=== block 1 ===
File: src/rtl/instr_issue_unit.sv
// Instruction-side initiator: program memory, PC and instruction issue.
// Presents one instruction at a time and holds it for the CPU control FSM.
module instr_issue_unit #(
   parameter int          DEPTH       = 64,
   parameter int          AW          = 6,
   parameter int          HOLD_CYCLES = 4,
   parameter logic [31:0] HALT_WORD   = 32'hFFFFFFFF
) (
   input  logic          clk,
   input  logic          rst,
   input  logic          load_en,
   input  logic [AW-1:0] load_addr,
   input  logic [31:0]   load_data,
   input  logic          start,
   input  logic          stall,
   output logic [31:0]   instrword,
   output logic          newinstr,
   output logic [31:0]   pc,
   output logic          busy,
   output logic          done
);

   localparam int CW = $clog2(HOLD_CYCLES + 1);
   localparam logic [31:0] LAST_PC = 32'((DEPTH - 1) * 4);
   localparam logic [CW-1:0] CNT_INIT = CW'(HOLD_CYCLES - 1);
   localparam logic [CW-1:0] CNT_ONE = CW'(1);

   typedef enum logic [1:0] {
      IDLE,
      ISSUE,
      HOLD,
      HALTED
   } state_t;

   state_t        state;
   state_t        state_n;
   logic [31:0]   mem [DEPTH];
   logic [31:0]   word;
   logic [CW-1:0] cnt;
   logic [CW-1:0] cnt_n;
   logic [31:0]   instr_n;
   logic [31:0]   pc_n;
   logic          new_n;
   logic          busy_n;
   logic          done_n;
   logic          idle_like;

   assign idle_like = (state == IDLE) || (state == HALTED);
   assign word = mem[pc[AW+1:2]];

   // Program load; contents are kept across reset.
   always_ff @(posedge clk) begin
      if (load_en && idle_like) begin
         mem[load_addr] <= load_data;
      end
   end

   // State and issue registers.
   always_ff @(posedge clk) begin
      if (rst) begin
         state     <= IDLE;
         instrword <= '0;
         newinstr  <= 1'b0;
         pc        <= '0;
         busy      <= 1'b0;
         done      <= 1'b0;
         cnt       <= '0;
      end else begin
         state     <= state_n;
         instrword <= instr_n;
         newinstr  <= new_n;
         pc        <= pc_n;
         busy      <= busy_n;
         done      <= done_n;
         cnt       <= cnt_n;
      end
   end

   // Next-state and next-output decision.
   always_comb begin
      state_n = state;
      instr_n = instrword;
      new_n   = 1'b0;
      pc_n    = pc;
      busy_n  = busy;
      done_n  = done;
      cnt_n   = cnt;
      unique case (state)
         IDLE, HALTED: begin
            if (start) begin
               pc_n    = '0;
               done_n  = 1'b0;
               busy_n  = 1'b1;
               state_n = ISSUE;
            end
         end
         ISSUE: begin
            if (word == HALT_WORD) begin
               state_n = HALTED;
               busy_n  = 1'b0;
               done_n  = 1'b1;
            end else begin
               instr_n = word;
               new_n   = 1'b1;
               cnt_n   = CNT_INIT;
               state_n = HOLD;
            end
         end
         HOLD: begin
            if (!stall) begin
               if (cnt > CNT_ONE) begin
                  cnt_n = cnt - CNT_ONE;
               end else begin
                  pc_n = pc + 32'd4;
                  if (pc == LAST_PC) begin
                     state_n = HALTED;
                     busy_n  = 1'b0;
                     done_n  = 1'b1;
                  end else begin
                     state_n = ISSUE;
                  end
               end
            end
         end
      endcase
   end

endmodule

File: config.mk
export PLATFORM = sky130hd
export DESIGN_NAME = instr_issue_unit
export DESIGN_NICKNAME = d
export VERILOG_FILES = /design/src/rtl/instr_issue_unit.sv
export SDC_FILE = /design/constraint.sdc
export NUM_CORES = 2
export LEC_CHECK = 0
export ABC_AREA = 1
export CAP_MARGIN = 20
export CORE_ASPECT_RATIO = 0.75
export CORE_MARGIN = 4
export CORE_UTILIZATION = 55
export CTS_CLUSTER_DIAMETER = 60
export DETAILED_ROUTE_END_ITERATION = 10
export PLACE_DENSITY = 0.71
export SKIP_CTS_REPAIR_TIMING = 1
export SLEW_MARGIN = 10
export SYNTH_ARGS = -nofsm -noshare
export SYNTH_HDL_FRONTEND = slang
export SYNTH_SLANG_ARGS = --single-unit
File: constraint.sdc
create_clock -name clk -period 4.1 [get_ports clk]
set_input_delay 0.615 -clock clk [delete_from_list [all_inputs] [get_ports clk]]
set_output_delay 0.615 -clock clk [all_outputs]
set_load 0.02 [all_outputs]
=== block 2 ===
[src/rtl/uart_tx_core.sv]
// uart_tx_core -- FIFO-buffered asynchronous serial transmitter.
//
// A FIFO_DEPTH-entry character FIFO feeds a frame engine that sends
// start bit, DATA_BITS data bits (LSB first), an optional parity bit and
// STOP_BITS stop bits, each bit held for CLK_DIV clocks. Frames queued in
// the FIFO go out back to back with no idle gap.
//
// Optional feature: define UART_TX_PARITY_EN to insert one parity bit
// (XOR of the data bits, inverted when parity_odd was 1 at pop time).
// Without it parity_odd is ignored and the PARITY state is unreachable.
//
// Parameters:
//   CLK_DIV    clocks per serial bit (2..2047)
//   DATA_BITS  data bits per frame (5..8)
//   STOP_BITS  stop bits per frame (1 or 2)
//   FIFO_DEPTH transmit FIFO entries (power of two, 2..16)
//
// Ports:
//   clock      system clock, single domain
//   reset      asynchronous, active-low reset
//   wr_data    character to enqueue
//   wr_valid   write request, taken when wr_ready is high
//   wr_ready   FIFO has room (registered occupancy only)
//   parity_odd parity sense, 1 = odd, 0 = even (latched per character)
//   tx         serial line, idle high, registered
//   busy       frame in flight or FIFO non-empty
//   fifo_count current FIFO occupancy

module uart_tx_core #(
    parameter int CLK_DIV    = 104,
    parameter int DATA_BITS  = 8,
    parameter int STOP_BITS  = 1,
    parameter int FIFO_DEPTH = 4
) (
    input  logic                        clock,
    input  logic                        reset,
    input  logic [DATA_BITS-1:0]        wr_data,
    input  logic                        wr_valid,
    output logic                        wr_ready,
    input  logic                        parity_odd,
    output logic                        tx,
    output logic                        busy,
    output logic [$clog2(FIFO_DEPTH):0] fifo_count
);

    localparam int AW = $clog2(FIFO_DEPTH);
    localparam int CW = AW + 1;
    localparam int DW = $clog2(CLK_DIV);
    localparam int BW = $clog2(DATA_BITS);

    localparam logic [2:0] IDLE   = 3'd0;
    localparam logic [2:0] START  = 3'd1;
    localparam logic [2:0] DATA   = 3'd2;
    localparam logic [2:0] PARITY = 3'd3;
    localparam logic [2:0] STOP   = 3'd4;

    // ------------------------------------------------------------------
    // Transmit FIFO
    // ------------------------------------------------------------------
    logic [DATA_BITS-1:0] mem [FIFO_DEPTH];
    logic [AW-1:0]        wr_ptr;
    logic [AW-1:0]        rd_ptr;
    logic [DATA_BITS-1:0] head;
    logic                 fifo_empty;
    logic                 push;
    logic                 pop;

    // Ready looks only at the registered count, so a pop in the same
    // cycle never opens a slot early.
    assign wr_ready   = (fifo_count < CW'(FIFO_DEPTH));
    assign fifo_empty = (fifo_count == '0);
    assign push       = wr_valid && wr_ready;
    assign head       = mem[rd_ptr];

    // Storage needs no reset: an entry is only read after it was written.
    always_ff @(posedge clock) begin
        if (push) begin
            mem[wr_ptr] <= wr_data;
        end
    end

    // Pointers wrap naturally because FIFO_DEPTH is a power of two.
    always_ff @(posedge clock or negedge reset) begin
        if (!reset) begin
            wr_ptr     <= '0;
            rd_ptr     <= '0;
            fifo_count <= '0;
        end else begin
            if (push) begin
                wr_ptr <= wr_ptr + AW'(1);
            end
            if (pop) begin
                rd_ptr <= rd_ptr + AW'(1);
            end
            case ({push, pop})
                2'b10:   fifo_count <= fifo_count + CW'(1);
                2'b01:   fifo_count <= fifo_count - CW'(1);
                default: fifo_count <= fifo_count;
            endcase
        end
    end

    // ------------------------------------------------------------------
    // Frame engine state
    // ------------------------------------------------------------------
    logic [2:0]           state;
    logic [DW-1:0]        div;
    logic [BW-1:0]        bit_idx;
    logic                 stop_idx;
    logic [DATA_BITS-1:0] shreg;
    logic                 bit_end;
    logic                 last_data;
    logic                 last_stop;

    assign bit_end   = (div == DW'(CLK_DIV - 1));
    assign last_data = (bit_idx == BW'(DATA_BITS - 1));
    assign last_stop = (STOP_BITS == 1) || stop_idx;

    // A character leaves the FIFO either straight from IDLE or on the
    // final stop clock, which is what makes back-to-back frames gapless.
    assign pop = !fifo_empty &&
                 ((state == IDLE) || ((state == STOP) && bit_end && last_stop));

    assign busy = (state != IDLE) || !fifo_empty;

    // ------------------------------------------------------------------
    // Parity bit, computed once per character when it is popped
    // ------------------------------------------------------------------
`ifdef UART_TX_PARITY_EN
    localparam bit PAR_EN = 1'b1;
    logic par_bit;

    always_ff @(posedge clock or negedge reset) begin
        if (!reset) begin
            par_bit <= 1'b0;
        end else if (pop) begin
            par_bit <= (^head) ^ parity_odd;
        end
    end
`else
    localparam bit PAR_EN = 1'b0;
    logic par_bit;
    logic unused_parity_odd;

    assign par_bit           = 1'b1;
    assign unused_parity_odd = parity_odd;
`endif

    // ------------------------------------------------------------------
    // Bit sequencer. tx is registered: every bit value is loaded on the
    // edge that enters its bit period.
    // ------------------------------------------------------------------
    always_ff @(posedge clock or negedge reset) begin
        if (!reset) begin
            state    <= IDLE;
            div      <= '0;
            bit_idx  <= '0;
            stop_idx <= 1'b0;
            shreg    <= '0;
            tx       <= 1'b1;
        end else begin
            // Divider runs only while a frame is in flight; every bit
            // boundary wraps it back to zero.
            if (state != IDLE) begin
                div <= bit_end ? '0 : div + DW'(1);
            end

            case (state)
                IDLE: begin
                    if (pop) begin
                        state <= START;
                        shreg <= head;
                        tx    <= 1'b0;
                        div   <= '0;
                    end
                end

                START: begin
                    if (bit_end) begin
                        state   <= DATA;
                        tx      <= shreg[0];
                        shreg   <= shreg >> 1;
                        bit_idx <= '0;
                    end
                end

                DATA: begin
                    if (bit_end) begin
                        if (!last_data) begin
                            bit_idx <= bit_idx + BW'(1);
                            tx      <= shreg[0];
                            shreg   <= shreg >> 1;
                        end else if (PAR_EN) begin
                            state <= PARITY;
                            tx    <= par_bit;
                        end else begin
                            state    <= STOP;
                            tx       <= 1'b1;
                            stop_idx <= 1'b0;
                        end
                    end
                end

                PARITY: begin
                    if (bit_end) begin
                        state    <= STOP;
                        tx       <= 1'b1;
                        stop_idx <= 1'b0;
                    end
                end

                STOP: begin
                    if (bit_end) begin
                        if (!last_stop) begin
                            stop_idx <= 1'b1;
                        end else if (pop) begin
                            state <= START;
                            shreg <= head;
                            tx    <= 1'b0;
                        end else begin
                            state <= IDLE;
                            tx    <= 1'b1;
                        end
                    end
                end

                default: begin
                    state <= IDLE;
                    tx    <= 1'b1;
                end
            endcase
        end
    end

endmodule

[config.mk]
export PLATFORM = sky130hd
export DESIGN_NAME = uart_tx_core
export DESIGN_NICKNAME = d
export VERILOG_FILES = /design/src/rtl/uart_tx_core.sv
export SDC_FILE = /design/constraint.sdc
export NUM_CORES = 1
export LEC_CHECK = 0
export CORE_ASPECT_RATIO = 1.2
export CORE_MARGIN = 1.5
export CORE_UTILIZATION = 58
export DETAILED_ROUTE_END_ITERATION = 16
export GPL_ROUTABILITY_DRIVEN = 1
export PLACE_DENSITY = 0.9
export SYNTH_ARGS = -nofsm -noshare
export SYNTH_HDL_FRONTEND = slang
export SYNTH_SLANG_ARGS = --single-unit
export TNS_END_PERCENT = 5
[constraint.sdc]
create_clock -name clock -period 3 [get_ports clock]
set_clock_uncertainty 0.1 [all_clocks]
set_input_delay 0.45 -clock clock [delete_from_list [all_inputs] [get_ports clock]]
set_output_delay 0.45 -clock clock [all_outputs]
set_load 0.02 [all_outputs]
=== block 3 ===
**src/rtl/exc_mem_commit_pkg.sv**
```systemverilog
// Shared types for the commit stage: FSM states, exception codes and the
// per-lane memory request record.
package exc_mem_commit_pkg;

    // Widest address/data path a lane record can carry; DATA_W must not exceed it.
    localparam int MAX_DATA_W = 64;

    typedef enum logic [1:0] {
        ST_IDLE  = 2'd0,
        ST_ISSUE = 2'd1,
        ST_DONE  = 2'd2
    } commit_state_t;

    localparam logic [4:0] EXC_INT  = 5'd0;
    localparam logic [4:0] EXC_NONE = 5'd0;

    typedef struct packed {
        logic [MAX_DATA_W-1:0] addr;
        logic [MAX_DATA_W-1:0] wd;
        logic [1:0]            size;
        logic [3:0]            wstrb;
        logic                  wt;
    } mem_req_t;

    // An interrupt attached to a lane replaces whatever that lane reported.
    function automatic logic [4:0] kill_code(input logic int_hit, input logic [4:0] lane_code);
        return int_hit ? EXC_INT : lane_code;
    endfunction

endpackage

```
**src/rtl/prio_pick.sv**
```systemverilog
// Highest-index set bit of vec; found is low when vec is all zero.
module prio_pick #(
    parameter int N  = 2,
    parameter int IW = (N > 1) ? $clog2(N) : 1
) (
    input  logic [N-1:0]  vec,
    output logic [IW-1:0] idx,
    output logic          found
);

    always_comb begin
        idx   = '0;
        found = 1'b0;
        for (int i = 0; i < N; i++) begin
            if (vec[i]) begin
                idx   = IW'(i);
                found = 1'b1;
            end
        end
    end

endmodule

```
**src/rtl/exc_mem_commit.sv**
```systemverilog
// Commit stage: picks the kill point of a commit group, masks retirement and
// issues the surviving memory ops oldest-first. Interrupt injection: EXC_COMMIT_INT_EN.
//
// state | meaning
// IDLE  | waiting for a group; groups without memory work finish here
// ISSUE | one request per cycle for the oldest pending lane
// DONE  | every request accepted; one-cycle grp_done pulse
module exc_mem_commit
    import exc_mem_commit_pkg::*;
#(
    parameter int LANES  = 2,
    parameter int DATA_W = 32
) (
    input  logic                      clk,
    input  logic                      reset,
    input  logic                      flush,
    input  logic                      grp_valid,
    input  logic [LANES-1:0]          lane_valid,
    input  logic [LANES-1:0]          lane_exc,
    input  logic [LANES-1:0]          lane_eret,
    input  logic [LANES-1:0]          lane_mem,
    input  logic [LANES-1:0]          lane_wt,
    input  logic [LANES*5-1:0]        lane_exccode,
    input  logic [LANES*DATA_W-1:0]   lane_addr,
    input  logic [LANES*DATA_W-1:0]   lane_wd,
    input  logic [LANES*2-1:0]        lane_size,
    input  logic [LANES*4-1:0]        lane_wstrb,
    input  logic [5:0]                ext_int,
    input  logic                      int_enable,
    input  logic [5:0]                int_mask,
    output logic                      dmem_req,
    output logic                      dmem_wt,
    output logic [DATA_W-1:0]         dmem_addr,
    output logic [DATA_W-1:0]         dmem_wd,
    output logic [1:0]                dmem_size,
    output logic [3:0]                dmem_wstrb,
    input  logic                      dmem_addr_ok,
    output logic [LANES-1:0]          commit_mask,
    output logic                      exception_valid,
    output logic [$clog2(LANES)-1:0]  exc_lane,
    output logic [4:0]                exc_code,
    output logic                      grp_done
);

    localparam int LW = $clog2(LANES);

    commit_state_t    state;
    logic [LANES-1:0] pend;
    logic [LANES-1:0] pend_clr;
    logic [LANES-1:0] kill_vec;
    logic [LANES-1:0] issue_set;
    logic [LANES-1:0] commit_c;
    logic [LW-1:0]    kill_idx;
    logic [LW-1:0]    issue_idx;
    logic             kill_found;
    logic             issue_found;
    logic             kill_exc;
    logic             int_pend;
    logic             go_issue;
    logic             sel_unused;
    mem_req_t         sel;

`ifdef EXC_COMMIT_INT_EN
    assign int_pend = int_enable & |(ext_int & int_mask);
`else
    logic int_unused;
    assign int_unused = ^{ext_int, int_enable, int_mask};
    assign int_pend   = 1'b0;
`endif

    // A pending interrupt makes every valid lane a candidate, so the oldest valid lane wins.
    assign kill_vec = (lane_valid & (lane_exc | lane_eret)) | (int_pend ? lane_valid : '0);

    prio_pick #(.N(LANES)) u_kill (
        .vec   (kill_vec),
        .idx   (kill_idx),
        .found (kill_found)
    );

    assign kill_exc = kill_found & (int_pend | lane_exc[kill_idx]);

    always_comb begin
        commit_c = '0;
        for (int i = 0; i < LANES; i++) begin
            if (!kill_found || i > int'(kill_idx)) begin
                commit_c[i] = lane_valid[i];
            end else if (i == int'(kill_idx) && !kill_exc) begin
                commit_c[i] = lane_valid[i];
            end
        end
        if (!grp_valid || !reset) begin
            commit_c = '0;
        end
    end

    assign commit_mask     = commit_c;
    assign exception_valid = reset & grp_valid & kill_exc;
    assign exc_lane        = exception_valid ? kill_idx : '0;
    assign exc_code        = exception_valid ?
                             kill_code(int_pend, lane_exccode[int'(kill_idx)*5 +: 5]) : EXC_NONE;

    assign issue_set = lane_valid & lane_mem & commit_c;
    assign go_issue  = grp_valid & ~flush & (|issue_set);

    prio_pick #(.N(LANES)) u_issue (
        .vec   (pend),
        .idx   (issue_idx),
        .found (issue_found)
    );

    always_comb begin
        sel       = '0;
        sel.addr  = MAX_DATA_W'(lane_addr[int'(issue_idx)*DATA_W +: DATA_W]);
        sel.wd    = MAX_DATA_W'(lane_wd[int'(issue_idx)*DATA_W +: DATA_W]);
        sel.size  = lane_size[int'(issue_idx)*2 +: 2];
        sel.wstrb = lane_wstrb[int'(issue_idx)*4 +: 4];
        sel.wt    = lane_wt[issue_idx];
    end

    assign sel_unused = ^{sel.addr, sel.wd};

    assign dmem_req   = (state == ST_ISSUE) & ~flush & issue_found;
    assign dmem_addr  = dmem_req ? sel.addr[DATA_W-1:0] : '0;
    assign dmem_wd    = dmem_req ? sel.wd[DATA_W-1:0]   : '0;
    assign dmem_size  = dmem_req ? sel.size  : '0;
    assign dmem_wstrb = dmem_req ? sel.wstrb : '0;
    assign dmem_wt    = dmem_req & sel.wt;

    assign pend_clr = pend & ~(LANES'(1) << issue_idx);

    always_comb begin
        case (state)
            ST_IDLE: grp_done = grp_valid & ~go_issue;
            ST_DONE: grp_done = 1'b1;
            default: grp_done = 1'b0;
        endcase
        if (!reset) begin
            grp_done = 1'b0;
        end
    end

    always_ff @(posedge clk or negedge reset) begin
        if (!reset) begin
            state <= ST_IDLE;
            pend  <= '0;
        end else if (flush) begin
            state <= ST_IDLE;
            pend  <= '0;
        end else begin
            case (state)
                ST_IDLE: begin
                    if (go_issue) begin
                        pend  <= issue_set;
                        state <= ST_ISSUE;
                    end
                end
                ST_ISSUE: begin
                    if (dmem_addr_ok && issue_found) begin
                        pend <= pend_clr;
                        if (pend_clr == '0) begin
                            state <= ST_DONE;
                        end
                    end
                end
                ST_DONE: begin
                    state <= ST_IDLE;
                end
                default: begin
                    state <= ST_IDLE;
                    pend  <= '0;
                end
            endcase
        end
    end

endmodule
```
**config.mk**
```make
export PLATFORM = sky130hd
export DESIGN_NAME = exc_mem_commit
export DESIGN_NICKNAME = d
export VERILOG_FILES = /design/src/rtl/exc_mem_commit_pkg.sv /design/src/rtl/prio_pick.sv /design/src/rtl/exc_mem_commit.sv
export SDC_FILE = /design/constraint.sdc
export NUM_CORES = 1
export LEC_CHECK = 0
export CAP_MARGIN = 20
export CELL_PAD_IN_SITES_DETAIL_PLACEMENT = 0
export CELL_PAD_IN_SITES_GLOBAL_PLACEMENT = 1
export CORE_MARGIN = 4
export CORE_UTILIZATION = 12
export DETAILED_ROUTE_END_ITERATION = 12
export PLACE_DENSITY_LB_ADDON = 0.1
export SYNTH_ARGS = -nofsm -noshare
export SYNTH_HDL_FRONTEND = slang
export SYNTH_HIERARCHICAL = 1
export SYNTH_SLANG_ARGS = --single-unit
export TNS_END_PERCENT = 20
```
**constraint.sdc**
```tcl
create_clock -name clk -period 1.6 [get_ports clk]
set_input_delay 0.24 -clock clk [delete_from_list [all_inputs] [get_ports clk]]
set_output_delay 0.24 -clock clk [all_outputs]
set_load 0.05 [all_outputs]
```
=== block 4 ===
`src/rtl/fetch_unit_if.sv`:
```
// fetch_unit_if: instruction-memory request/response bus between the fetch stage and imem.
interface fetch_unit_if #(parameter int XLEN = 32);
    logic            req;
    logic [XLEN-1:0] addr;
    logic            ready;
    logic [XLEN-1:0] rdata;
    modport master (output req, addr, input ready, rdata);
    modport slave (input req, addr, output ready, rdata);
endinterface

```
`src/rtl/fetch_unit.sv`:
```
// fetch_unit: RV32 fetch stage; holds PC, fetches over a req/ready bus, presents one instruction at a time.
module fetch_unit #(
    parameter int              XLEN     = 32,
    parameter logic [XLEN-1:0] RESET_PC = '0
) (
    input  logic              clk,
    input  logic              rst_n,
    fetch_unit_if.master      imem,
    input  logic              PCsrc,
    input  logic [XLEN-1:0]   PCTarget,
    input  logic              stall,
    output logic [XLEN-1:0]   instr,
    output logic              instr_valid,
    output logic [XLEN-1:0]   PC,
    output logic [XLEN-1:0]   PCPlus4,
    output logic [XLEN-1:0]   retire_count,
    output logic              misalign_err
);
    typedef enum logic [1:0] {BOOT, FETCH, VALID, HALT} state_t;
    localparam logic [XLEN-1:0] ONE  = 1;
    localparam logic [XLEN-1:0] FOUR = 4;
    state_t state;
    assign imem.addr = PC;
    assign PCPlus4   = PC + FOUR;
    always_ff @(posedge clk or negedge rst_n) begin
        if (!rst_n) begin
            state        <= BOOT;
            PC           <= RESET_PC;
            instr        <= '0;
            instr_valid  <= 1'b0;
            imem.req     <= 1'b0;
            retire_count <= '0;
            misalign_err <= 1'b0;
        end else begin
            case (state)
                BOOT: begin
                    state    <= FETCH;
                    imem.req <= 1'b1;
                end
                FETCH: if (imem.ready) begin
                    instr       <= imem.rdata;
                    instr_valid <= 1'b1;
                    imem.req    <= 1'b0;
                    state       <= VALID;
                end
                VALID: if (!stall) begin
                    retire_count <= retire_count + ONE;
                    instr_valid  <= 1'b0;
                    // A misaligned redirect keeps the PC of the offending instruction.
                    if (PCsrc && PCTarget[1:0] != 2'b00) begin
                        misalign_err <= 1'b1;
                        state        <= HALT;
                    end else begin
                        PC       <= PCsrc ? PCTarget : PCPlus4;
                        imem.req <= 1'b1;
                        state    <= FETCH;
                    end
                end
                default: ;
            endcase
        end
    end
endmodule

```
`src/flat_wrapper.sv`:
```
// flat-port wrapper written by rule: the top's interface ports become plain ports
module fetch_unit_flat 
#(
    parameter int              XLEN     = 32,
    parameter logic [XLEN-1:0] RESET_PC = '0
)
  (clk, rst_n, PCsrc, PCTarget, stall, instr, instr_valid, PC, PCPlus4, retire_count, misalign_err, imem_req, imem_addr, imem_ready, imem_rdata);
  fetch_unit_if #(.XLEN(XLEN)) imem_i ();
  input  logic clk;
  input  logic rst_n;
  input  logic PCsrc;
  input  logic [XLEN-1:0] PCTarget;
  input  logic stall;
  output logic [XLEN-1:0] instr;
  output logic instr_valid;
  output logic [XLEN-1:0] PC;
  output logic [XLEN-1:0] PCPlus4;
  output logic [XLEN-1:0] retire_count;
  output logic misalign_err;
  output wire logic [$bits(imem_i.req)-1:0] imem_req;
  output wire logic [$bits(imem_i.addr)-1:0] imem_addr;
  input wire logic [$bits(imem_i.ready)-1:0] imem_ready;
  input wire logic [$bits(imem_i.rdata)-1:0] imem_rdata;
  assign imem_req = imem_i.req;
  assign imem_addr = imem_i.addr;
  assign imem_i.ready = imem_ready;
  assign imem_i.rdata = imem_rdata;
  fetch_unit #(.XLEN(XLEN), .RESET_PC(RESET_PC)) u_core (.clk(clk), .rst_n(rst_n), .imem(imem_i), .PCsrc(PCsrc), .PCTarget(PCTarget), .stall(stall), .instr(instr), .instr_valid(instr_valid), .PC(PC), .PCPlus4(PCPlus4), .retire_count(retire_count), .misalign_err(misalign_err));
endmodule
```
`config.mk`:
```
export PLATFORM = sky130hd
export DESIGN_NAME = fetch_unit_flat
export DESIGN_NICKNAME = d
export VERILOG_FILES = /design/src/rtl/fetch_unit_if.sv /design/src/rtl/fetch_unit.sv /design/src/flat_wrapper.sv
export SDC_FILE = /design/constraint.sdc
export NUM_CORES = 1
export LEC_CHECK = 0
export CAP_MARGIN = 25
export CORE_ASPECT_RATIO = 1.75
export CORE_MARGIN = 3
export CORE_UTILIZATION = 47
export CTS_BUF_LIST = sky130_fd_sc_hd__clkbuf_8
export DETAILED_ROUTE_END_ITERATION = 8
export PLACE_DENSITY = 0.88
export SLEW_MARGIN = 0
export SYNTH_ARGS = -nofsm -noshare
export SYNTH_HDL_FRONTEND = slang
export SYNTH_SLANG_ARGS = --single-unit
```
`constraint.sdc`:
```
create_clock -name clk -period 3.9 [get_ports clk]
set_input_delay 0.39 -clock clk [delete_from_list [all_inputs] [get_ports clk]]
set_output_delay 0.39 -clock clk [all_outputs]
set_load 0.01 [all_outputs]
```
### Signal wires by layer, block 3

Scale: 3 px per um. Only two layers are drawn.
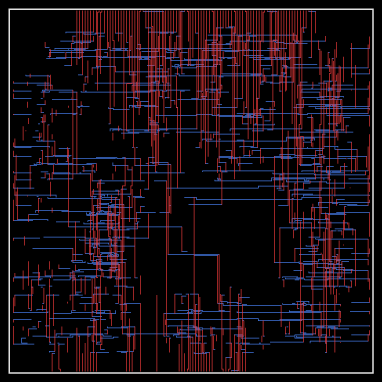
M1 -> blue  # wire length 3980 um
M2 -> red  # wire length 5950 um

==> results.json, block 3 <==
{
  "status": "finished with violations",
  "violations": "negative setup slack",
  "top_cells_by_area": "mux2i_1, nor2_1, dfrtp_1, buf_2, a311oi_4",
  "crit_path_start_kind": "register",
  "drtIter0Drc": 49,
  "topCombFamilyByArea": "multiplexers",
  "synthAoiAreaFrac_pct": 7.137,
  "finalWorstPathRequiredPeriod_ns": 1.832,
  "seqCellArea_um2": 103.9,
  "report.final.setup_viol": 79,
  "clk_share_pct": 1.308,
  "sh_comb_area_pct": 29.08,
  "clock_latency_ns": 0.23,
  "cts_hold_repair.buffers": 0,
  "routed_wl_um": 10940,
  "maxCapViolations": 0,
  "biggestCellCategory": "buffers",
  "cts_setup_buffers": 6,
  "dp.cells": 639,
  "seq-cell-share_pct": 1.724,
  "post_cts_resized": 49,
  "ys_sh_adder_pct": 0,
  "worst_slack_ns": -0.2323,
  "tns_ns": -16.10,
  "fmax_mhz": 545.8,
  "yosysTopAreaCellShare_pct": 50.53,
  "synth-edff-count": 0,
  "reg_top3": "pend: 2 flops, state: 2 flops",
  "max_stage_delay_ns": 0.47,
  "bufAreaShareNonClock_pct": 64.09,
  "synthCells": 215,
  "fp_util_pct": 12.49,
  "yosysChipArea_um2": 1525,
  "post-synth-top-count-cell": "nor2_1"
}
## block 3: power groups by stage
stage | sequential (uW) | clock, uW | combinational (uW)
floorplan | 107 | 0 | 257
global placement | 107 | 0 | 764
detailed placement | 107 | 0 | 774
CTS | 106 | 416 | 811
global route | 107 | 427 | 880
finish | 106 | 413 | 826
## block 3: stage by stage
stage	utilization, %	power (uW)	setup WS, ns	cell area (um2)
2_1_floorplan	-	364.4	-0.2692	1805
3_3_place_gp	44.81	871.2	-0.5191	5472
3_5_place_dp	44.81	881.4	-0.6067	5472
4_1_cts	46.50	1333	-0.2467	5678
5_1_grt	49.33	1413	-0.2787	6025
6_report	49.33	1345	-0.2323	6025
## block 3: routing by layer
metal  GRT usage, %  share of wire [%]
met4          1.275               0.33
met2          25.15                 54
met3          4.350                8.9
met5              0                  0
met1          13.22                 36
## block 3: final timing paths
kind                       startpoint    endpoint  slack [ns]  cells after the start
setup / recovery              pend[1]  dmem_wd[8]       -0.23                      6
max in group asynchronous       reset     pend[1]        1.38                      2
hold / removal                  reset     pend[0]        0.11                      2
setup reg to reg              pend[1]     pend[1]        0.12                      6
hold reg to reg               pend[0]     pend[0]        0.58                      2
min in group clk              pend[0]     pend[0]        0.58                      2
### Cell outlines without signal wires, block 1

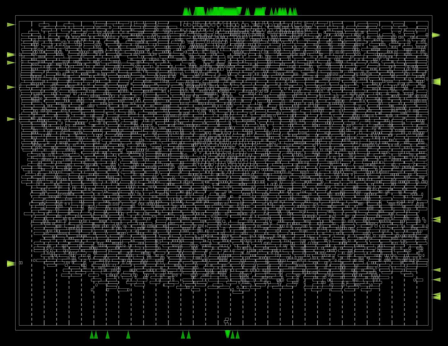
FILL cells: 11480
flop count: 2124

==> results.json, block 1 <==
{
  "status": "finished clean",
  "skew_ns": 0.02529,
  "critical_path_class": "reg -> reg",
  "finalHoldViolCount": 0,
  "utilization_pct": 62.42,
  "reg_top3": "mem: 2048 flops, instrword: 32 flops, pc: 30 flops",
  "nets": 7352,
  "antenna_found_initial": 18,
  "synthCells": 7214,
  "max_stage_delay_ns": 0.57,
  "grt_util_met3_pct": 6.697,
  "stdcell_count": 9482,
  "tns_ns": 0,
  "log.warning_count": 39,
  "h-tree-depth": 4,
  "vias": 58270,
  "largest-register": "mem",
  "gr-total-overflow": 0,
  "drcViolationCount": 0,
  "comb_area_um2": 20450,
  "ys_seq_elements": 2124,
  "grtUsageMet1_pct": 44.43,
  "cts_num_sinks": 2124,
  "place_hpwl_um": 134500,
  "slowest_stage": "dfxtp_4",
  "syn2layout_area_growth_pct": 12.06,
  "report.final.setup_viol": 0
}
==> block 1: Yosys cell counts, types with 2 or more instances <==
library cell  instances  area share, %
nand2_1            2368             10
edfxtp_1           2048             72
nand3_1            1957             11
buf_2               266            1.6
nor2_1              107           0.47
clkbuf_1             92           0.40
dfxtp_1              76            1.8
buf_1                72           0.32
a21oi_1              62           0.36
inv_1                44           0.19
buf_4                27           0.24
nand4_1              20           0.15
nor3_1               15          0.088
o21ai_0              13          0.076
buf_6                 7          0.092
ha_1                  6          0.088
xor2_1                5          0.051
nor4_1                4          0.029
inv_2                 3          0.013
nor2_2                3          0.022
a211oi_1              2          0.018
a31oi_1               2          0.015
==> block 1: layout make-up <==
cell class              instances  area share, %
flip-flops and latches       2124          65.88
multi-input cells            4578          21.37
clock buffers                 240          5.232
repair buffers                365          3.776
well taps                    2016          2.636
clock inverters                99         0.8486
inverters                      49         0.2301
diodes                         11        0.02877
==> block 1: power by group <==
group | leakage, uW | total, uW | internal [uW] | switching (uW)
logic | 0.0114 | 7610 | 2170 | 5440
registers | 0.0190 | 24200 | 24000 | 187
clock network | 0.00285 | 17100 | 9410 | 7700
### Cell outlines without signal wires, block 4

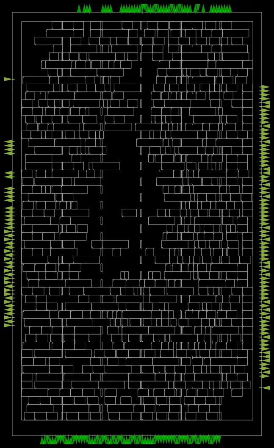
CORE AREA: 11170 um2
FILL cells: 826
flop count: 101
final non-filler cell total: 840

### Sequential cells grouped by signal name, block 4

Scale: 4 px per um.
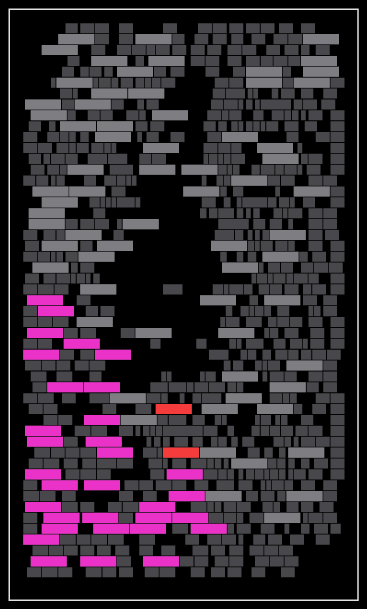
`u_core.instr` -> magenta  # flops 32
`u_core.state` -> red  # flops 2

==> results.json, block 4 <==
{
  "fmax_mhz": 314.3,
  "bufAreaShareNonClock_pct": 31.05,
  "cts_made_buffers": 9,
  "ys_types": 53,
  "final_common_cell": "clkdlybuf4s50_1",
  "path_depth": 7,
  "log.warning_count": 28,
  "drv_slew": 0,
  "rsz0062_at_grt": "no",
  "die_w_um": 86.79,
  "ys_sh_adder_pct": 1.166,
  "report.final.setup_viol": 0,
  "critical_path.cell_chain": "ha_1 -> and4_1 -> and2_0 -> buf_4 -> nand4_1 -> xnor2_1 -> clkdlybuf4s50_1",
  "top_cells_by_area": "dfrtp_1, xnor2_1, mux2_2, buf_4, nand2_1",
  "drt-vias-per-instance": 5.594,
  "critPathMaxFanout": 15,
  "drive_gt1_share_pct": 10.03,
  "utilization_pct": 69.36,
  "drtIter0Drc": 197,
  "cp.buffers_inverters": 2,
  "yosysTopAreaCellShare_pct": 47.09,
  "biggestCellCategory": "sequential cells",
  "ios": 232,
  "yosysSeqAreaShare_pct": 47.09,
  "final_cell_mix": "clkdlybuf4s50_1, dfrtp_1, xnor2_1",
  "leakage_uw": 0.003259,
  "synthCells": 512,
  "finalCritPeriodShare_pct": 81.59,
  "slew-limit-headroom_pct": 36.74,
  "die_y_um": 147.4,
  "routed_wl_um": 15720,
  "tns_ns": 0,
  "inv_count": 10,
  "ys_seq_elements": 101,
  "mux_area_share_pct": 8.811,
  "grt_pass1_vias": 4841,
  "finalWorstPathRequiredPeriod_ns": 3.182,
  "cp_top_family": "buffers and inverters",
  "synth-main-ff-cell": "dfrtp_1",
  "cts_root_buf": "clkbuf_8",
  "p_per_area_nw_per_um2": 580.9,
  "clockBufferDepth": 2,
  "status": "finished clean",
  "n_clock_buffer": 9,
  "simple_gate_share_pct": 17.27
}
## block 4: layer usage
metal  up-vias  share of wire (%)  GRT usage [%]
met2       228                 55          45.05
met5         -                  0              0
met3        32                7.5          5.633
met4         0                3.6          10.92
met1      2291                 34          26.11
li1       2148                  -              -
## block 4: how the worst min path moves through the flow
stage | to | cells after the start
final | u_core.PC[7] | 1
after global routing | u_core.PC[9] | 1
after CTS | u_core.PC[22] | 1
after detailed placement | u_core.misalign_err | 1
after global placement | u_core.misalign_err | 1
after floorplan | u_core.PC[0] | 0
## block 4: stage by stage
step	hold slack, ns	worst slack (ns)	instance area [um2]	power (uW)
after detailed placement	0.4468	1.017	7562	3899
final	0.1186	0.7181	7745	4499
after floorplan	0.09441	1.712	5368	2684
after CTS	0.1680	0.7113	7745	4536
after global routing	0.1918	0.5769	7745	4748
after global placement	0.4450	1.124	7535	3804
## block 4: power breakdown
part / total, uW / switching, uW / internal (uW) / leakage [uW]
clock: 634 / 391 / 242 / 0.0000911
sequential: 1690 / 338 / 1350 / 0.00124
combinational: 2180 / 875 / 1300 / 0.00193
### Sequential cells grouped by signal name, block 2

Scale: 8 px per um.
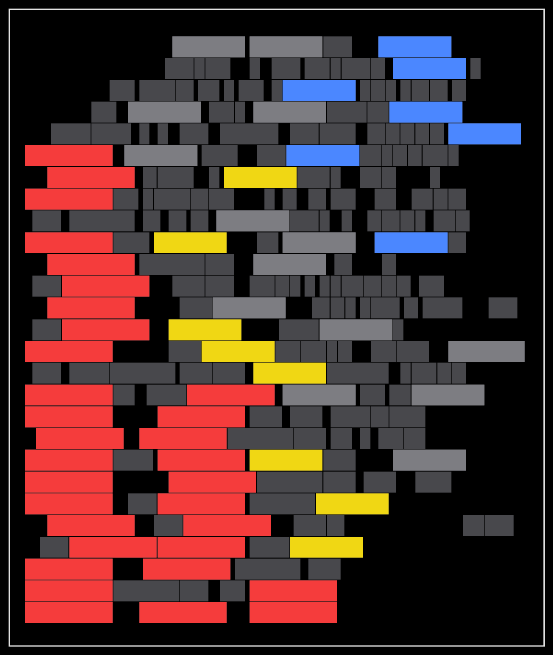
`shreg` -> yellow  # flops 8
`mem` -> red  # flops 32
`div` -> blue  # flops 7, where upper right
not coloured = 14

==> results.json, block 2 <==
{
  "share_comb_of_total_power_pct": 27.3,
  "ys_sh_adder_pct": 4.257,
  "worst_pin_slew_ns": 0.7222,
  "cts_num_sinks": 61,
  "crit_end": "busy",
  "met2_length_um": 2374,
  "status": "finished clean",
  "grt_util_met3_pct": 4.654,
  "finalWorstPathRequiredPeriod_ns": 2.627,
  "worst_slack_ns": 0.3729,
  "drv_slew": 0,
  "ant_nets": 0,
  "rsz0062_at_grt": "no",
  "p_sw_uw": 852.4,
  "intPower_uw": 1811,
  "grtUsageMet1_pct": 25.07,
  "mux_area_share_pct": 13.04,
  "synth-main-ff-cell": "edfxtp_1",
  "finalCritPeriodShare_pct": 87.57,
  "hold_ws_ns": 0.3893,
  "report.final.setup_viol": 0,
  "clk-power_uw": 657,
  "pwr-share-seq_pct": 48.1,
  "routed_wl_um": 4545,
  "crit_start": "fifo_count[0]",
  "cts_setup_buffers": 0,
  "synthCells": 204,
  "synthesis.nets": 225,
  "port_buffers": 16,
  "grt_util_all_layers_pct": 19.66,
  "syn2layout_area_growth_pct": 14.19,
  "ys_cells": 204,
  "clockBufferDepth": 2,
  "simple_gate_share_pct": 9.446,
  "top_layer": "met4"
}
block 2: cell type report:
| class | count | area, um2 | area share, % |
|---|---|---|---|
| inverters | 12 | 45.04 | 1.398 |
| multi-input cells | 123 | 1045 | 32.43 |
| flip-flops and latches | 61 | 1688 | 52.39 |
| clock buffers | 9 | 123.9 | 3.845 |
| well taps | 58 | 72.57 | 2.252 |
| clock inverters | 7 | 57.56 | 1.786 |
| repair buffers | 20 | 190.2 | 5.903 |
block 2: placed cells by master, fill, tap and decap left out, drive strengths merged, types with 2 or more instances in the layout:
| cell type | instances |
|---|---|
| a22oi | 3 |
| clkinvlp | 3 |
| nor3 | 5 |
| mux2 | 14 |
| nor2 | 10 |
| ha | 8 |
| mux4 | 8 |
| o2bb2ai | 4 |
| clkdlybuf4s50 | 16 |
| nand2b | 3 |
| or3b | 2 |
| and2 | 5 |
| inv | 15 |
| a21oi | 9 |
| o21ai | 9 |
| nor2b | 4 |
| xor2 | 3 |
| dfrtp | 28 |
| mux2i | 3 |
| and3 | 2 |
| nand2 | 10 |
| buf | 4 |
| nand3 | 3 |
| edfxtp | 32 |
| nor3b | 2 |
| xnor2 | 4 |
| clkbuf | 9 |

=== block 5 ===
### Sequential cells grouped by signal name, block 5

Scale: 4 px per um.
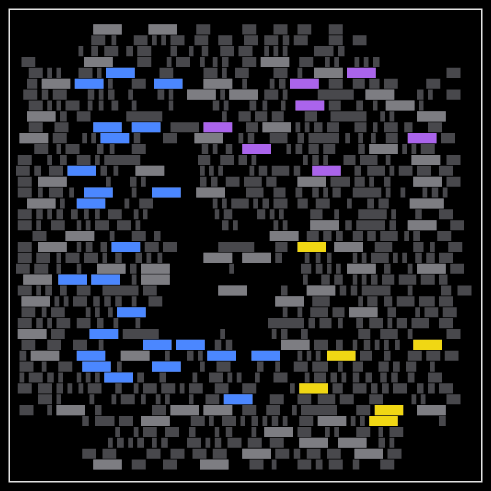

==> config.mk <==
export PLATFORM = sky130hd
export DESIGN_NAME = oled_rect_fill_ctrl
export DESIGN_NICKNAME = d
export VERILOG_FILES = /design/src/rtl/oled_rect_fill_ctrl.sv
export SDC_FILE = /design/constraint.sdc
export NUM_CORES = 1
export LEC_CHECK = 0
export CELL_PAD_IN_SITES_DETAIL_PLACEMENT = 1
export CELL_PAD_IN_SITES_GLOBAL_PLACEMENT = 1
export CORE_UTILIZATION = 35
export CTS_CLUSTER_SIZE = 24
export DETAILED_ROUTE_END_ITERATION = 10
export PLACE_DENSITY = 0.87
export REMOVE_ABC_BUFFERS = 1
export SYNTH_ARGS = -nofsm -noshare
export SYNTH_HDL_FRONTEND = slang
export SYNTH_SLANG_ARGS = --single-unit
export TNS_END_PERCENT = 30
==> constraint.sdc <==
create_clock -name CLK -period 3 [get_ports CLK]
set_clock_uncertainty 0.1 [all_clocks]
set_input_delay 0.3 -clock CLK [delete_from_list [all_inputs] [get_ports CLK]]
set_output_delay 0.3 -clock CLK [all_outputs]
set_load 0.05 [all_outputs]
==> src/rtl/oled_rect_fill_ctrl.sv <==
// Rectangle-fill sequencer owning the OLED pixel-write port; the CPU wins every
// cycle it writes, and the fill engine rasters its rectangle in the gaps.
module oled_rect_fill_ctrl #(
  parameter int N_COLS = 96,
  parameter int N_ROWS = 64
) (
  input  logic        CLK,
  input  logic        RESET,
  input  logic        fill_start,
  input  logic [6:0]  fill_col0,
  input  logic [6:0]  fill_col1,
  input  logic [5:0]  fill_row0,
  input  logic [5:0]  fill_row1,
  input  logic [23:0] fill_colour,
  input  logic        fill_abort,
  output logic        fill_busy,
  output logic        fill_done,
  output logic        fill_err,
  input  logic        cpu_write,
  input  logic [6:0]  cpu_col,
  input  logic [5:0]  cpu_row,
  input  logic [23:0] cpu_data,
  output logic        OLED_Write,
  output logic [6:0]  OLED_Col,
  output logic [5:0]  OLED_Row,
  output logic [23:0] OLED_Data
);

  localparam logic STATE_IDLE = 1'b0;
  localparam logic STATE_FILL = 1'b1;

  localparam logic [31:0] COL_LIMIT = N_COLS;
  localparam logic [31:0] ROW_LIMIT = N_ROWS;

  logic        state_reg;
  logic [6:0]  col0_reg, col1_reg, cur_col_reg;
  logic [5:0]  row0_reg, row1_reg, cur_row_reg;
  logic [23:0] colour_reg;
  logic        done_reg, err_reg;
  logic        write_reg;
  logic [6:0]  col_reg;
  logic [5:0]  row_reg;
  logic [23:0] data_reg;

  logic cmd_valid;
  logic fill_issue;
  logic last_pixel;

  assign cmd_valid = (fill_col0 <= fill_col1) && (32'(fill_col1) < COL_LIMIT) &&
                     (fill_row0 <= fill_row1) && (32'(fill_row1) < ROW_LIMIT);

  // The fill only gets the port in cycles the CPU leaves free.
  assign fill_issue = (state_reg == STATE_FILL) && !cpu_write;
  assign last_pixel = (cur_col_reg == col1_reg) && (cur_row_reg == row1_reg);

  always_ff @(posedge CLK) begin
    if (RESET) begin
      state_reg   <= STATE_IDLE;
      col0_reg    <= '0;
      col1_reg    <= '0;
      row0_reg    <= '0;
      row1_reg    <= '0;
      cur_col_reg <= '0;
      cur_row_reg <= '0;
      colour_reg  <= '0;
      done_reg    <= 1'b0;
      err_reg     <= 1'b0;
      write_reg   <= 1'b0;
      col_reg     <= '0;
      row_reg     <= '0;
      data_reg    <= '0;
    end else begin
      done_reg  <= 1'b0;
      err_reg   <= 1'b0;
      write_reg <= cpu_write | fill_issue;

      if (cpu_write) begin
        col_reg  <= cpu_col;
        row_reg  <= cpu_row;
        data_reg <= cpu_data;
      end else if (fill_issue) begin
        col_reg  <= cur_col_reg;
        row_reg  <= cur_row_reg;
        data_reg <= colour_reg;
      end

      case (state_reg)
        STATE_IDLE: begin
          if (fill_start) begin
            if (cmd_valid) begin
              col0_reg    <= fill_col0;
              col1_reg    <= fill_col1;
              row0_reg    <= fill_row0;
              row1_reg    <= fill_row1;
              colour_reg  <= fill_colour;
              cur_col_reg <= fill_col0;
              cur_row_reg <= fill_row0;
              state_reg   <= STATE_FILL;
            end else begin
              err_reg <= 1'b1;
            end
          end
        end
        default: begin
          // An abort still lets this cycle's pixel reach the port, but never signals done.
          if (fill_abort) begin
            state_reg <= STATE_IDLE;
          end else if (fill_issue) begin
            if (last_pixel) begin
              state_reg <= STATE_IDLE;
              done_reg  <= 1'b1;
            end else if (cur_col_reg != col1_reg) begin
              cur_col_reg <= cur_col_reg + 7'd1;
            end else begin
              cur_col_reg <= col0_reg;
              cur_row_reg <= cur_row_reg + 6'd1;
            end
          end
        end
      endcase
    end
  end

  assign fill_busy  = (state_reg == STATE_FILL);
  assign fill_done  = done_reg;
  assign fill_err   = err_reg;
  assign OLED_Write = write_reg;
  assign OLED_Col   = col_reg;
  assign OLED_Row   = row_reg;
  assign OLED_Data  = data_reg;

endmodule

=== block 6 ===
===== src/rtl/vending_machine_param.sv =====
// vending_machine_param: nickel-unit vending FSM with credit, change return and stock tracking
module vending_machine_param #(
  parameter int PRICE       = 4,
  parameter int CREDIT_W    = 4,
  parameter int STOCK_DEPTH = 8,
  parameter int STOCK_W     = $clog2(STOCK_DEPTH + 1)
) (
  input  logic                clk_i,
  input  logic                rst_i,
  input  logic                nickle_i,
  input  logic                dime_i,
  input  logic                quarter_i,
  input  logic                cancel_i,
  input  logic                restock_i,
  output logic                soda_o,
  output logic                nickel_o,
  output logic                coin_reject_o,
  output logic [CREDIT_W-1:0] credit_o,
  output logic                busy_o,
  output logic                sold_out_o
);
  if (PRICE < 1 || PRICE + 4 >= 2 ** CREDIT_W) begin : g_bad_params
    $error("vending_machine_param: need PRICE >= 1 and PRICE+4 < 2**CREDIT_W");
  end
  typedef enum logic [1:0] {IDLE, COLLECT, VEND, CHANGE} state_t;
  localparam logic [CREDIT_W-1:0] PRICE_C = CREDIT_W'(PRICE);
  localparam logic [STOCK_W-1:0]  DEPTH_C = STOCK_W'(STOCK_DEPTH);
  state_t                state, state_n;
  logic [CREDIT_W-1:0]   credit, credit_n, owed, owed_n, value, sum;
  logic [STOCK_W-1:0]    stock, stock_n;
  logic [1:0]            coins;
  logic                  open, accept, coin_any, vend_go, cancel_go;
  always_comb begin
    coins     = {1'b0, nickle_i} + {1'b0, dime_i} + {1'b0, quarter_i};
    coin_any  = coins != 2'd0;
    value     = quarter_i ? CREDIT_W'(5) : dime_i ? CREDIT_W'(2) : CREDIT_W'(1);
    sum       = credit + value;
    open      = state == IDLE || state == COLLECT;
    accept    = coins == 2'd1 && open && stock != '0 && !cancel_i;
    vend_go   = accept && sum >= PRICE_C;
    cancel_go = cancel_i && state == COLLECT;
    state_n   = state;
    credit_n  = credit;
    owed_n    = owed;
    if (cancel_go) begin
      state_n  = CHANGE;
      owed_n   = credit;
      credit_n = '0;
    end else if (vend_go) begin
      state_n  = VEND;
      owed_n   = sum - PRICE_C;
      credit_n = '0;
    end else if (accept) begin
      state_n  = COLLECT;
      credit_n = sum;
    end else if (state == VEND) begin
      state_n = owed != '0 ? CHANGE : IDLE;
    end else if (state == CHANGE) begin
      owed_n  = owed - CREDIT_W'(1);
      state_n = owed <= CREDIT_W'(1) ? IDLE : CHANGE;
    end
    // restock overrides a same-cycle vend decrement
    stock_n = restock_i ? DEPTH_C : vend_go ? stock - STOCK_W'(1) : stock;
  end
  always_ff @(posedge clk_i) begin
    if (rst_i) begin
      state         <= IDLE;
      credit        <= '0;
      owed          <= '0;
      stock         <= DEPTH_C;
      soda_o        <= 1'b0;
      nickel_o      <= 1'b0;
      coin_reject_o <= 1'b0;
    end else begin
      state         <= state_n;
      credit        <= credit_n;
      owed          <= owed_n;
      stock         <= stock_n;
      soda_o        <= state_n == VEND;
      nickel_o      <= state_n == CHANGE;
      coin_reject_o <= coin_any && !accept;
    end
  end
  assign credit_o   = credit;
  assign busy_o     = state == VEND || state == CHANGE;
  assign sold_out_o = stock == '0;
endmodule

===== config.mk =====
export PLATFORM = sky130hd
export DESIGN_NAME = vending_machine_param
export DESIGN_NICKNAME = d
export VERILOG_FILES = /design/src/rtl/vending_machine_param.sv
export SDC_FILE = /design/constraint.sdc
export NUM_CORES = 1
export LEC_CHECK = 0
export CELL_PAD_IN_SITES_DETAIL_PLACEMENT = 0
export CELL_PAD_IN_SITES_GLOBAL_PLACEMENT = 1
export CORE_MARGIN = 2
export CORE_UTILIZATION = 42
export CTS_CLUSTER_DIAMETER = 80
export DETAILED_ROUTE_END_ITERATION = 7
export GPL_TIMING_DRIVEN = 0
export HOLD_SLACK_MARGIN = 0.1
export PLACE_DENSITY = 0.82
export RECOVER_POWER = 50
export SETUP_SLACK_MARGIN = 0.05
export SKIP_CTS_REPAIR_TIMING = 1
export SLEW_MARGIN = 20
export SYNTH_ARGS = -nofsm -noshare
export SYNTH_HDL_FRONTEND = slang
export SYNTH_SLANG_ARGS = --single-unit

===== constraint.sdc =====
create_clock -name clk_i -period 4.4 [get_ports clk_i]
set_input_delay 1.32 -clock clk_i [delete_from_list [all_inputs] [get_ports clk_i]]
set_output_delay 1.32 -clock clk_i [all_outputs]
set_load 0.005 [all_outputs]

=== block 7 ===
`src/rtl/clkdiv_arb_pkg.sv`:
```
// Shared types and default widths for the clock-divider arbiter.
package clkdiv_arb_pkg;

    localparam int DEF_WIDTH = 32;
    localparam int DEF_CNT_W = 16;

    typedef enum logic [1:0] {
        IDLE = 2'd0,
        LOAD = 2'd1,
        RUN  = 2'd2,
        FIN  = 2'd3
    } state_t;

endpackage

```
`src/rtl/rr_arbiter.sv`:
```
// Round-robin priority pick: first set request at or after the pointer,
// wrapping modulo NUM_REQ. Purely combinational.
module rr_arbiter #(
    parameter int NUM_REQ = 4,
    parameter int PTR_W   = 2
) (
    input  logic [NUM_REQ-1:0] req,
    input  logic [PTR_W-1:0]   ptr,
    output logic [NUM_REQ-1:0] gnt,
    output logic [PTR_W-1:0]   idx,
    output logic               valid
);

    logic [PTR_W-1:0] cand;

    // Walk the requests starting at the pointer; the first hit wins.
    always_comb begin
        gnt   = '0;
        idx   = '0;
        valid = 1'b0;
        cand  = '0;
        for (int k = 0; k < NUM_REQ; k++) begin
            cand = PTR_W'((int'(ptr) + k) % NUM_REQ);
            if (!valid && req[cand]) begin
                valid     = 1'b1;
                idx       = cand;
                gnt[cand] = 1'b1;
            end
        end
    end

endmodule

```
`src/rtl/clock_divider_arbiter.sv`:
```
// Shares one clock_divider between NUM_REQ requesters. Each grant programs
// and resets the divider, runs it for a burst of divided-clock rising edges,
// then releases it.
//
// state | meaning
// ------+-----------------------------------------------------------
// IDLE  | divider free; round-robin pick among pending requests
// LOAD  | divider held in reset, counter and edge register cleared
// RUN   | divider enabled, counting rising edges of div_out_clk
// FIN   | burst complete; done pulse to owner, divider disabled
module clock_divider_arbiter
    import clkdiv_arb_pkg::*;
#(
    parameter int NUM_REQ = 4,
    parameter int WIDTH   = DEF_WIDTH,
    parameter int CNT_W   = DEF_CNT_W
) (
    input  logic                     in_clk,
    input  logic                     reset,
    input  logic [NUM_REQ-1:0]       req,
    input  logic [NUM_REQ*WIDTH-1:0] req_ratio,
    input  logic [NUM_REQ*CNT_W-1:0] req_count,
    output logic [NUM_REQ-1:0]       grant,
    output logic [NUM_REQ-1:0]       done,
    output logic                     err,
    output logic                     busy,
    output logic                     div_enable,
    output logic                     div_reset,
    output logic [WIDTH-1:0]         div_n_clks,
    input  logic                     div_out_clk
);

    localparam int PTR_W = (NUM_REQ > 1) ? $clog2(NUM_REQ) : 1;

    state_t             state;
    state_t             state_nxt;
    logic [PTR_W-1:0]   ptr;
    logic [NUM_REQ-1:0] grant_q;
    logic [CNT_W-1:0]   target;
    logic [CNT_W-1:0]   count;
    logic               edge_q;
    logic               rise;
    logic               owner_req;
    logic               final_edge;

    logic [NUM_REQ-1:0] arb_gnt;
    logic [PTR_W-1:0]   arb_idx;
    logic               arb_valid;

    logic [WIDTH-1:0]   ratio_arr [NUM_REQ];
    logic [CNT_W-1:0]   count_arr [NUM_REQ];

    for (genvar g = 0; g < NUM_REQ; g++) begin : g_unpack
        assign ratio_arr[g] = req_ratio[g*WIDTH +: WIDTH];
        assign count_arr[g] = req_count[g*CNT_W +: CNT_W];
    end

    rr_arbiter #(
        .NUM_REQ (NUM_REQ),
        .PTR_W   (PTR_W)
    ) u_rr (
        .req   (req),
        .ptr   (ptr),
        .gnt   (arb_gnt),
        .idx   (arb_idx),
        .valid (arb_valid)
    );

    assign grant      = grant_q;
    assign rise       = div_out_clk & ~edge_q;
    assign owner_req  = |(req & grant_q);
    // Compare one bit wider so a target of all-ones cannot alias to zero.
    assign final_edge = rise &&
                        (({1'b0, count} + {{CNT_W{1'b0}}, 1'b1}) == {1'b0, target});

    // State register.
    always_ff @(posedge in_clk) begin
        if (reset) begin
            state <= IDLE;
        end else begin
            state <= state_nxt;
        end
    end

    // Next-state and divider control; owner withdrawal overrides every other
    // exit from LOAD and RUN, including a coincident final edge.
    always_comb begin
        state_nxt  = state;
        done       = '0;
        err        = 1'b0;
        div_enable = 1'b0;
        div_reset  = 1'b0;
        busy       = (state != IDLE);
        case (state)
            IDLE: begin
                if (arb_valid) state_nxt = LOAD;
            end
            LOAD: begin
                div_reset = 1'b1;
                err       = (div_n_clks == '0);
                if (!owner_req)                                  state_nxt = IDLE;
                else if ((div_n_clks == '0) || (target == '0))   state_nxt = FIN;
                else                                             state_nxt = RUN;
            end
            RUN: begin
                div_enable = 1'b1;
                if (!owner_req)      state_nxt = IDLE;
                else if (final_edge) state_nxt = FIN;
            end
            FIN: begin
                done      = grant_q;
                state_nxt = IDLE;
            end
            default: state_nxt = IDLE;
        endcase
    end

    // Grant latch, round-robin pointer, burst counter and edge register.
    always_ff @(posedge in_clk) begin
        if (reset) begin
            ptr        <= '0;
            grant_q    <= '0;
            div_n_clks <= '0;
            target     <= '0;
            count      <= '0;
            edge_q     <= 1'b0;
        end else begin
            case (state)
                IDLE: begin
                    if (arb_valid) begin
                        grant_q    <= arb_gnt;
                        div_n_clks <= ratio_arr[arb_idx];
                        target     <= count_arr[arb_idx];
                        ptr        <= (arb_idx == PTR_W'(NUM_REQ - 1)) ? '0 : arb_idx + 1'b1;
                    end
                end
                LOAD: begin
                    count  <= '0;
                    edge_q <= 1'b0;
                end
                RUN: begin
                    edge_q <= div_out_clk;
                    if (rise) count <= count + 1'b1;
                end
                default: ;
            endcase
            if ((state != IDLE) && (state_nxt == IDLE)) grant_q <= '0;
        end
    end

endmodule

```
`config.mk`:
```
export PLATFORM = sky130hd
export DESIGN_NAME = clock_divider_arbiter
export DESIGN_NICKNAME = d
export VERILOG_FILES = /design/src/rtl/clkdiv_arb_pkg.sv /design/src/rtl/rr_arbiter.sv /design/src/rtl/clock_divider_arbiter.sv
export SDC_FILE = /design/constraint.sdc
export NUM_CORES = 1
export LEC_CHECK = 0
export ABC_CLOCK_PERIOD_IN_PS = 3800
export CORE_MARGIN = 2
export CORE_UTILIZATION = 38
export DETAILED_ROUTE_END_ITERATION = 10
export PLACE_DENSITY = 0.82
export SLEW_MARGIN = 20
export SYNTH_ARGS = -nofsm -noshare
export SYNTH_HDL_FRONTEND = slang
export SYNTH_HIERARCHICAL = 1
export SYNTH_SLANG_ARGS = --single-unit
```
`constraint.sdc`:
```
create_clock -name in_clk -period 3.8 [get_ports in_clk]
set_input_delay 0.76 -clock in_clk [delete_from_list [all_inputs] [get_ports in_clk]]
set_output_delay 0.76 -clock in_clk [all_outputs]
set_load 0.02 [all_outputs]
```
### Cell outlines without signal wires, block 6

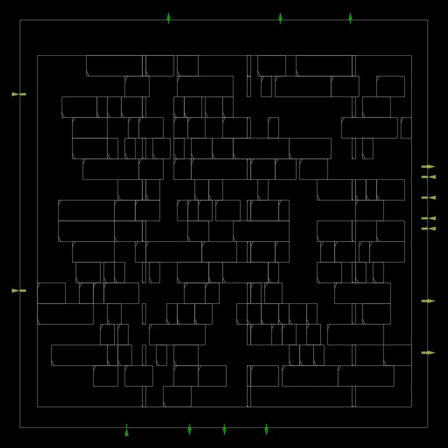
Tap Cells: 28
final non-filler cell total: 166
flop count: 17
Layout Utilization: 54.59%

==> results.json, block 6 <==
{
  "synthCells": 119,
  "report.final.setup_viol": 0,
  "synth-xor-area-share_pct": 5.079,
  "worst_pin_slew_ns": 0.4809,
  "slew-limit-headroom_pct": 67.94,
  "gr-total-overflow": 0,
  "grt_pass1_vias": 827,
  "topCombFamilyByArea": "simple AND/OR/NAND/NOR gates",
  "cts_tree": "built",
  "finalWorstPathRequiredPeriod_ns": 3.912,
  "drv_slew": 0,
  "finalCritPeriodShare_pct": 88.90,
  "required_ns": 4.63,
  "antenna_found_initial": 0,
  "status": "finished clean",
  "core_um2": 2276,
  "grtUsageMet1_pct": 24.28,
  "vias": 901,
  "fmax_mhz": 255.6,
  "ys_types": 44,
  "place_hpwl_um": 1786,
  "h-tree-depth": 1,
  "cp_top_family": "buffers and inverters",
  "syn_area_per_cell_um2": 8.695,
  "yosysSeqAreaShare_pct": 32.89,
  "drt-met1-wl_um": 1101,
  "drt-vias-per-instance": 5.428,
  "rows": 17,
  "place_area_um2": 1220,
  "seqCellArea_um2": 340.3
}
-- block 6: report_power, final --
part	internal, uW	total (uW)	leakage [uW]	switching, uW
clock	35.4	87.9	0.0000150	52.6
combinational	37.2	79.1	0.000348	41.9
sequential	162	169	0.000138	6.88
total	235	336	0.000501	101
-- block 6: sequential cells by signal, summed over array words and instances (netlist names) --
| register | flops |
|---|---|
| coin_reject_o | 1 |
| state | 2 |
| credit_o | 4 |
| stock | 4 |
| nickel_o | 1 |
| soda_o | 1 |
| owed | 4 |
-- block 6: Yosys cell counts, types with 2 or more instances --
library cell,count,area (um2)
xnor2_1,2,17.52
nor2_1,9,33.78
nand3_1,5,25.02
nor3_1,4,20.02
a21oi_1,8,40.04
nor2b_1,2,12.51
nand2_1,11,41.29
ha_1,8,100.1
nor4_1,2,12.51
inv_1,11,41.29
fa_1,2,40.04
clkbuf_1,3,11.26
dfxtp_1,17,340.3
xor2_1,4,35.03
a31oi_1,2,12.51
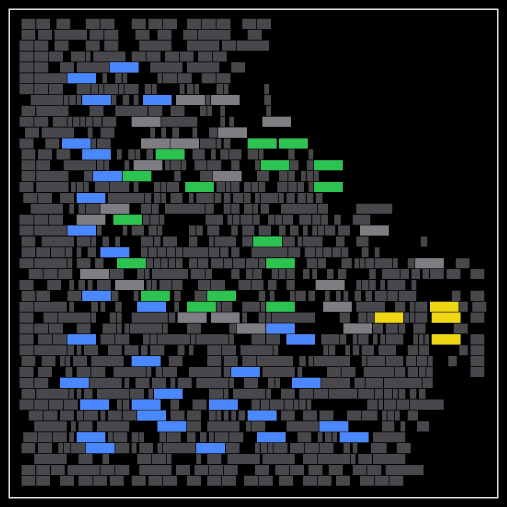
*Sequential cells grouped by signal name, block 7*
Scale: 4 px per um.
`grant` -> yellow  # flops 4
`count` -> green  # flops 16
`div_n_clks` -> blue  # flops 32

==> results.json, block 7 <==
{
  "routabilityCongestion": 0.8983,
  "maxCapViolations": 0,
  "ys_sh_adder_pct": 2.848,
  "status": "finished clean",
  "fp_util_pct": 38.42,
  "synthArstFlopShare_pct": 0,
  "vias": 5688,
  "antenna_found_initial": 2,
  "critPathArrivalTime_ns": 3.57,
  "grt_max_degree": 56,
  "critical_path_class": "in -> reg",
  "dr_wl_met3_um": 1335,
  "yosysChipArea_um2": 5271,
  "synthesis.nets": 807,
  "stdcell_count": 997,
  "post_cts_resized": 0,
  "crit_path_end_kind": "register",
  "ys_seq_elements": 73,
  "cts_num_sinks": 73,
  "synthCells": 596,
  "cts_hold_repair.buffers": 0,
  "log.warning_count": 34,
  "ys_types": 58,
  "yosysSeqAreaShare_pct": 27.72,
  "core_um2": 13720
}
block 7: final timing paths:
check	slack [ns]	depth (start not counted)	start	end
max reg2reg	0.74	7	count[0]	grant[0]
min	0.48	2	edge_q	edge_q
max	0.40	9	req[3]	div_n_clks[15]
min reg2reg	0.48	2	edge_q	edge_q
block 7: state kept, by name, indices dropped and copies added (netlist names):
signal and cells:
ptr 2, target 16, grant 4, count 16, edge_q 1, state 2
div_n_clks 32
block 7: tightest hold or removal path: cells and delay by family (launching register included):
family,cells,cell delay [ns]
flops,1,0.31
compound gates,1,0.05
simple gates,1,0.06
block 7: report_power, final:
group          switching (uW)  total, uW  internal (uW)
Sequential                287       1330           1050
Clock                     341        869            527
Combinational            1680       3440           1770
Total                    2310       5650           3340
block 7: through the flow:
stage	hold WS (ns)	setup slack (ns)	utilization (%)	total power (uW)	cell area, um2
2_1_floorplan	0.4455	0.1930	-	3635	5271
3_3_place_gp	0.4546	0.2057	56.99	4731	7819
3_5_place_dp	0.4610	0.09548	56.99	4777	7819
4_1_cts	0.4739	0.4400	59.21	5664	8123
5_1_grt	0.5013	0.2696	59.24	6015	8128
6_report	0.4753	0.4012	59.24	5645	8128
### Cell outlines without signal wires, block 5

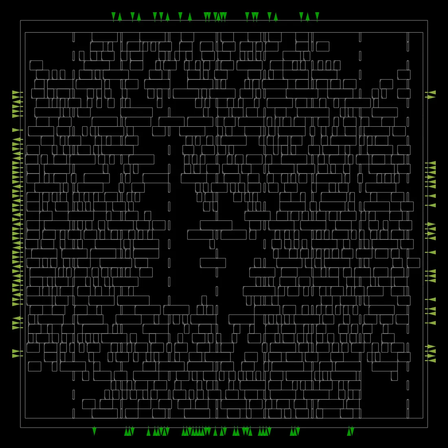
row count: 41
flop count: 98
Tap Cells: 172

### Signal wires by layer, block 5

Scale: 3 px per um. Only two layers are drawn.
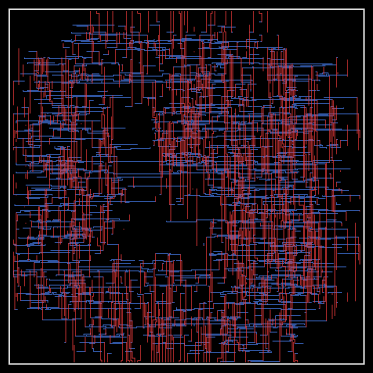
M2 -> red  # wire length 7510 um
M1 -> blue  # wire length 6120 um

## Picture notes: 'Sequential cells grouped by signal name' of block 5
`cur_row_reg` -> yellow  # flops 6, where lower right
`col1_reg` -> purple  # flops 7
`colour_reg` -> blue  # flops 24
not coloured = 61

==> results.json, block 5 <==
{
  "inv_count": 16,
  "ff2ff_path_depth": 7,
  "p_per_area_nw_per_um2": 532.7,
  "r2r_start": "cur_row_reg[0]",
  "min_path_type": "in -> reg",
  "cts_root_buf": "clkbuf_16",
  "place_hpwl_um": 10420,
  "synth-main-ff-cell": "dfxtp_1",
  "seqCellArea_um2": 1966,
  "worst_slack_ns": 0.2577,
  "leakage_uw": 0.002426,
  "yosysTopAreaCellShare_pct": 41.86,
  "regToRegEndpoint": "cur_col_reg[2]",
  "cts_made_buffers": 9,
  "slew-limit-headroom_pct": 48.72,
  "vias": 4453,
  "holdPathStages": 3,
  "status": "finished clean",
  "p_clk_share_pct": 33.0,
  "die_y_um": 117.7,
  "seq-cell-share_pct": 30.71,
  "hold_ws_ns": 0.2311,
  "routed_wl_um": 14760,
  "drt-vias-per-instance": 5.124,
  "simple_gate_share_pct": 20.26,
  "fp_util_pct": 36.55,
  "ios": 133,
  "slowest_stage": "clkdlybuf4s50_1",
  "synthAoiAreaFrac_pct": 14.42,
  "n_clock_buffer": 14,
  "biggestCellCategory": "multi-input combinational cells",
  "ys_sh_adder_pct": 4.004,
  "h-tree-depth": 3,
  "clk_pin_slew_ns": 0.07
}
==> block 5: synth_stat cells (all sizes together) (4+ instances only) <==
library cell / n
a21oi: 91
buf: 17
clkbuf: 23
dfxtp: 98
ha: 15
inv: 16
mux2i: 47
nand2: 101
nand3: 12
nand4: 4
nor2: 93
nor2b: 4
nor3b: 4
o21ai: 7
xnor2: 10
xor2: 8
==> block 5: metal layers <==
| metal | routed length (um) | track usage, % | up-vias |
|---|---|---|---|
| met5 | 0 | 0 | - |
| met4 | 320 | 8.413 | 0 |
| met3 | 809 | 5.959 | 29 |
| met2 | 7510 | 40.18 | 124 |
| met1 | 6122 | 24.17 | 2147 |
| li1 | - | - | 2153 |
==> block 5: worst reg2reg max path, stage by stage (launching register included) <==
cell and delay [ns]:
dfxtp_1 0.47, xnor2_1 0.17, nand4_1 0.11, nor3_1 0.33, a21oi_1 0.18, o22ai_4 0.43, mux2i_1 0.27, nor2_1 0.07

=== block 8 ===
### src/rtl/audio_subpacket_packer_if.sv
`default_nettype none
// ============================================================================
//  audio_subpacket_packer_if : sample-in / subpacket-out bus of the packer
//  Revision: 1.0
// ============================================================================
interface audio_subpacket_packer_if #(
    parameter int DEPTH = 8
);
    logic                         I_sample_valid;
    logic [15:0]                  I_sample;
    logic                         I_pkt_ready;
    logic                         O_pkt_valid;
    logic [55:0]                  O_subpacket;
    logic                         O_frame_start;
    logic                         O_overflow;
    logic [$clog2(DEPTH+1)-1:0]   O_level;

    // master = sample source plus packet scheduler; slave = the packer
    modport master (
        output I_sample_valid, I_sample, I_pkt_ready,
        input  O_pkt_valid, O_subpacket, O_frame_start, O_overflow, O_level
    );
    modport slave (
        input  I_sample_valid, I_sample, I_pkt_ready,
        output O_pkt_valid, O_subpacket, O_frame_start, O_overflow, O_level
    );
endinterface
`default_nettype wire

### src/rtl/audio_subpacket_packer.sv
`default_nettype none
// ============================================================================
//  audio_subpacket_packer : buffers mono samples and emits HDMI audio subpackets
//  Revision: 1.0
// ============================================================================
module audio_subpacket_packer #(
    parameter int          DEPTH       = 8,
    parameter bit          UNSIGNED_IN = 1'b1,
    parameter logic [39:0] CS_LOW      = 40'h0002000004
) (
    input  wire logic                I_clk,
    input  wire logic                I_reset,
    audio_subpacket_packer_if.slave  bus
);
    localparam int           AW         = $clog2(DEPTH);
    localparam int           LW         = AW + 1;
    localparam logic [191:0] CS_VEC     = {152'b0, CS_LOW};
    localparam logic [7:0]   LAST_FRAME = 8'd191;

    logic [15:0]   mem_q [DEPTH];
    logic [15:0]   mem_d [DEPTH];
    logic [LW-1:0] wr_ptr_q, wr_ptr_d;
    logic [LW-1:0] rd_ptr_q, rd_ptr_d;
    logic          valid_q, valid_d;
    logic [55:0]   pkt_q, pkt_d;
    logic          fs_q, fs_d;
    logic          ovf_q, ovf_d;
    logic [7:0]    frame_q, frame_d;

    logic [LW-1:0] level;
    logic          empty, full, pop, wr;
    logic [15:0]   head;
    logic [23:0]   s24;
    logic          c_bit, p_bit;
    logic [3:0]    vucp;

    always_comb begin
        level    = wr_ptr_q - rd_ptr_q;
        empty    = (level == '0);
        full     = (level == LW'(DEPTH));
        pop      = !empty && (!valid_q || bus.I_pkt_ready);
        // a pop frees the slot in the same cycle, so a full FIFO can still accept
        wr       = bus.I_sample_valid && (!full || pop);

        head     = mem_q[rd_ptr_q[AW-1:0]];
        s24      = {head[15] ^ UNSIGNED_IN, head[14:0], 8'h00};
        c_bit    = CS_VEC[frame_q];
        p_bit    = ^{s24, 2'b00, c_bit};
        vucp     = {p_bit, c_bit, 2'b00};

        mem_d    = mem_q;
        wr_ptr_d = wr_ptr_q;
        rd_ptr_d = rd_ptr_q;
        valid_d  = valid_q;
        pkt_d    = pkt_q;
        fs_d     = fs_q;
        ovf_d    = ovf_q;
        frame_d  = frame_q;

        if (wr) begin
            mem_d[wr_ptr_q[AW-1:0]] = bus.I_sample;
            wr_ptr_d                = wr_ptr_q + LW'(1);
        end else if (bus.I_sample_valid) begin
            ovf_d = 1'b1;
        end

        if (pop) begin
            rd_ptr_d = rd_ptr_q + LW'(1);
            valid_d  = 1'b1;
            pkt_d    = {vucp, vucp, s24, s24};
            fs_d     = (frame_q == 8'd0);
            frame_d  = (frame_q == LAST_FRAME) ? 8'd0 : frame_q + 8'd1;
        end else if (valid_q && bus.I_pkt_ready) begin
            valid_d  = 1'b0;
        end
    end

    always_ff @(posedge I_clk or posedge I_reset) begin
        if (I_reset) begin
            mem_q    <= '{default: '0};
            wr_ptr_q <= '0;
            rd_ptr_q <= '0;
            valid_q  <= 1'b0;
            pkt_q    <= '0;
            fs_q     <= 1'b0;
            ovf_q    <= 1'b0;
            frame_q  <= 8'd0;
        end else begin
            mem_q    <= mem_d;
            wr_ptr_q <= wr_ptr_d;
            rd_ptr_q <= rd_ptr_d;
            valid_q  <= valid_d;
            pkt_q    <= pkt_d;
            fs_q     <= fs_d;
            ovf_q    <= ovf_d;
            frame_q  <= frame_d;
        end
    end

    assign bus.O_pkt_valid   = valid_q;
    assign bus.O_subpacket   = pkt_q;
    assign bus.O_frame_start = fs_q;
    assign bus.O_overflow    = ovf_q;
    assign bus.O_level       = level;
endmodule
`default_nettype wire

### src/flat_wrapper.sv
// flat-port wrapper written by rule: the top's interface ports become plain ports
module audio_subpacket_packer_flat 
#(
    parameter int          DEPTH       = 8,
    parameter bit          UNSIGNED_IN = 1'b1,
    parameter logic [39:0] CS_LOW      = 40'h0002000004
)
  (I_clk, I_reset, bus_I_sample_valid, bus_I_sample, bus_I_pkt_ready, bus_O_pkt_valid, bus_O_subpacket, bus_O_frame_start, bus_O_overflow, bus_O_level);
  audio_subpacket_packer_if #(.DEPTH(DEPTH)) bus_i ();
  input  wire logic I_clk;
  input  wire logic I_reset;
  input wire logic [$bits(bus_i.I_sample_valid)-1:0] bus_I_sample_valid;
  input wire logic [$bits(bus_i.I_sample)-1:0] bus_I_sample;
  input wire logic [$bits(bus_i.I_pkt_ready)-1:0] bus_I_pkt_ready;
  output wire logic [$bits(bus_i.O_pkt_valid)-1:0] bus_O_pkt_valid;
  output wire logic [$bits(bus_i.O_subpacket)-1:0] bus_O_subpacket;
  output wire logic [$bits(bus_i.O_frame_start)-1:0] bus_O_frame_start;
  output wire logic [$bits(bus_i.O_overflow)-1:0] bus_O_overflow;
  output wire logic [$bits(bus_i.O_level)-1:0] bus_O_level;
  assign bus_i.I_sample_valid = bus_I_sample_valid;
  assign bus_i.I_sample = bus_I_sample;
  assign bus_i.I_pkt_ready = bus_I_pkt_ready;
  assign bus_O_pkt_valid = bus_i.O_pkt_valid;
  assign bus_O_subpacket = bus_i.O_subpacket;
  assign bus_O_frame_start = bus_i.O_frame_start;
  assign bus_O_overflow = bus_i.O_overflow;
  assign bus_O_level = bus_i.O_level;
  audio_subpacket_packer #(.DEPTH(DEPTH), .UNSIGNED_IN(UNSIGNED_IN), .CS_LOW(CS_LOW)) u_core (.I_clk(I_clk), .I_reset(I_reset), .bus(bus_i));
endmodule
### config.mk
export PLATFORM = sky130hd
export DESIGN_NAME = audio_subpacket_packer_flat
export DESIGN_NICKNAME = d
export VERILOG_FILES = /design/src/rtl/audio_subpacket_packer_if.sv /design/src/rtl/audio_subpacket_packer.sv /design/src/flat_wrapper.sv
export SDC_FILE = /design/constraint.sdc
export NUM_CORES = 1
export LEC_CHECK = 0
export CAP_MARGIN = 10
export CORE_MARGIN = 2
export CORE_UTILIZATION = 61
export CTS_CLUSTER_DIAMETER = 80
export DETAILED_ROUTE_END_ITERATION = 10
export GPL_TIMING_DRIVEN = 0
export PLACE_DENSITY = 0.89
export SLEW_MARGIN = 5
export SYNTH_ARGS = -nofsm -noshare
export SYNTH_HDL_FRONTEND = slang
export SYNTH_SLANG_ARGS = --single-unit
### constraint.sdc
create_clock -name I_clk -period 9.4 [get_ports I_clk]
set_clock_uncertainty 0.15 [all_clocks]
set_input_delay 1.41 -clock I_clk [delete_from_list [all_inputs] [get_ports I_clk]]
set_output_delay 1.41 -clock I_clk [all_outputs]
set_load 0.02 [all_outputs]
=== block 9 ===
<file path="src/rtl/mux4_rr_arbiter_pkg.sv">
// mux4_rr_arbiter_pkg: state encodings, requester constants and round-robin search
package mux4_rr_arbiter_pkg;
  typedef enum logic {ST_IDLE = 1'b0, ST_GRANT = 1'b1} state_t;
  localparam int N_REQ = 4;
  localparam logic [1:0] PTR_RST = 2'd3;
  function automatic logic [1:0] rr_pick(input logic [N_REQ-1:0] req, input logic [1:0] ptr);
    logic [1:0] w;
    logic [1:0] idx;
    w = ptr;
    for (int k = N_REQ; k >= 1; k--) begin
      idx = ptr + 2'(k);
      if (req[idx]) w = idx;
    end
    return w;
  endfunction
endpackage

</file>
<file path="src/rtl/multiplexer4to1.sv">
// multiplexer4to1: plain 4-to-1 bit multiplexer
module multiplexer4to1 (
  input  logic [3:0] d,
  input  logic [1:0] s,
  output logic       y
);
  assign y = d[s];
endmodule

</file>
<file path="src/rtl/mux4_rr_arbiter.sv">
// mux4_rr_arbiter: round-robin arbiter sharing a 4:1 bit mux with a burst limit
// define MUX_ARB_LOCK_EN to add the lock input that suspends the burst limit
module mux4_rr_arbiter
  import mux4_rr_arbiter_pkg::*;
#(
  parameter int MAX_BURST = 8,
  parameter int CNT_W     = 8
) (
  input  logic       clk,
  input  logic       rst_n,
  input  logic [3:0] req,
  input  logic [3:0] din,
`ifdef MUX_ARB_LOCK_EN
  input  logic       lock,
`endif
  output logic [3:0] gnt,
  output logic [1:0] sel,
  output logic       valid,
  output logic       dout
);
  localparam logic [CNT_W-1:0] LIMIT = CNT_W'(MAX_BURST);
  localparam logic [CNT_W-1:0] ONE   = CNT_W'(1);
  state_t           state, state_d;
  logic [3:0]       gnt_d;
  logic [1:0]       sel_d, ptr, ptr_d, w;
  logic             valid_d, lock_on, take, mux_y;
  logic [CNT_W-1:0] cnt, cnt_d;
`ifdef MUX_ARB_LOCK_EN
  assign lock_on = lock;
`else
  assign lock_on = 1'b0;
`endif
  assign w = rr_pick(req, ptr);
  // ptr tracks the owner, so the owner is always last in the search order
  always_comb begin
    state_d = state;
    gnt_d   = gnt;
    sel_d   = sel;
    valid_d = valid;
    cnt_d   = cnt;
    ptr_d   = ptr;
    take    = 1'b0;
    if (state == ST_IDLE) take = |req;
    else if (!req[sel]) begin
      take    = |req;
      state_d = ST_IDLE;
      gnt_d   = '0;
      valid_d = 1'b0;
      cnt_d   = '0;
    end
    else if (lock_on) cnt_d = (cnt == LIMIT) ? LIMIT : cnt + ONE;
    else if (cnt < LIMIT) cnt_d = cnt + ONE;
    else if (|(req & ~gnt)) take = 1'b1;
    else cnt_d = ONE;
    if (take) begin
      state_d = ST_GRANT;
      gnt_d   = 4'b0001 << w;
      sel_d   = w;
      valid_d = 1'b1;
      cnt_d   = ONE;
      ptr_d   = w;
    end
  end
  always_ff @(posedge clk or negedge rst_n) begin
    if (!rst_n) begin
      state <= ST_IDLE;
      gnt   <= '0;
      sel   <= '0;
      valid <= 1'b0;
      cnt   <= '0;
      ptr   <= PTR_RST;
    end else begin
      state <= state_d;
      gnt   <= gnt_d;
      sel   <= sel_d;
      valid <= valid_d;
      cnt   <= cnt_d;
      ptr   <= ptr_d;
    end
  end
  multiplexer4to1 u_mux (.d(din), .s(sel), .y(mux_y));
  assign dout = mux_y & valid;
endmodule

</file>
<file path="config.mk">
export PLATFORM = sky130hd
export DESIGN_NAME = mux4_rr_arbiter
export DESIGN_NICKNAME = d
export VERILOG_FILES = /design/src/rtl/mux4_rr_arbiter_pkg.sv /design/src/rtl/multiplexer4to1.sv /design/src/rtl/mux4_rr_arbiter.sv
export SDC_FILE = /design/constraint.sdc
export NUM_CORES = 1
export LEC_CHECK = 0
export ABC_AREA = 1
export CORE_ASPECT_RATIO = 1.25
export CORE_UTILIZATION = 40
export CTS_BUF_LIST = sky130_fd_sc_hd__clkbuf_4 sky130_fd_sc_hd__clkbuf_8
export CTS_CLUSTER_DIAMETER = 80
export DETAILED_ROUTE_END_ITERATION = 6
export SYNTH_ARGS = -nofsm -noshare
export SYNTH_HDL_FRONTEND = slang
export SYNTH_SLANG_ARGS = --single-unit
</file>
<file path="constraint.sdc">
create_clock -name clk -period 2 [get_ports clk]
set_clock_uncertainty 0.05 [all_clocks]
set_input_delay 0.3 -clock clk [delete_from_list [all_inputs] [get_ports clk]]
set_output_delay 0.3 -clock clk [all_outputs]
set_load 0.05 [all_outputs]
</file>
### Cell outlines without signal wires, block 9

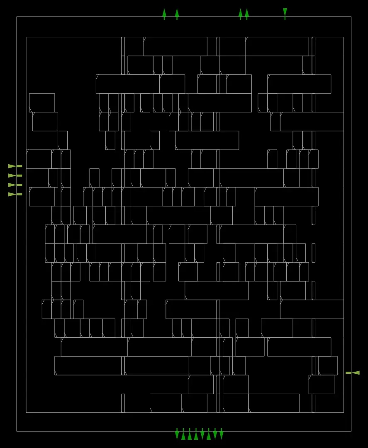
Seq area share: 34.02%
Tap Cells: 33
row count: 20
final non-filler cell total: 206
CORE AREA: 2502 um2

==> results.json, block 9 <==
{
  "status": "finished clean",
  "yosysSeqAreaShare_pct": 41.95,
  "synth-xor-area-share_pct": 0,
  "firstDrtPassIters": 4,
  "p_sw_uw": 1109,
  "drv_slew": 0,
  "antenna_found_initial": 0,
  "p_clk_share_pct": 9.3,
  "cts_num_sinks": 18,
  "log.warning_count": 26,
  "r2r_slack_ns": 0.38,
  "crit_path_start_kind": "register",
  "syn_area_per_cell_um2": 7.057,
  "nets": 185,
  "cts_tree": "built",
  "cts_root_buf": "clkbuf_4",
  "max_stage_delay_ns": 0.82,
  "pwr-share-seq_pct": 28.0,
  "combinationalPower_uw": 1380,
  "synthArstFlopShare_pct": 100.0,
  "finalCritPeriodShare_pct": 94.19,
  "clk-power_uw": 204,
  "place_area_um2": 1299,
  "h-tree-depth": 1,
  "netlist_area_um2": 1080,
  "fp_util_pct": 43.15,
  "chipArea_um2": 2913,
  "critPathArrivalTime_ns": 1.53,
  "slew-limit-headroom_pct": 66.72,
  "yosysTopAreaCellShare_pct": 37.08,
  "syn2layout_area_growth_pct": 23.29,
  "grt_util_met3_pct": 1.527,
  "yosysChipArea_um2": 1080,
  "ys_seq_elements": 18,
  "common_cells": "nand2_1, inv_1, dfrtp_1",
  "final_common_cell": "nand2_1",
  "grt_util_all_layers_pct": 17.95,
  "ys_sh_adder_pct": 1.159,
  "critical_path_class": "reg -> out",
  "fmax_mhz": 530.8,
  "fin_area_um2": 1331,
  "intPower_uw": 1092,
  "utilization_pct": 53.20,
  "dr_wl_met3_um": 35,
  "drt-vias-per-instance": 4.748,
  "gr-total-overflow": 0,
  "worst_pin_slew_ns": 0.4983,
  "diodes": 0,
  "tns_ns": 0,
  "ys_types": 22,
  "met2_length_um": 1217
}
==> block 9: sequential cells by signal, indices dropped and copies added, names as in the netlist <==
signal	flops
valid	1
state	1
ptr	2
gnt	4
sel	2
cnt	8
==> block 9: cell type report <==
type                            count  area (um2)
Sequential cell                    18       452.9
Tap cell                           33       41.29
Fill cell                         250        1171
Clock buffer                        4       30.03
Multi-Input combinational cell    106       496.7
Timing Repair Buffer               19       210.2
Inverter                           26       100.1
==> block 9: what timing repair did <==
action	4_1_cts	5_1_grt
gates resized	0	1
hold buffers	0	0
endpoints found under the setup margin	0	1
==> block 9: final timing paths <==
| path | cells after the start | start | to |
|---|---|---|---|
| setup / recovery | 1 | sel[1] | sel[1] |
| hold / removal | 2 | rst_n | cnt[0] |
| setup reg to reg | 11 | ptr[0] | sel[0] |
| hold reg to reg | 2 | cnt[6] | cnt[6] |
| max in group asynchronous | 2 | rst_n | ptr[0] |
| min in group clk | 2 | cnt[6] | cnt[6] |
==> block 9: metrics by stage <==
stage | hold slack [ns] | std cells
6_report | 0.2706 | 206
5_1_grt | 0.2933 | 206
4_1_cts | 0.2790 | 206
3_5_place_dp | 0.4396 | 202
3_3_place_gp | 0.4320 | 202
2_1_floorplan | -0.04559 | 153
### Cells coloured by class, block 8

Scale: 2 px per um.
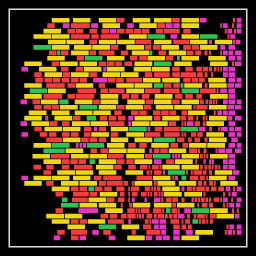
remaining buffers and delay cells -> magenta  # cells 127, share of their area 12%
sequential cells -> yellow  # cells 165, share of their area 45%
clock drivers and dummy loads -> green  # cells 32, share of their area 6.4%
remaining logic cells -> red  # cells 356, share of their area 37%

==> results.json, block 8 <==
{
  "status": "finished clean",
  "ys_seq_elements": 165,
  "share_comb_of_total_power_pct": 52.0,
  "post-synth-top-count-cell": "dfrtp_1",
  "chipArea_um2": 13920,
  "synth-main-ff-cell": "dfrtp_1",
  "synthArstFlopShare_pct": 100.0,
  "worst_slack_ns": 4.704,
  "ys_sh_adder_pct": 1.673,
  "power_leader": "combinational cells",
  "vias": 4858,
  "nets": 697,
  "routabilityCongestion": 0.7823,
  "ios": 83,
  "h-tree-depth": 4,
  "cts_num_sinks": 165,
  "use_met2_pct": 43.28,
  "mux_area_share_pct": 29.68,
  "required_ns": 7.84,
  "vdd.ir_drop.worst_mv": 0.2613,
  "top_cells_by_area": "dfrtp_1, mux2_2, mux4_2, buf_4, mux4_1",
  "slew-limit-headroom_pct": 30.17,
  "regToRegEndpoint": "u_core.mem_q[12]",
  "leakage_uw": 0.004183,
  "firstDrtPassIters": 4,
  "grt_pass1_wl_um": 27300,
  "drcViolationCount": 0,
  "top_layer": "met4",
  "pwr-share-seq_pct": 31.3,
  "grt_util_met3_pct": 6.347,
  "intPower_uw": 2629,
  "r2r_slack_ns": 5.12,
  "hold_path_end": "u_core.bus.O_frame_start",
  "finalHoldViolCount": 0,
  "finalWorstPathRequiredPeriod_ns": 4.696,
  "ys_types": 45,
  "netlist_area_um2": 7926,
  "n_clock_buffer": 21,
  "routed_wl_um": 16860,
  "grtUsageMet1_pct": 32.85,
  "yosysTopAreaCellShare_pct": 52.09,
  "met2_length_um": 8634,
  "cts_hold_repair.buffers": 0
}
## block 8: cell usage in the layout (no fill, tap or decap), drive strengths merged, types with 3 or more instances in the layout
master         count
ha                 9
mux2i             13
clkbuf            29
clkdlybuf4s50     62
nand3b             3
nor3b              3
a31oi              4
a21oi              3
dfrtp            165
and3               5
or2                3
clkinv             6
xor2               9
buf               57
conb              20
nor3               4
nand2             38
mux2             130
xnor2             17
mux4              32
nor2              12
inv               12
o21ai             24
## block 8: worst max path at each step
stage | from | end | depth (start not counted)
2_1_floorplan | I_reset | u_core.bus.O_frame_start | 1
3_3_place_gp | I_reset | u_core.bus.O_subpacket[39] | 2
3_5_place_dp | bus_I_pkt_ready | u_core.mem_q[13] | 9
4_1_cts | u_core.rd_ptr_q[1] | bus_O_level[3] | 9
5_1_grt | u_core.rd_ptr_q[1] | bus_O_level[3] | 9
6_report | u_core.rd_ptr_q[1] | bus_O_level[3] | 9
## block 8: kinds of logic (layout without fill, tap and decap cells)
logic type,count (synthesis),count (layout)
compound gates,36,36
xor+xnor,27,27
fa+ha+maj,10,10
buf+inv,74,170
flops,165,165
mux,175,175
other cells,1,20
simple gates,77,77

==> layout pictures side by side <==
Signal wires by layer.
(a)
Scale: 3 px per um. Only two layers are drawn.
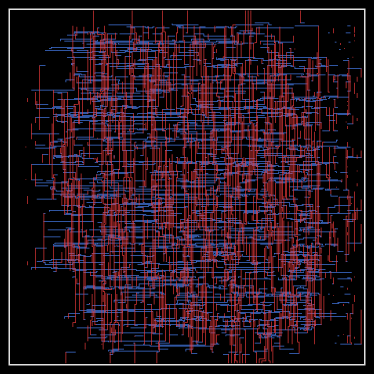
(b)
Scale: 6 px per um. Only two layers are drawn.
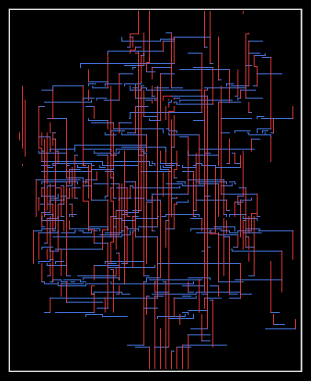
| picture | from |
|---|---|
| (a) | block 8 |
| (b) | block 9 |
Of these, most wire: (a)
Of these, largest die: (a)


=== block 10 ===
### Cell outlines without signal wires, block 10

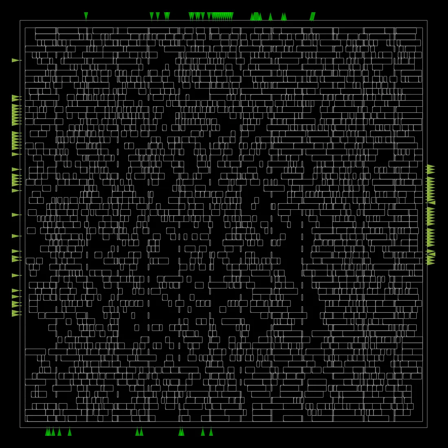

===== config.mk =====
export PLATFORM = sky130hd
export DESIGN_NAME = alu_exec_unit_flat
export DESIGN_NICKNAME = d
export VERILOG_FILES = /design/src/rtl/alu_exec_unit_if.sv /design/src/rtl/alu_exec_unit.sv /design/src/flat_wrapper.sv
export SDC_FILE = /design/constraint.sdc
export NUM_CORES = 1
export LEC_CHECK = 0
export CAP_MARGIN = 20
export CORE_MARGIN = 2
export CORE_UTILIZATION = 50
export CTS_CLUSTER_DIAMETER = 150
export DETAILED_ROUTE_END_ITERATION = 8
export PLACE_DENSITY = 0.73
export RECOVER_POWER = 50
export SLEW_MARGIN = 20
export SYNTH_ARGS = -nofsm -noshare
export SYNTH_HDL_FRONTEND = slang
export SYNTH_SLANG_ARGS = --single-unit

===== constraint.sdc =====
create_clock -name clk_i -period 11.85 [get_ports clk_i]
set_clock_uncertainty 0.2 [all_clocks]
set_input_delay 2.9625 -clock clk_i [delete_from_list [all_inputs] [get_ports clk_i]]
set_output_delay 2.9625 -clock clk_i [all_outputs]
set_load 0.03 [all_outputs]

===== src/rtl/alu_exec_unit_if.sv =====
// Request/response bundle between the operand mux (master) and alu_exec_unit (slave).
interface alu_exec_unit_if #(
  parameter int unsigned WIDTH = 32
);
  logic             start_i;
  logic [2:0]       ALUCtrl_i;
  logic [WIDTH-1:0] data1_i;
  logic [WIDTH-1:0] data2_i;
  logic             kill_i;
  logic             ready_o;
  logic             valid_o;
  logic [WIDTH-1:0] data_o;
  logic             zero_o;

  modport master (
    output start_i, ALUCtrl_i, data1_i, data2_i, kill_i,
    input  ready_o, valid_o, data_o, zero_o
  );

  modport slave (
    input  start_i, ALUCtrl_i, data1_i, data2_i, kill_i,
    output ready_o, valid_o, data_o, zero_o
  );
endinterface


===== src/rtl/alu_exec_unit.sv =====
// ALU execution unit: single-cycle ops, iterative shift-add MUL, one-cycle valid pulse per result.
// Define ALU_FAST_MUL_EN for a combinational single-cycle MUL (MUL_BUSY state never entered).
module alu_exec_unit #(
  parameter int unsigned WIDTH = 32
) (
  input logic            clk_i,
  input logic            rst_i,
  alu_exec_unit_if.slave bus
);
  localparam int unsigned ShW = $clog2(WIDTH);

  localparam logic [2:0] OpAnd  = 3'b000;
  localparam logic [2:0] OpXor  = 3'b001;
  localparam logic [2:0] OpSll  = 3'b010;
  localparam logic [2:0] OpAdd  = 3'b011;
  localparam logic [2:0] OpSub  = 3'b100;
  localparam logic [2:0] OpMul  = 3'b101;
  localparam logic [2:0] OpAddi = 3'b110;
  localparam logic [2:0] OpSrai = 3'b111;

  typedef enum logic {StIdle, StMulBusy} state_e;

  state_e           r_state, w_state_d;
  logic [WIDTH-1:0] r_a, w_a_d;
  logic [WIDTH-1:0] r_b, w_b_d;
  logic [WIDTH-1:0] r_acc, w_acc_d;
  logic [WIDTH-1:0] r_data, w_data_d;
  logic [ShW-1:0]   r_cnt, w_cnt_d;
  logic             r_valid, w_valid_d;
  logic             r_zero, w_zero_d;

  logic [WIDTH-1:0] w_result;
  logic [WIDTH-1:0] w_mul;
  logic [WIDTH-1:0] w_step;
  logic [ShW-1:0]   w_shamt;

`ifdef ALU_FAST_MUL_EN
  localparam bit FastMul = 1'b1;
  assign w_mul = bus.data1_i * bus.data2_i;
`else
  localparam bit FastMul = 1'b0;
  assign w_mul = '0;
`endif

  assign w_shamt = bus.data2_i[ShW-1:0];
  assign w_step  = r_b[0] ? r_acc + r_a : r_acc;

  always_comb begin
    w_result = '0;
    case (bus.ALUCtrl_i)
      OpAnd:         w_result = bus.data1_i & bus.data2_i;
      OpXor:         w_result = bus.data1_i ^ bus.data2_i;
      OpSll:         w_result = bus.data1_i << w_shamt;
      OpAdd, OpAddi: w_result = bus.data1_i + bus.data2_i;
      OpSub:         w_result = bus.data1_i - bus.data2_i;
      OpMul:         w_result = w_mul;
      OpSrai:        w_result = $unsigned($signed(bus.data1_i) >>> w_shamt);
      default:       w_result = '0;
    endcase
  end

  always_comb begin
    w_state_d = r_state;
    w_a_d     = r_a;
    w_b_d     = r_b;
    w_acc_d   = r_acc;
    w_cnt_d   = r_cnt;
    w_data_d  = r_data;
    w_zero_d  = r_zero;
    w_valid_d = 1'b0;
    unique case (r_state)
      StIdle: begin
        if (bus.start_i) begin
          if (bus.ALUCtrl_i == OpMul && !FastMul) begin
            w_a_d     = bus.data1_i;
            w_b_d     = bus.data2_i;
            w_acc_d   = '0;
            w_cnt_d   = '0;
            w_state_d = StMulBusy;
          end else begin
            w_data_d  = w_result;
            w_zero_d  = (w_result == '0);
            w_valid_d = 1'b1;
          end
        end
      end
      StMulBusy: begin
        // kill wins over completion; a same-cycle start is not looked at here
        if (bus.kill_i) begin
          w_state_d = StIdle;
        end else begin
          w_acc_d = w_step;
          w_a_d   = r_a << 1;
          w_b_d   = r_b >> 1;
          w_cnt_d = r_cnt + ShW'(1);
          if (r_cnt == ShW'(WIDTH - 1)) begin
            w_data_d  = w_step;
            w_zero_d  = (w_step == '0);
            w_valid_d = 1'b1;
            w_state_d = StIdle;
          end
        end
      end
      default: w_state_d = StIdle;
    endcase
  end

  always_ff @(posedge clk_i or posedge rst_i) begin
    if (rst_i) begin
      r_state <= StIdle;
      r_a     <= '0;
      r_b     <= '0;
      r_acc   <= '0;
      r_cnt   <= '0;
      r_data  <= '0;
      r_zero  <= 1'b1;
      r_valid <= 1'b0;
    end else begin
      r_state <= w_state_d;
      r_a     <= w_a_d;
      r_b     <= w_b_d;
      r_acc   <= w_acc_d;
      r_cnt   <= w_cnt_d;
      r_data  <= w_data_d;
      r_zero  <= w_zero_d;
      r_valid <= w_valid_d;
    end
  end

  assign bus.ready_o = (r_state == StIdle);
  assign bus.valid_o = r_valid;
  assign bus.data_o  = r_data;
  assign bus.zero_o  = r_zero;
endmodule


===== src/flat_wrapper.sv =====
// flat-port wrapper written by rule: the top's interface ports become plain ports
module alu_exec_unit_flat 
#(
  parameter int unsigned WIDTH = 32
)
  (clk_i, rst_i, bus_start_i, bus_ALUCtrl_i, bus_data1_i, bus_data2_i, bus_kill_i, bus_ready_o, bus_valid_o, bus_data_o, bus_zero_o);
  alu_exec_unit_if #(.WIDTH(WIDTH)) bus_i ();
  input logic clk_i;
  input logic rst_i;
  input wire logic [$bits(bus_i.start_i)-1:0] bus_start_i;
  input wire logic [$bits(bus_i.ALUCtrl_i)-1:0] bus_ALUCtrl_i;
  input wire logic [$bits(bus_i.data1_i)-1:0] bus_data1_i;
  input wire logic [$bits(bus_i.data2_i)-1:0] bus_data2_i;
  input wire logic [$bits(bus_i.kill_i)-1:0] bus_kill_i;
  output wire logic [$bits(bus_i.ready_o)-1:0] bus_ready_o;
  output wire logic [$bits(bus_i.valid_o)-1:0] bus_valid_o;
  output wire logic [$bits(bus_i.data_o)-1:0] bus_data_o;
  output wire logic [$bits(bus_i.zero_o)-1:0] bus_zero_o;
  assign bus_i.start_i = bus_start_i;
  assign bus_i.ALUCtrl_i = bus_ALUCtrl_i;
  assign bus_i.data1_i = bus_data1_i;
  assign bus_i.data2_i = bus_data2_i;
  assign bus_i.kill_i = bus_kill_i;
  assign bus_ready_o = bus_i.ready_o;
  assign bus_valid_o = bus_i.valid_o;
  assign bus_data_o = bus_i.data_o;
  assign bus_zero_o = bus_i.zero_o;
  alu_exec_unit #(.WIDTH(WIDTH)) u_core (.clk_i(clk_i), .rst_i(rst_i), .bus(bus_i));
endmodule

=== block 11 ===
**src/rtl/timer_pkg.sv**
```systemverilog
// Shared op codes, FSM state encoding and idle bus levels for the timer initiator.
package timer_pkg;

  typedef enum logic [1:0] {
    OP_WRITE    = 2'b00,
    OP_READ     = 2'b01,
    OP_WAIT_IRQ = 2'b10,
    OP_RSVD     = 2'b11
  } op_t;

  typedef enum logic [2:0] {
    IDLE = 3'd0,
    WR   = 3'd1,
    RD1  = 3'd2,
    RD2  = 3'd3,
    WAIT = 3'd4,
    RESP = 3'd5
  } state_t;

  localparam logic       BUS_IDLE_ENABLE = 1'b0;
  localparam logic       BUS_IDLE_WE_N   = 1'b1;
  localparam logic [2:0] BUS_IDLE_A      = 3'b000;
  localparam logic [7:0] BUS_IDLE_DI     = 8'h00;

endpackage

```
**src/rtl/timer_initiator.sv**
```systemverilog
// Turns WRITE / READ / WAIT_IRQ commands into timer bus cycles, one response per command.
//   state | meaning
//   IDLE  | cmd_ready high, waiting for a command
//   WR    | one-clock write strobe on the timer bus
//   RD1   | first read clock, timer drives DO
//   RD2   | second read clock, DO/OE captured on exit
//   WAIT  | waiting for irq low or timeout
//   RESP  | response held until rsp_ready
module timer_initiator
  import timer_pkg::*;
#(
  parameter int TIMEOUT_W = 16
) (
  input  logic                 clk,
  input  logic                 rst_n,
  input  logic                 cmd_valid,
  output logic                 cmd_ready,
  input  logic [1:0]           cmd_op,
  input  logic [2:0]           cmd_addr,
  input  logic [7:0]           cmd_wdata,
  input  logic [TIMEOUT_W-1:0] cmd_timeout,
  output logic                 rsp_valid,
  input  logic                 rsp_ready,
  output logic [7:0]           rsp_data,
  output logic                 rsp_err,
  output logic                 enable,
  output logic                 we_n,
  output logic [2:0]           A,
  output logic [7:0]           DI,
  input  logic [7:0]           DO,
  input  logic                 OE,
  input  logic                 irq
);

  state_t               state_q, state_d;
  logic                 cmd_ready_q, cmd_ready_d;
  op_t                  op_q, op_d;
  logic [2:0]           addr_q, addr_d;
  logic [7:0]           wdata_q, wdata_d;
  logic [TIMEOUT_W-1:0] timeout_q, timeout_d;
  logic [TIMEOUT_W-1:0] cnt_q, cnt_d;
  logic [TIMEOUT_W-1:0] cnt_inc;
  logic [7:0]           rsp_data_q, rsp_data_d;
  logic                 rsp_err_q, rsp_err_d;
  logic                 bus_active;

  always_comb begin
    state_d    = state_q;
    op_d       = op_q;
    addr_d     = addr_q;
    wdata_d    = wdata_q;
    timeout_d  = timeout_q;
    cnt_d      = cnt_q;
    cnt_inc    = cnt_q + 1'b1;
    rsp_data_d = rsp_data_q;
    rsp_err_d  = rsp_err_q;
    case (state_q)
      IDLE: begin
        if (cmd_valid && cmd_ready_q) begin
          op_d       = op_t'(cmd_op);
          addr_d     = cmd_addr;
          wdata_d    = cmd_wdata;
          timeout_d  = cmd_timeout;
          cnt_d      = '0;
          rsp_data_d = 8'h00;
          rsp_err_d  = 1'b0;
          case (op_t'(cmd_op))
            OP_WRITE:    state_d = WR;
            OP_READ:     state_d = RD1;
            OP_WAIT_IRQ: state_d = WAIT;
            OP_RSVD: begin
              state_d   = RESP;
              rsp_err_d = 1'b1;
            end
          endcase
        end
      end
      WR:  state_d = RESP;
      RD1: state_d = RD2;
      RD2: begin
        state_d    = RESP;
        rsp_data_d = OE ? DO : 8'h00;
        rsp_err_d  = ~OE;
      end
      WAIT: begin
        // irq wins over a timeout landing on the same edge; timeout 0 never fires
        if (!irq) begin
          state_d = RESP;
        end else if ((timeout_q != '0) && (cnt_inc == timeout_q)) begin
          state_d   = RESP;
          rsp_err_d = 1'b1;
        end else begin
          cnt_d = cnt_inc;
        end
      end
      RESP: if (rsp_ready) state_d = IDLE;
      default: state_d = IDLE;
    endcase
    cmd_ready_d = (state_d == IDLE);
  end

  always_ff @(posedge clk or negedge rst_n) begin
    if (!rst_n) begin
      state_q     <= IDLE;
      cmd_ready_q <= 1'b0;
      op_q        <= OP_WRITE;
      addr_q      <= 3'b000;
      wdata_q     <= 8'h00;
      timeout_q   <= '0;
      cnt_q       <= '0;
      rsp_data_q  <= 8'h00;
      rsp_err_q   <= 1'b0;
    end else begin
      state_q     <= state_d;
      cmd_ready_q <= cmd_ready_d;
      op_q        <= op_d;
      addr_q      <= addr_d;
      wdata_q     <= wdata_d;
      timeout_q   <= timeout_d;
      cnt_q       <= cnt_d;
      rsp_data_q  <= rsp_data_d;
      rsp_err_q   <= rsp_err_d;
    end
  end

  assign bus_active = (state_q == WR) || (state_q == RD1) || (state_q == RD2);

  assign cmd_ready = cmd_ready_q;
  assign rsp_valid = (state_q == RESP);
  assign rsp_data  = rsp_data_q;
  assign rsp_err   = rsp_err_q;
  assign enable    = bus_active ? 1'b1 : BUS_IDLE_ENABLE;
  assign we_n      = bus_active ? (op_q != OP_WRITE) : BUS_IDLE_WE_N;
  assign A         = bus_active ? addr_q : BUS_IDLE_A;
  assign DI        = (state_q == WR) ? wdata_q : BUS_IDLE_DI;

endmodule

```
**config.mk**
```make
export PLATFORM = sky130hd
export DESIGN_NAME = timer_initiator
export DESIGN_NICKNAME = d
export VERILOG_FILES = /design/src/rtl/timer_pkg.sv /design/src/rtl/timer_initiator.sv
export SDC_FILE = /design/constraint.sdc
export NUM_CORES = 1
export LEC_CHECK = 0
export ABC_CLOCK_PERIOD_IN_PS = 2800
export CAP_MARGIN = 20
export CORE_MARGIN = 8
export CORE_UTILIZATION = 52
export CTS_CLUSTER_DIAMETER = 60
export DETAILED_ROUTE_END_ITERATION = 8
export HOLD_SLACK_MARGIN = 0.12
export PLACE_DENSITY = 0.81
export SLEW_MARGIN = 20
export SYNTH_ARGS = -nofsm -noshare
export SYNTH_HDL_FRONTEND = slang
export SYNTH_SLANG_ARGS = --single-unit
```
**constraint.sdc**
```tcl
create_clock -name clk -period 2.8 [get_ports clk]
set_input_delay 0.56 -clock clk [delete_from_list [all_inputs] [get_ports clk]]
set_output_delay 0.56 -clock clk [all_outputs]
set_load 0.005 [all_outputs]
```
=== block 12 ===
--- src/rtl/ysyx_22040759_pkg.sv ---
// Shared types and constants for the NPC decode/execute boundary.
// The entry struct is the payload carried from ID through EX to WB.
package ysyx_22040759_pkg;

    localparam int XLEN = 32;
    localparam int RIDX = 5;

    localparam logic ALU_OR  = 1'b0;
    localparam logic ALU_ADD = 1'b1;

    typedef struct packed {
        logic [XLEN-1:0] src1;
        logic [XLEN-1:0] src2;
        logic [RIDX-1:0] rs1;
        logic [RIDX-1:0] rs2;
        logic            use_rs1;
        logic            use_rs2;
        logic            alusel;
        logic [RIDX-1:0] rd;
        logic            rd_wen;
    } idex_entry_t;

    typedef enum logic [1:0] {
        OCC_EMPTY,
        OCC_ONE,
        OCC_FULL
    } occ_e;

    typedef enum logic [1:0] {
        HEAD_HOLD,
        HEAD_FROM_IN,
        HEAD_FROM_SKID
    } head_src_e;

    // Reference ALU behaviour for the two supported operations.
    function automatic logic [XLEN-1:0] alu_eval(input logic [XLEN-1:0] a,
                                                 input logic [XLEN-1:0] b,
                                                 input logic            sel);
        case (sel)
            ALU_ADD: alu_eval = a + b;
            ALU_OR:  alu_eval = a | b;
            default: alu_eval = '0;
        endcase
    endfunction

endpackage

--- src/rtl/ysyx_22040759_fwd_mux.sv ---
// Write-back forwarding for one operand: substitutes wb_data when the
// operand reads the register being written this cycle (x0 never forwards).
module ysyx_22040759_fwd_mux
    import ysyx_22040759_pkg::*;
(
    input  logic [XLEN-1:0] val,
    input  logic [RIDX-1:0] rs,
    input  logic            use_rs,
    input  logic            wb_wen,
    input  logic [RIDX-1:0] wb_rd,
    input  logic [XLEN-1:0] wb_data,
    output logic [XLEN-1:0] fwd
);

    logic hit;

    assign hit = wb_wen && use_rs && (rs == wb_rd) && (wb_rd != '0);
    assign fwd = hit ? wb_data : val;

endmodule

--- src/rtl/ysyx_22040759_idex_stage.sv ---
// ID/EX pipeline stage: 2-entry skid buffer (head + skid) with registered
// in_ready, write-back forwarding on every held operand and synchronous flush.
module ysyx_22040759_idex_stage #(
    parameter int XLEN = 32,
    parameter int RIDX = 5
) (
    input  logic            clk,
    input  logic            rst,
    input  logic            in_valid,
    output logic            in_ready,
    input  logic [XLEN-1:0] in_src1,
    input  logic [XLEN-1:0] in_src2,
    input  logic [RIDX-1:0] in_rs1,
    input  logic [RIDX-1:0] in_rs2,
    input  logic            in_use_rs1,
    input  logic            in_use_rs2,
    input  logic            in_alusel,
    input  logic [RIDX-1:0] in_rd,
    input  logic            in_rd_wen,
    output logic            out_valid,
    input  logic            out_ready,
    output logic [XLEN-1:0] out_src1,
    output logic [XLEN-1:0] out_src2,
    output logic            out_alusel,
    output logic [RIDX-1:0] out_rd,
    output logic            out_rd_wen,
    input  logic            wb_wen,
    input  logic [RIDX-1:0] wb_rd,
    input  logic [XLEN-1:0] wb_data,
    input  logic            flush
);

    import ysyx_22040759_pkg::*;

    occ_e        state_q, state_d;
    head_src_e   head_src;
    logic        skid_load;
    logic        accept, pop;
    idex_entry_t head_q, skid_q;
    idex_entry_t in_f, head_f, skid_f;
    logic [XLEN-1:0] in_fwd1, in_fwd2, head_fwd1, head_fwd2, skid_fwd1, skid_fwd2;

    // Both valid bits and in_ready come straight from the occupancy register.
    assign in_ready  = (state_q != OCC_FULL);
    assign out_valid = (state_q != OCC_EMPTY);
    assign accept    = in_valid && in_ready && !flush;
    assign pop       = out_valid && out_ready;

    ysyx_22040759_fwd_mux u_fwd_in1   (.val(in_src1),     .rs(in_rs1),      .use_rs(in_use_rs1),
                                       .wb_wen(wb_wen),   .wb_rd(wb_rd),    .wb_data(wb_data), .fwd(in_fwd1));
    ysyx_22040759_fwd_mux u_fwd_in2   (.val(in_src2),     .rs(in_rs2),      .use_rs(in_use_rs2),
                                       .wb_wen(wb_wen),   .wb_rd(wb_rd),    .wb_data(wb_data), .fwd(in_fwd2));
    ysyx_22040759_fwd_mux u_fwd_head1 (.val(head_q.src1), .rs(head_q.rs1),  .use_rs(head_q.use_rs1),
                                       .wb_wen(wb_wen),   .wb_rd(wb_rd),    .wb_data(wb_data), .fwd(head_fwd1));
    ysyx_22040759_fwd_mux u_fwd_head2 (.val(head_q.src2), .rs(head_q.rs2),  .use_rs(head_q.use_rs2),
                                       .wb_wen(wb_wen),   .wb_rd(wb_rd),    .wb_data(wb_data), .fwd(head_fwd2));
    ysyx_22040759_fwd_mux u_fwd_skid1 (.val(skid_q.src1), .rs(skid_q.rs1),  .use_rs(skid_q.use_rs1),
                                       .wb_wen(wb_wen),   .wb_rd(wb_rd),    .wb_data(wb_data), .fwd(skid_fwd1));
    ysyx_22040759_fwd_mux u_fwd_skid2 (.val(skid_q.src2), .rs(skid_q.rs2),  .use_rs(skid_q.use_rs2),
                                       .wb_wen(wb_wen),   .wb_rd(wb_rd),    .wb_data(wb_data), .fwd(skid_fwd2));

    // NOTE: every signal written in an always_comb gets a default first, so no latch is inferred.
    always_comb begin
        in_f = '{src1: in_fwd1, src2: in_fwd2, rs1: in_rs1, rs2: in_rs2,
                 use_rs1: in_use_rs1, use_rs2: in_use_rs2, alusel: in_alusel,
                 rd: in_rd, rd_wen: in_rd_wen};
        head_f      = head_q;
        head_f.src1 = head_fwd1;
        head_f.src2 = head_fwd2;
        skid_f      = skid_q;
        skid_f.src1 = skid_fwd1;
        skid_f.src2 = skid_fwd2;
    end

    always_comb begin
        state_d   = state_q;
        head_src  = HEAD_HOLD;
        skid_load = 1'b0;
        case (state_q)
            OCC_EMPTY: begin
                if (accept) begin
                    state_d  = OCC_ONE;
                    head_src = HEAD_FROM_IN;
                end
            end
            OCC_ONE: begin
                if (accept && pop) begin
                    head_src = HEAD_FROM_IN;
                end else if (accept) begin
                    state_d   = OCC_FULL;
                    skid_load = 1'b1;
                end else if (pop) begin
                    state_d = OCC_EMPTY;
                end
            end
            OCC_FULL: begin
                if (pop) begin
                    state_d  = OCC_ONE;
                    head_src = HEAD_FROM_SKID;
                end
            end
            default: state_d = OCC_EMPTY;
        endcase
        if (flush) begin
            state_d = OCC_EMPTY;
        end
    end

    // NOTE: clocked state uses non-blocking (<=) so all registers update from pre-edge values.
    always_ff @(posedge clk or posedge rst) begin
        if (rst) begin
            state_q <= OCC_EMPTY;
            // NOTE: payload is reset as well because it drives the outputs directly.
            head_q  <= '0;
            skid_q  <= '0;
        end else begin
            state_q <= state_d;
            if (!flush) begin
                case (head_src)
                    HEAD_FROM_IN:   head_q <= in_f;
                    HEAD_FROM_SKID: head_q <= skid_f;
                    default:        head_q <= head_f;
                endcase
                skid_q <= skid_load ? in_f : skid_f;
            end
        end
    end

    assign out_src1   = head_q.src1;
    assign out_src2   = head_q.src2;
    assign out_alusel = head_q.alusel;
    assign out_rd     = head_q.rd;
    assign out_rd_wen = head_q.rd_wen;

endmodule

--- config.mk ---
export PLATFORM = sky130hd
export DESIGN_NAME = ysyx_22040759_idex_stage
export DESIGN_NICKNAME = d
export VERILOG_FILES = /design/src/rtl/ysyx_22040759_pkg.sv /design/src/rtl/ysyx_22040759_fwd_mux.sv /design/src/rtl/ysyx_22040759_idex_stage.sv
export SDC_FILE = /design/constraint.sdc
export NUM_CORES = 1
export LEC_CHECK = 0
export ABC_AREA = 1
export CAP_MARGIN = 20
export CORE_ASPECT_RATIO = 0.5
export CORE_UTILIZATION = 40
export CTS_CLUSTER_DIAMETER = 30
export CTS_CLUSTER_SIZE = 40
export DETAILED_ROUTE_END_ITERATION = 16
export HOLD_SLACK_MARGIN = 0.12
export PLACE_DENSITY = 0.72
export REMOVE_ABC_BUFFERS = 1
export SLEW_MARGIN = 30
export SYNTH_ARGS = -nofsm -noshare
export SYNTH_HDL_FRONTEND = slang
export SYNTH_HIERARCHICAL = 1
export SYNTH_SLANG_ARGS = --single-unit
--- constraint.sdc ---
create_clock -name clk -period 8.1 [get_ports clk]
set_input_delay 1.62 -clock clk [delete_from_list [all_inputs] [get_ports clk]]
set_output_delay 1.62 -clock clk [all_outputs]
set_load 0.01 [all_outputs]
=== block 13 ===
### src/rtl/addr8s_result_monitor.sv
// rtl/addr8s_result_monitor.sv - checks adder results against a golden sum, counts mismatches, forwards beats
module addr8s_result_monitor #(
    parameter int CNT_W       = 16,
    parameter bit HALT_ON_ERR = 1'b0
) (
    input  logic             clk,
    input  logic             rst_n,
    input  logic             en,
    input  logic             clr,
    input  logic             in_valid,
    output logic             in_ready,
    input  logic [7:0]       in_a,
    input  logic [7:0]       in_b,
    input  logic [8:0]       in_sum,
    output logic             out_valid,
    input  logic             out_ready,
    output logic [8:0]       out_sum,
    output logic             out_mismatch,
    output logic             err_sticky,
    output logic [CNT_W-1:0] samp_cnt,
    output logic [CNT_W-1:0] mism_cnt,
    output logic [1:0]       state
);

    typedef enum logic [1:0] {
        ST_IDLE = 2'b00,
        ST_RUN  = 2'b01,
        ST_HALT = 2'b10
    } state_e;

    localparam logic [CNT_W-1:0] CNT_MAX = {CNT_W{1'b1}};

    state_e           state_q;
    logic             out_valid_q, out_valid_d;
    logic [8:0]       out_sum_q, out_sum_d;
    logic             out_mis_q, out_mis_d;
    logic             err_q, err_d;
    logic [CNT_W-1:0] samp_q, samp_d;
    logic [CNT_W-1:0] mism_q, mism_d;

    logic [8:0]       golden_sum;
    logic             beat_mismatch;
    logic             accept;

    // Sign-extend both operands to 9 bits; the sum of two 8-bit signed values always fits
    assign golden_sum    = {in_a[7], in_a} + {in_b[7], in_b};
    assign beat_mismatch = (in_sum != golden_sum);

    // Ready depends only on registers and out_ready so the upstream never sees a loop through in_valid
    assign in_ready = (state_q == ST_RUN) && (!out_valid_q || out_ready);
    assign accept   = in_valid && in_ready;

    // Single-entry output stage: load on accept, drain when the consumer takes it, otherwise hold
    always_comb begin
        out_valid_d = out_valid_q;
        out_sum_d   = out_sum_q;
        out_mis_d   = out_mis_q;
        if (accept) begin
            out_valid_d = 1'b1;
            out_sum_d   = in_sum;
            out_mis_d   = beat_mismatch;
        end else if (out_ready) begin
            out_valid_d = 1'b0;
        end
    end

    // Statistics: clr wins over everything; beats seen during clr are forwarded but not counted
    always_comb begin
        samp_d = samp_q;
        mism_d = mism_q;
        err_d  = err_q;
        if (clr) begin
            samp_d = '0;
            mism_d = '0;
            err_d  = 1'b0;
        end else if (accept) begin
            if (samp_q != CNT_MAX) begin
                samp_d = samp_q + {{(CNT_W-1){1'b0}}, 1'b1};
            end
            if (beat_mismatch) begin
                err_d = 1'b1;
                if (mism_q != CNT_MAX) begin
                    mism_d = mism_q + {{(CNT_W-1){1'b0}}, 1'b1};
                end
            end
        end
    end

    // Datapath and statistics registers; reset drops any pending output entry
    always_ff @(posedge clk or negedge rst_n) begin
        if (!rst_n) begin
            out_valid_q <= 1'b0;
            out_sum_q   <= '0;
            out_mis_q   <= 1'b0;
            err_q       <= 1'b0;
            samp_q      <= '0;
            mism_q      <= '0;
        end else begin
            out_valid_q <= out_valid_d;
            out_sum_q   <= out_sum_d;
            out_mis_q   <= out_mis_d;
            err_q       <= err_d;
            samp_q      <= samp_d;
            mism_q      <= mism_d;
        end
    end

    // Control FSM: a counted mismatch halts intake (when enabled) until clr; clr alone never moves IDLE/RUN
    always_ff @(posedge clk or negedge rst_n) begin
        if (!rst_n) begin
            state_q <= ST_IDLE;
        end else begin
            case (state_q)
                ST_IDLE: begin
                    if (en) begin
                        state_q <= ST_RUN;
                    end
                end
                ST_RUN: begin
                    if (HALT_ON_ERR && accept && beat_mismatch && !clr) begin
                        state_q <= ST_HALT;
                    end else if (!en) begin
                        state_q <= ST_IDLE;
                    end
                end
                ST_HALT: begin
                    if (clr) begin
                        state_q <= ST_IDLE;
                    end
                end
                default: state_q <= ST_IDLE;
            endcase
        end
    end

    assign out_valid    = out_valid_q;
    assign out_sum      = out_sum_q;
    assign out_mismatch = out_mis_q;
    assign err_sticky   = err_q;
    assign samp_cnt     = samp_q;
    assign mism_cnt     = mism_q;
    assign state        = state_q;

endmodule

### config.mk
export PLATFORM = sky130hd
export DESIGN_NAME = addr8s_result_monitor
export DESIGN_NICKNAME = d
export VERILOG_FILES = /design/src/rtl/addr8s_result_monitor.sv
export SDC_FILE = /design/constraint.sdc
export NUM_CORES = 1
export LEC_CHECK = 0
export CORE_UTILIZATION = 48
export CTS_CLUSTER_SIZE = 10
export DETAILED_ROUTE_END_ITERATION = 7
export PLACE_DENSITY = 0.81
export SLEW_MARGIN = 20
export SYNTH_ARGS = -nofsm -noshare
export SYNTH_HDL_FRONTEND = slang
export SYNTH_SLANG_ARGS = --single-unit
### constraint.sdc
create_clock -name clk -period 2.6 [get_ports clk]
set_input_delay 0.52 -clock clk [delete_from_list [all_inputs] [get_ports clk]]
set_output_delay 0.52 -clock clk [all_outputs]
set_load 0.02 [all_outputs]
### Sequential cells grouped by signal name, block 11

Scale: 6 px per um.
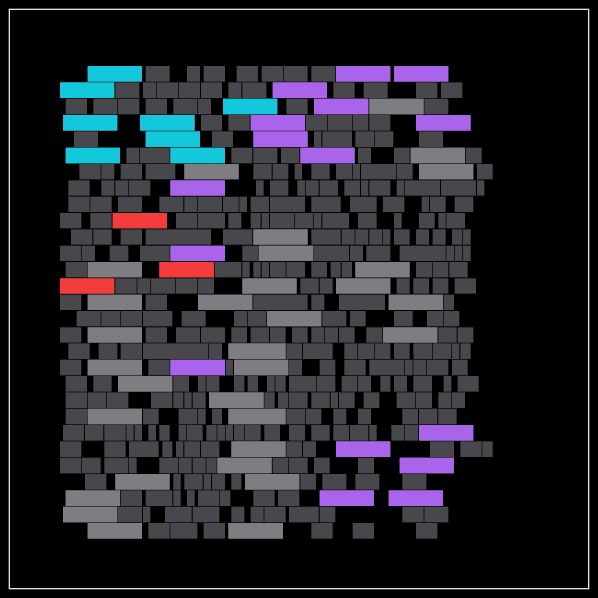
`timeout_q` -> purple  # flops 16
`addr_q` -> red  # flops 3
`wdata_q` -> cyan  # flops 8, where upper left

==> results.json, block 11 <==
{
  "status": "finished clean",
  "post_cts_resized": 2,
  "top_cells_by_area": "dfrtp_1, mux2_2, xnor2_1, o31ai_1, xor2_1",
  "grt_pass1_wl_um": 14520,
  "synth-xor-area-share_pct": 6.005,
  "cp_top_family": "simple AND/OR/NAND/NOR gates",
  "cp.buffers_inverters": 1,
  "utilization_pct": 71.28,
  "nets": 448,
  "maxCapViolations": 0,
  "antenna_found_initial": 0,
  "clock_latency_ns": 0.34,
  "p_sw_share_pct": 34.14,
  "die_w_um": 96.32,
  "chipArea_um2": 9277,
  "cts_tree": "built",
  "rsz0062_at_grt": "no",
  "sh_comb_area_pct": 39.51,
  "share_comb_of_total_power_pct": 40.0,
  "required_ns": 3.01,
  "pre_cts_ws_ns": -0.005836,
  "clk-power_uw": 875,
  "crit_end": "rsp_err",
  "fp_util_pct": 53.44,
  "drtIter0Drc": 226
}
==> block 11: metal layers <==
layer  vias to the layer above  track usage [%]  part of all wire (%)  wire length (um)
met5                         -                0                     0                 0
met4                         0            7.818                   1.6               136
met3                        15            6.708                   7.4               639
met2                        86            32.63                    50              4272
met1                      1368            23.86                    41              3556
li1                       1330                -                     -                 -
==> block 11: cell usage in the layout, fill, tap and decap left out, types with 3 or more instances in the layout <==
cell and count:
o41ai_2 6, and2_1 13, nor4_1 9, nand3_1 7
nor2b_1 4, o31ai_1 14, or3_1 3, dfrtp_1 56
a22o_1 8, nand4_1 5, xor2_1 10, o41ai_1 4
inv_1 13, o21ai_0 4, mux2_2 29, xnor2_1 13
clkdlybuf4s50_1 65, nand3b_1 3, nand2b_1 3, buf_4 30
a21oi_1 4, nor3_1 6, nand2_1 11, nor2_1 21
clkbuf_8 11, ha_1 4, a31oi_1 3
==> block 11: sequential cells by signal, summed over array words and instances, names as in the netlist <==
name and cells:
op_q 2, timeout_q 16, rsp_data 8, wdata_q 8, rsp_err 1, addr_q 3, cmd_ready 1, state_q 3
cnt_q 16
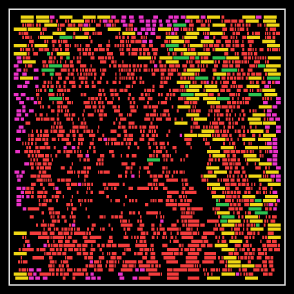
*Cells coloured by class, block 10*
Scale: 1.5 px per um.
remaining buffers and delay cells -> magenta  # cells 152, share of their area 8.0%
remaining logic cells -> red  # cells 1672, share of their area 69%
clock drivers and dummy loads -> green  # cells 32, share of their area 3.5%
sequential cells -> yellow  # cells 136, share of their area 20%

About 'Cell outlines without signal wires' of block 10:
Layout Utilization: 56.74%
Tap Cells: 402
FILL cells: 2884

==> results.json, block 10 <==
{
  "status": "finished with violations",
  "violations": "max-capacitance violations, max-slew violations",
  "hold_path_end": "u_core.bus.data_o[6]",
  "worst_pin_slew_ns": 3.972,
  "min_path_type": "reg -> reg",
  "synth-main-ff-cell": "dfrtp_1",
  "pre_cts_ws_ns": 2.744,
  "dp.cells": 2362,
  "dr_wl_met3_um": 7002,
  "synthArstFlopShare_pct": 100.0,
  "cpMostUsedCell": "nand4_1",
  "post-synth-top-count-cell": "nand2_1",
  "post_cts_resized": 0,
  "report.final.setup_viol": 0,
  "grt_pass1_wl_um": 100700,
  "regToRegEndpoint": "u_core.bus.zero_o",
  "drv_slew": 139,
  "fmax_mhz": 107.0,
  "maxCapViolations": 2,
  "r2r_start": "u_core.r_a[0]",
  "diodes": 2,
  "routed_wl_um": 67780,
  "drtIter0Drc": 1998,
  "gr-total-overflow": 0,
  "syn2layout_area_growth_pct": 11.96,
  "use_met2_pct": 62.98,
  "yosys.area.top_type": "dfrtp_1",
  "max_stage_delay_ns": 0.73,
  "drive_gt1_share_pct": 10.39
}
[block 10: registers in the layout, indices dropped and copies added (netlist names)]
| name | count |
|---|---|
| u_core.r_acc | 32 |
| u_core.bus.data_o | 32 |
| u_core.r_state | 1 |
| u_core.r_cnt | 5 |
| u_core.r_a | 32 |
| u_core.r_b | 32 |
| u_core.bus.zero_o | 1 |
| u_core.bus.valid_o | 1 |
[block 10: cells in the final DEF (no fill, tap or decap), types with 11 or more instances in the layout]
cell type,Yosys,layout
clkbuf_16,0,17
mux2i_1,135,135
buf_4,3,46
o22ai_1,21,21
o21a_1,17,17
or3_1,20,20
nand2_1,233,233
a31oi_1,22,22
o31ai_1,11,11
xnor2_1,40,40
and2_1,12,12
nand2b_1,27,27
clkdlybuf4s50_1,0,66
xor2_1,22,22
a211o_1,12,12
a21o_1,20,20
and3_1,13,13
mux4_2,54,54
o211ai_1,26,26
mux2_2,47,47
nor2_1,133,132
nand3_1,49,49
o21ai_0,194,194
nor2b_1,20,20
dfrtp_1,135,133
inv_1,40,38
a211oi_1,24,24
a21oi_1,127,127
dlygate4sd3_1,0,35
ha_1,98,98
nor3_1,40,40
nand4_1,25,25
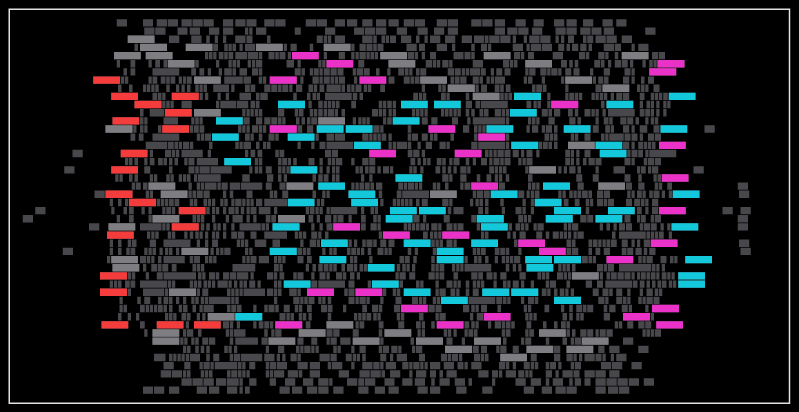
*Sequential cells grouped by signal name, block 12*
Scale: 3 px per um.
`skid_q` -> cyan  # flops 64
`out_src2` -> magenta  # flops 32
`skid_f` -> red  # flops 19
not coloured = 53

### Cells coloured by class, block 12

Scale: 1.5 px per um.
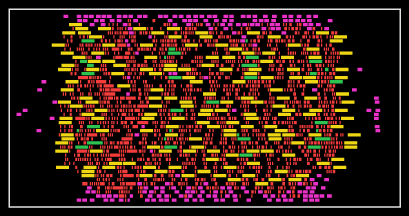
remaining buffers and delay cells -> magenta  # cells 209, share of their area 14%
remaining logic cells -> red  # cells 1714, share of their area 54%
clock drivers and dummy loads -> green  # cells 32, share of their area 4.1%
sequential cells -> yellow  # cells 168, share of their area 28%

==> results.json, block 12 <==
{
  "drive_gt1_share_pct": 7.537,
  "drv_slew": 0,
  "clockBufferDepth": 2,
  "antenna_found_initial": 0,
  "status": "finished clean",
  "vdd.ir_drop.worst_mv": 0.1262,
  "biggestCellCategory": "multi-input combinational cells",
  "wl_per_cell_um": 18.30,
  "gr-total-overflow": 0,
  "comb_cells": 1484,
  "ys_cells": 2039,
  "clock_latency_ns": 0.46,
  "routabilityCongestion": 0.8462,
  "nets": 2238,
  "post_cts_resized": 0,
  "ios": 199,
  "crit_path_end_kind": "register",
  "final_common_cell": "nand2_1",
  "comb_area_um2": 7208,
  "fp_util_pct": 41.25,
  "core_um2": 32170,
  "hold_ws_ns": 0.4802,
  "rsz0062_at_grt": "no",
  "met2_length_um": 21800,
  "slowest_stage": "clkdlybuf4s50_1",
  "vias": 14530,
  "synthCells": 2039,
  "finalWorstPathRequiredPeriod_ns": 4.836,
  "ff2ff_path_depth": 10,
  "grt_pass1_vias": 13720,
  "clk_share_pct": 3.932,
  "critical_path.cell_chain": "clkdlybuf4s50_1 -> nor2_1 -> nand2_1 -> nand2_1 -> nand2_2 -> nand4_4 -> nand2_1 -> nand2_1 -> inv_1 -> nand3_1 -> nand3_1 -> nand2_1",
  "grtUsageMet1_pct": 35.18,
  "yosysWarnings": 6,
  "cts_made_buffers": 17
}
==> block 12: synthesized netlist by cell type (all sizes together) <==
cell / count
a31oi: 64
o21ai: 20
nor2: 40
ha: 2
inv: 230
nand3: 156
buf: 131
dfrtp: 168
clkbuf: 26
nand2: 939
o22ai: 64
o211ai: 1
nand4: 198
==> block 12: cell families after synthesis <==
kind of cell	synth area share (%)
AND/OR/NAND/NOR	47.04
flip-flops	31.68
adder cells (fa/ha/maj)	0.1885
buffers and inverters	14.25
AND-OR/OR-AND	6.845
==> block 12: sequential cells by signal (all words and copies together), names as in the netlist <==
register	flops
head_f	12
out_alusel	1
out_rd	5
out_rd_wen	1
out_src1	32
out_src2	32
skid_f	19
skid_q	64
state_q	2
==> block 12: power breakdown <==
group / switching [uW] / internal [uW] / leakage, uW
Clock: 365 / 516 / 0.000300
Sequential: 203 / 1100 / 0.00203
Combinational: 912 / 583 / 0.00553
==> block 12: stage by stage <==
stage	total power, uW	std cells	util [%]	instance area (um2)
final	3677	2555	48.17	15500
after global routing	3900	2555	48.17	15500
after CTS	3661	2555	48.15	15490
after detailed placement	2781	2523	46.26	14880
after floorplan	2173	1882	-	12240
after global placement	2749	2523	46.26	14880
### M3 wires, block 13

Scale: 4 px per um.
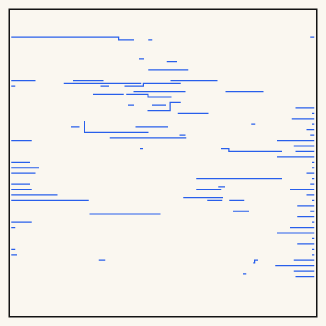
longest straight run = 26.7 um
share of all routed wire = 6.0%
nets with wire on the layer = 73

### Cells coloured by class, block 13

Scale: 4 px per um.
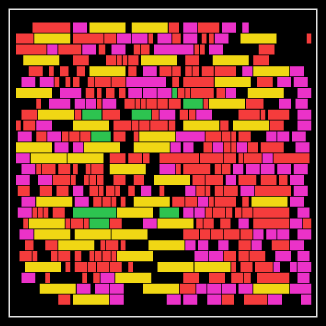
remaining logic cells -> red  # cells 216, share of their area 42%
sequential cells -> yellow  # cells 45, share of their area 27%
remaining buffers and delay cells -> magenta  # cells 115, share of their area 27%
clock drivers and dummy loads -> green  # cells 8, share of their area 2.8%

==> results.json, block 13 <==
{
  "yosysWarnings": 0,
  "clk_share_pct": 2.773,
  "flops": 45,
  "ios": 78,
  "p_sw_share_pct": 27.84,
  "worst_slack_ns": -0.2856,
  "drt-vias-per-instance": 5.760,
  "r2r_start": "mism_cnt[5]",
  "nWellTaps": 70,
  "slowest_stage": "a311o_1",
  "violations": "negative setup slack",
  "share_comb_of_total_power_pct": 28.1,
  "port_buffers": 76,
  "nets": 425,
  "status": "finished with violations",
  "grt_util_met3_pct": 5.509,
  "diodes": 0,
  "leakage_uw": 0.001741,
  "syn_area_per_cell_um2": 9.793,
  "fmax_mhz": 346.5,
  "max_stage_delay_ns": 0.41,
  "report.final.setup_viol": 17,
  "post-synth-top-count-cell": "dfrtp_1",
  "cts_setup_buffers": 6,
  "grt_pass1_wl_um": 12700,
  "worst_pin_slew_ns": 0.6934,
  "synthArstFlopShare_pct": 100.0,
  "nNonClkBuffers": 115,
  "rsz0062_at_grt": "yes"
}
## block 13: per-layer routing
layer | wire, um | up-vias
met5 | 0 | -
met4 | 123 | 0
met3 | 473 | 18
met2 | 3994 | 115
met1 | 3276 | 1274
li1 | - | 1208
## block 13: kinds of logic (layout without fill, tap and decap cells)
logic type	after synthesis	after routing	share of synthesized area, %
buf+inv	17	129	3.194
xor+xnor	24	24	7.891
compound gates	48	48	12.73
other cells	1	1	0.1408
simple gates	113	113	22.64
mux	13	13	5.684
flops	45	45	42.27
fa+ha+maj	11	11	5.449
## block 13: metrics by stage
stage                     setup WS (ns)  power (uW)  hold slack, ns
after CTS                       -0.2945        1813          0.2892
after global placement          -0.9565        1192          0.4821
after detailed placement         -1.016        1203          0.4790
after global routing            -0.3743        1912          0.3078
after floorplan                 -0.3460       985.6          0.2244
final                           -0.2856        1829          0.2583
## block 13: worst max path at each step
stage            start      endpoint  cells after the start
6_report       in_b[3]   mism_cnt[7]                     12
5_1_grt        in_b[0]   mism_cnt[0]                     13
4_1_cts        in_b[0]  mism_cnt[15]                     12
3_5_place_dp   in_b[0]  mism_cnt[15]                     10
3_3_place_gp   in_a[0]  mism_cnt[15]                     10
2_1_floorplan  in_a[0]   mism_cnt[7]                     10


## Gallery

Cells coloured by class.
image #1
Scale: 4 px per um.
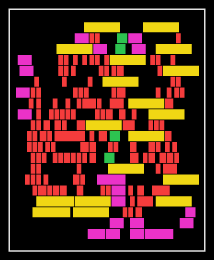
image #2
Scale: 2 px per um.
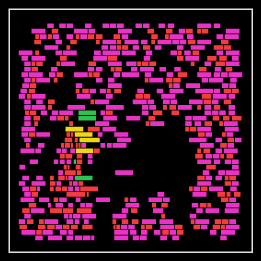
image #3
Scale: 4 px per um.
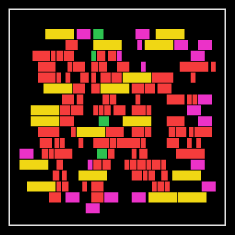
image #4
Scale: 3 px per um.
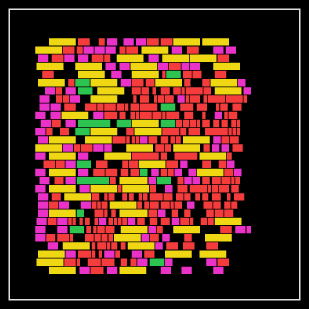
image #5
Scale: 3 px per um.
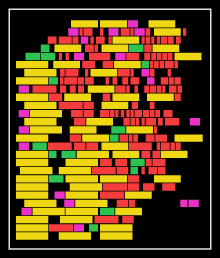
image #6
Scale: 2 px per um.
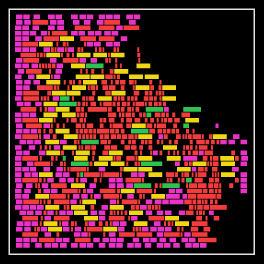
image #2 -> block 3
image #3 -> block 6
image #4 -> block 11
image #5 -> block 2
image #6 -> block 7
image #1 -> block 9
- fewest cells: image #3
- most sequential cells: image #6

Key to image #6:
remaining logic cells -> red  # cells 473, share of their area 46%
sequential cells -> yellow  # cells 73, share of their area 19%
clock drivers and dummy loads -> green  # cells 16, share of their area 3.8%
remaining buffers and delay cells -> magenta  # cells 253, share of their area 32%


## Gallery

Cells coloured by class.
shot_01.png
Scale: 2 px per um.
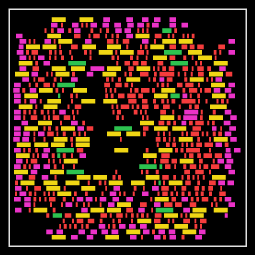
shot_02.png
Scale: 1 px per um.
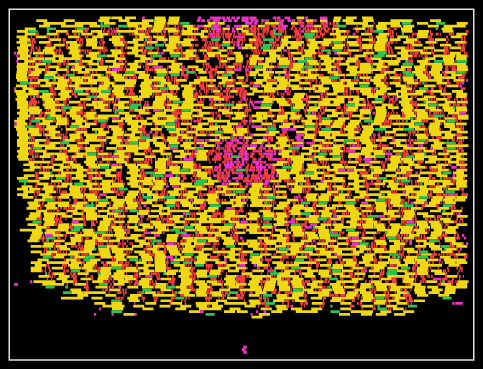
shot_03.png
Scale: 2 px per um.
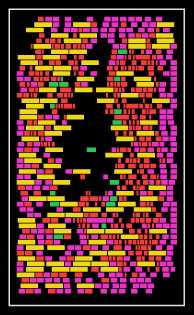
shot_02.png comes from block 1.
shot_03.png comes from block 4.
shot_01.png comes from block 5.

Power is estimated from default activity; no workload was simulated.
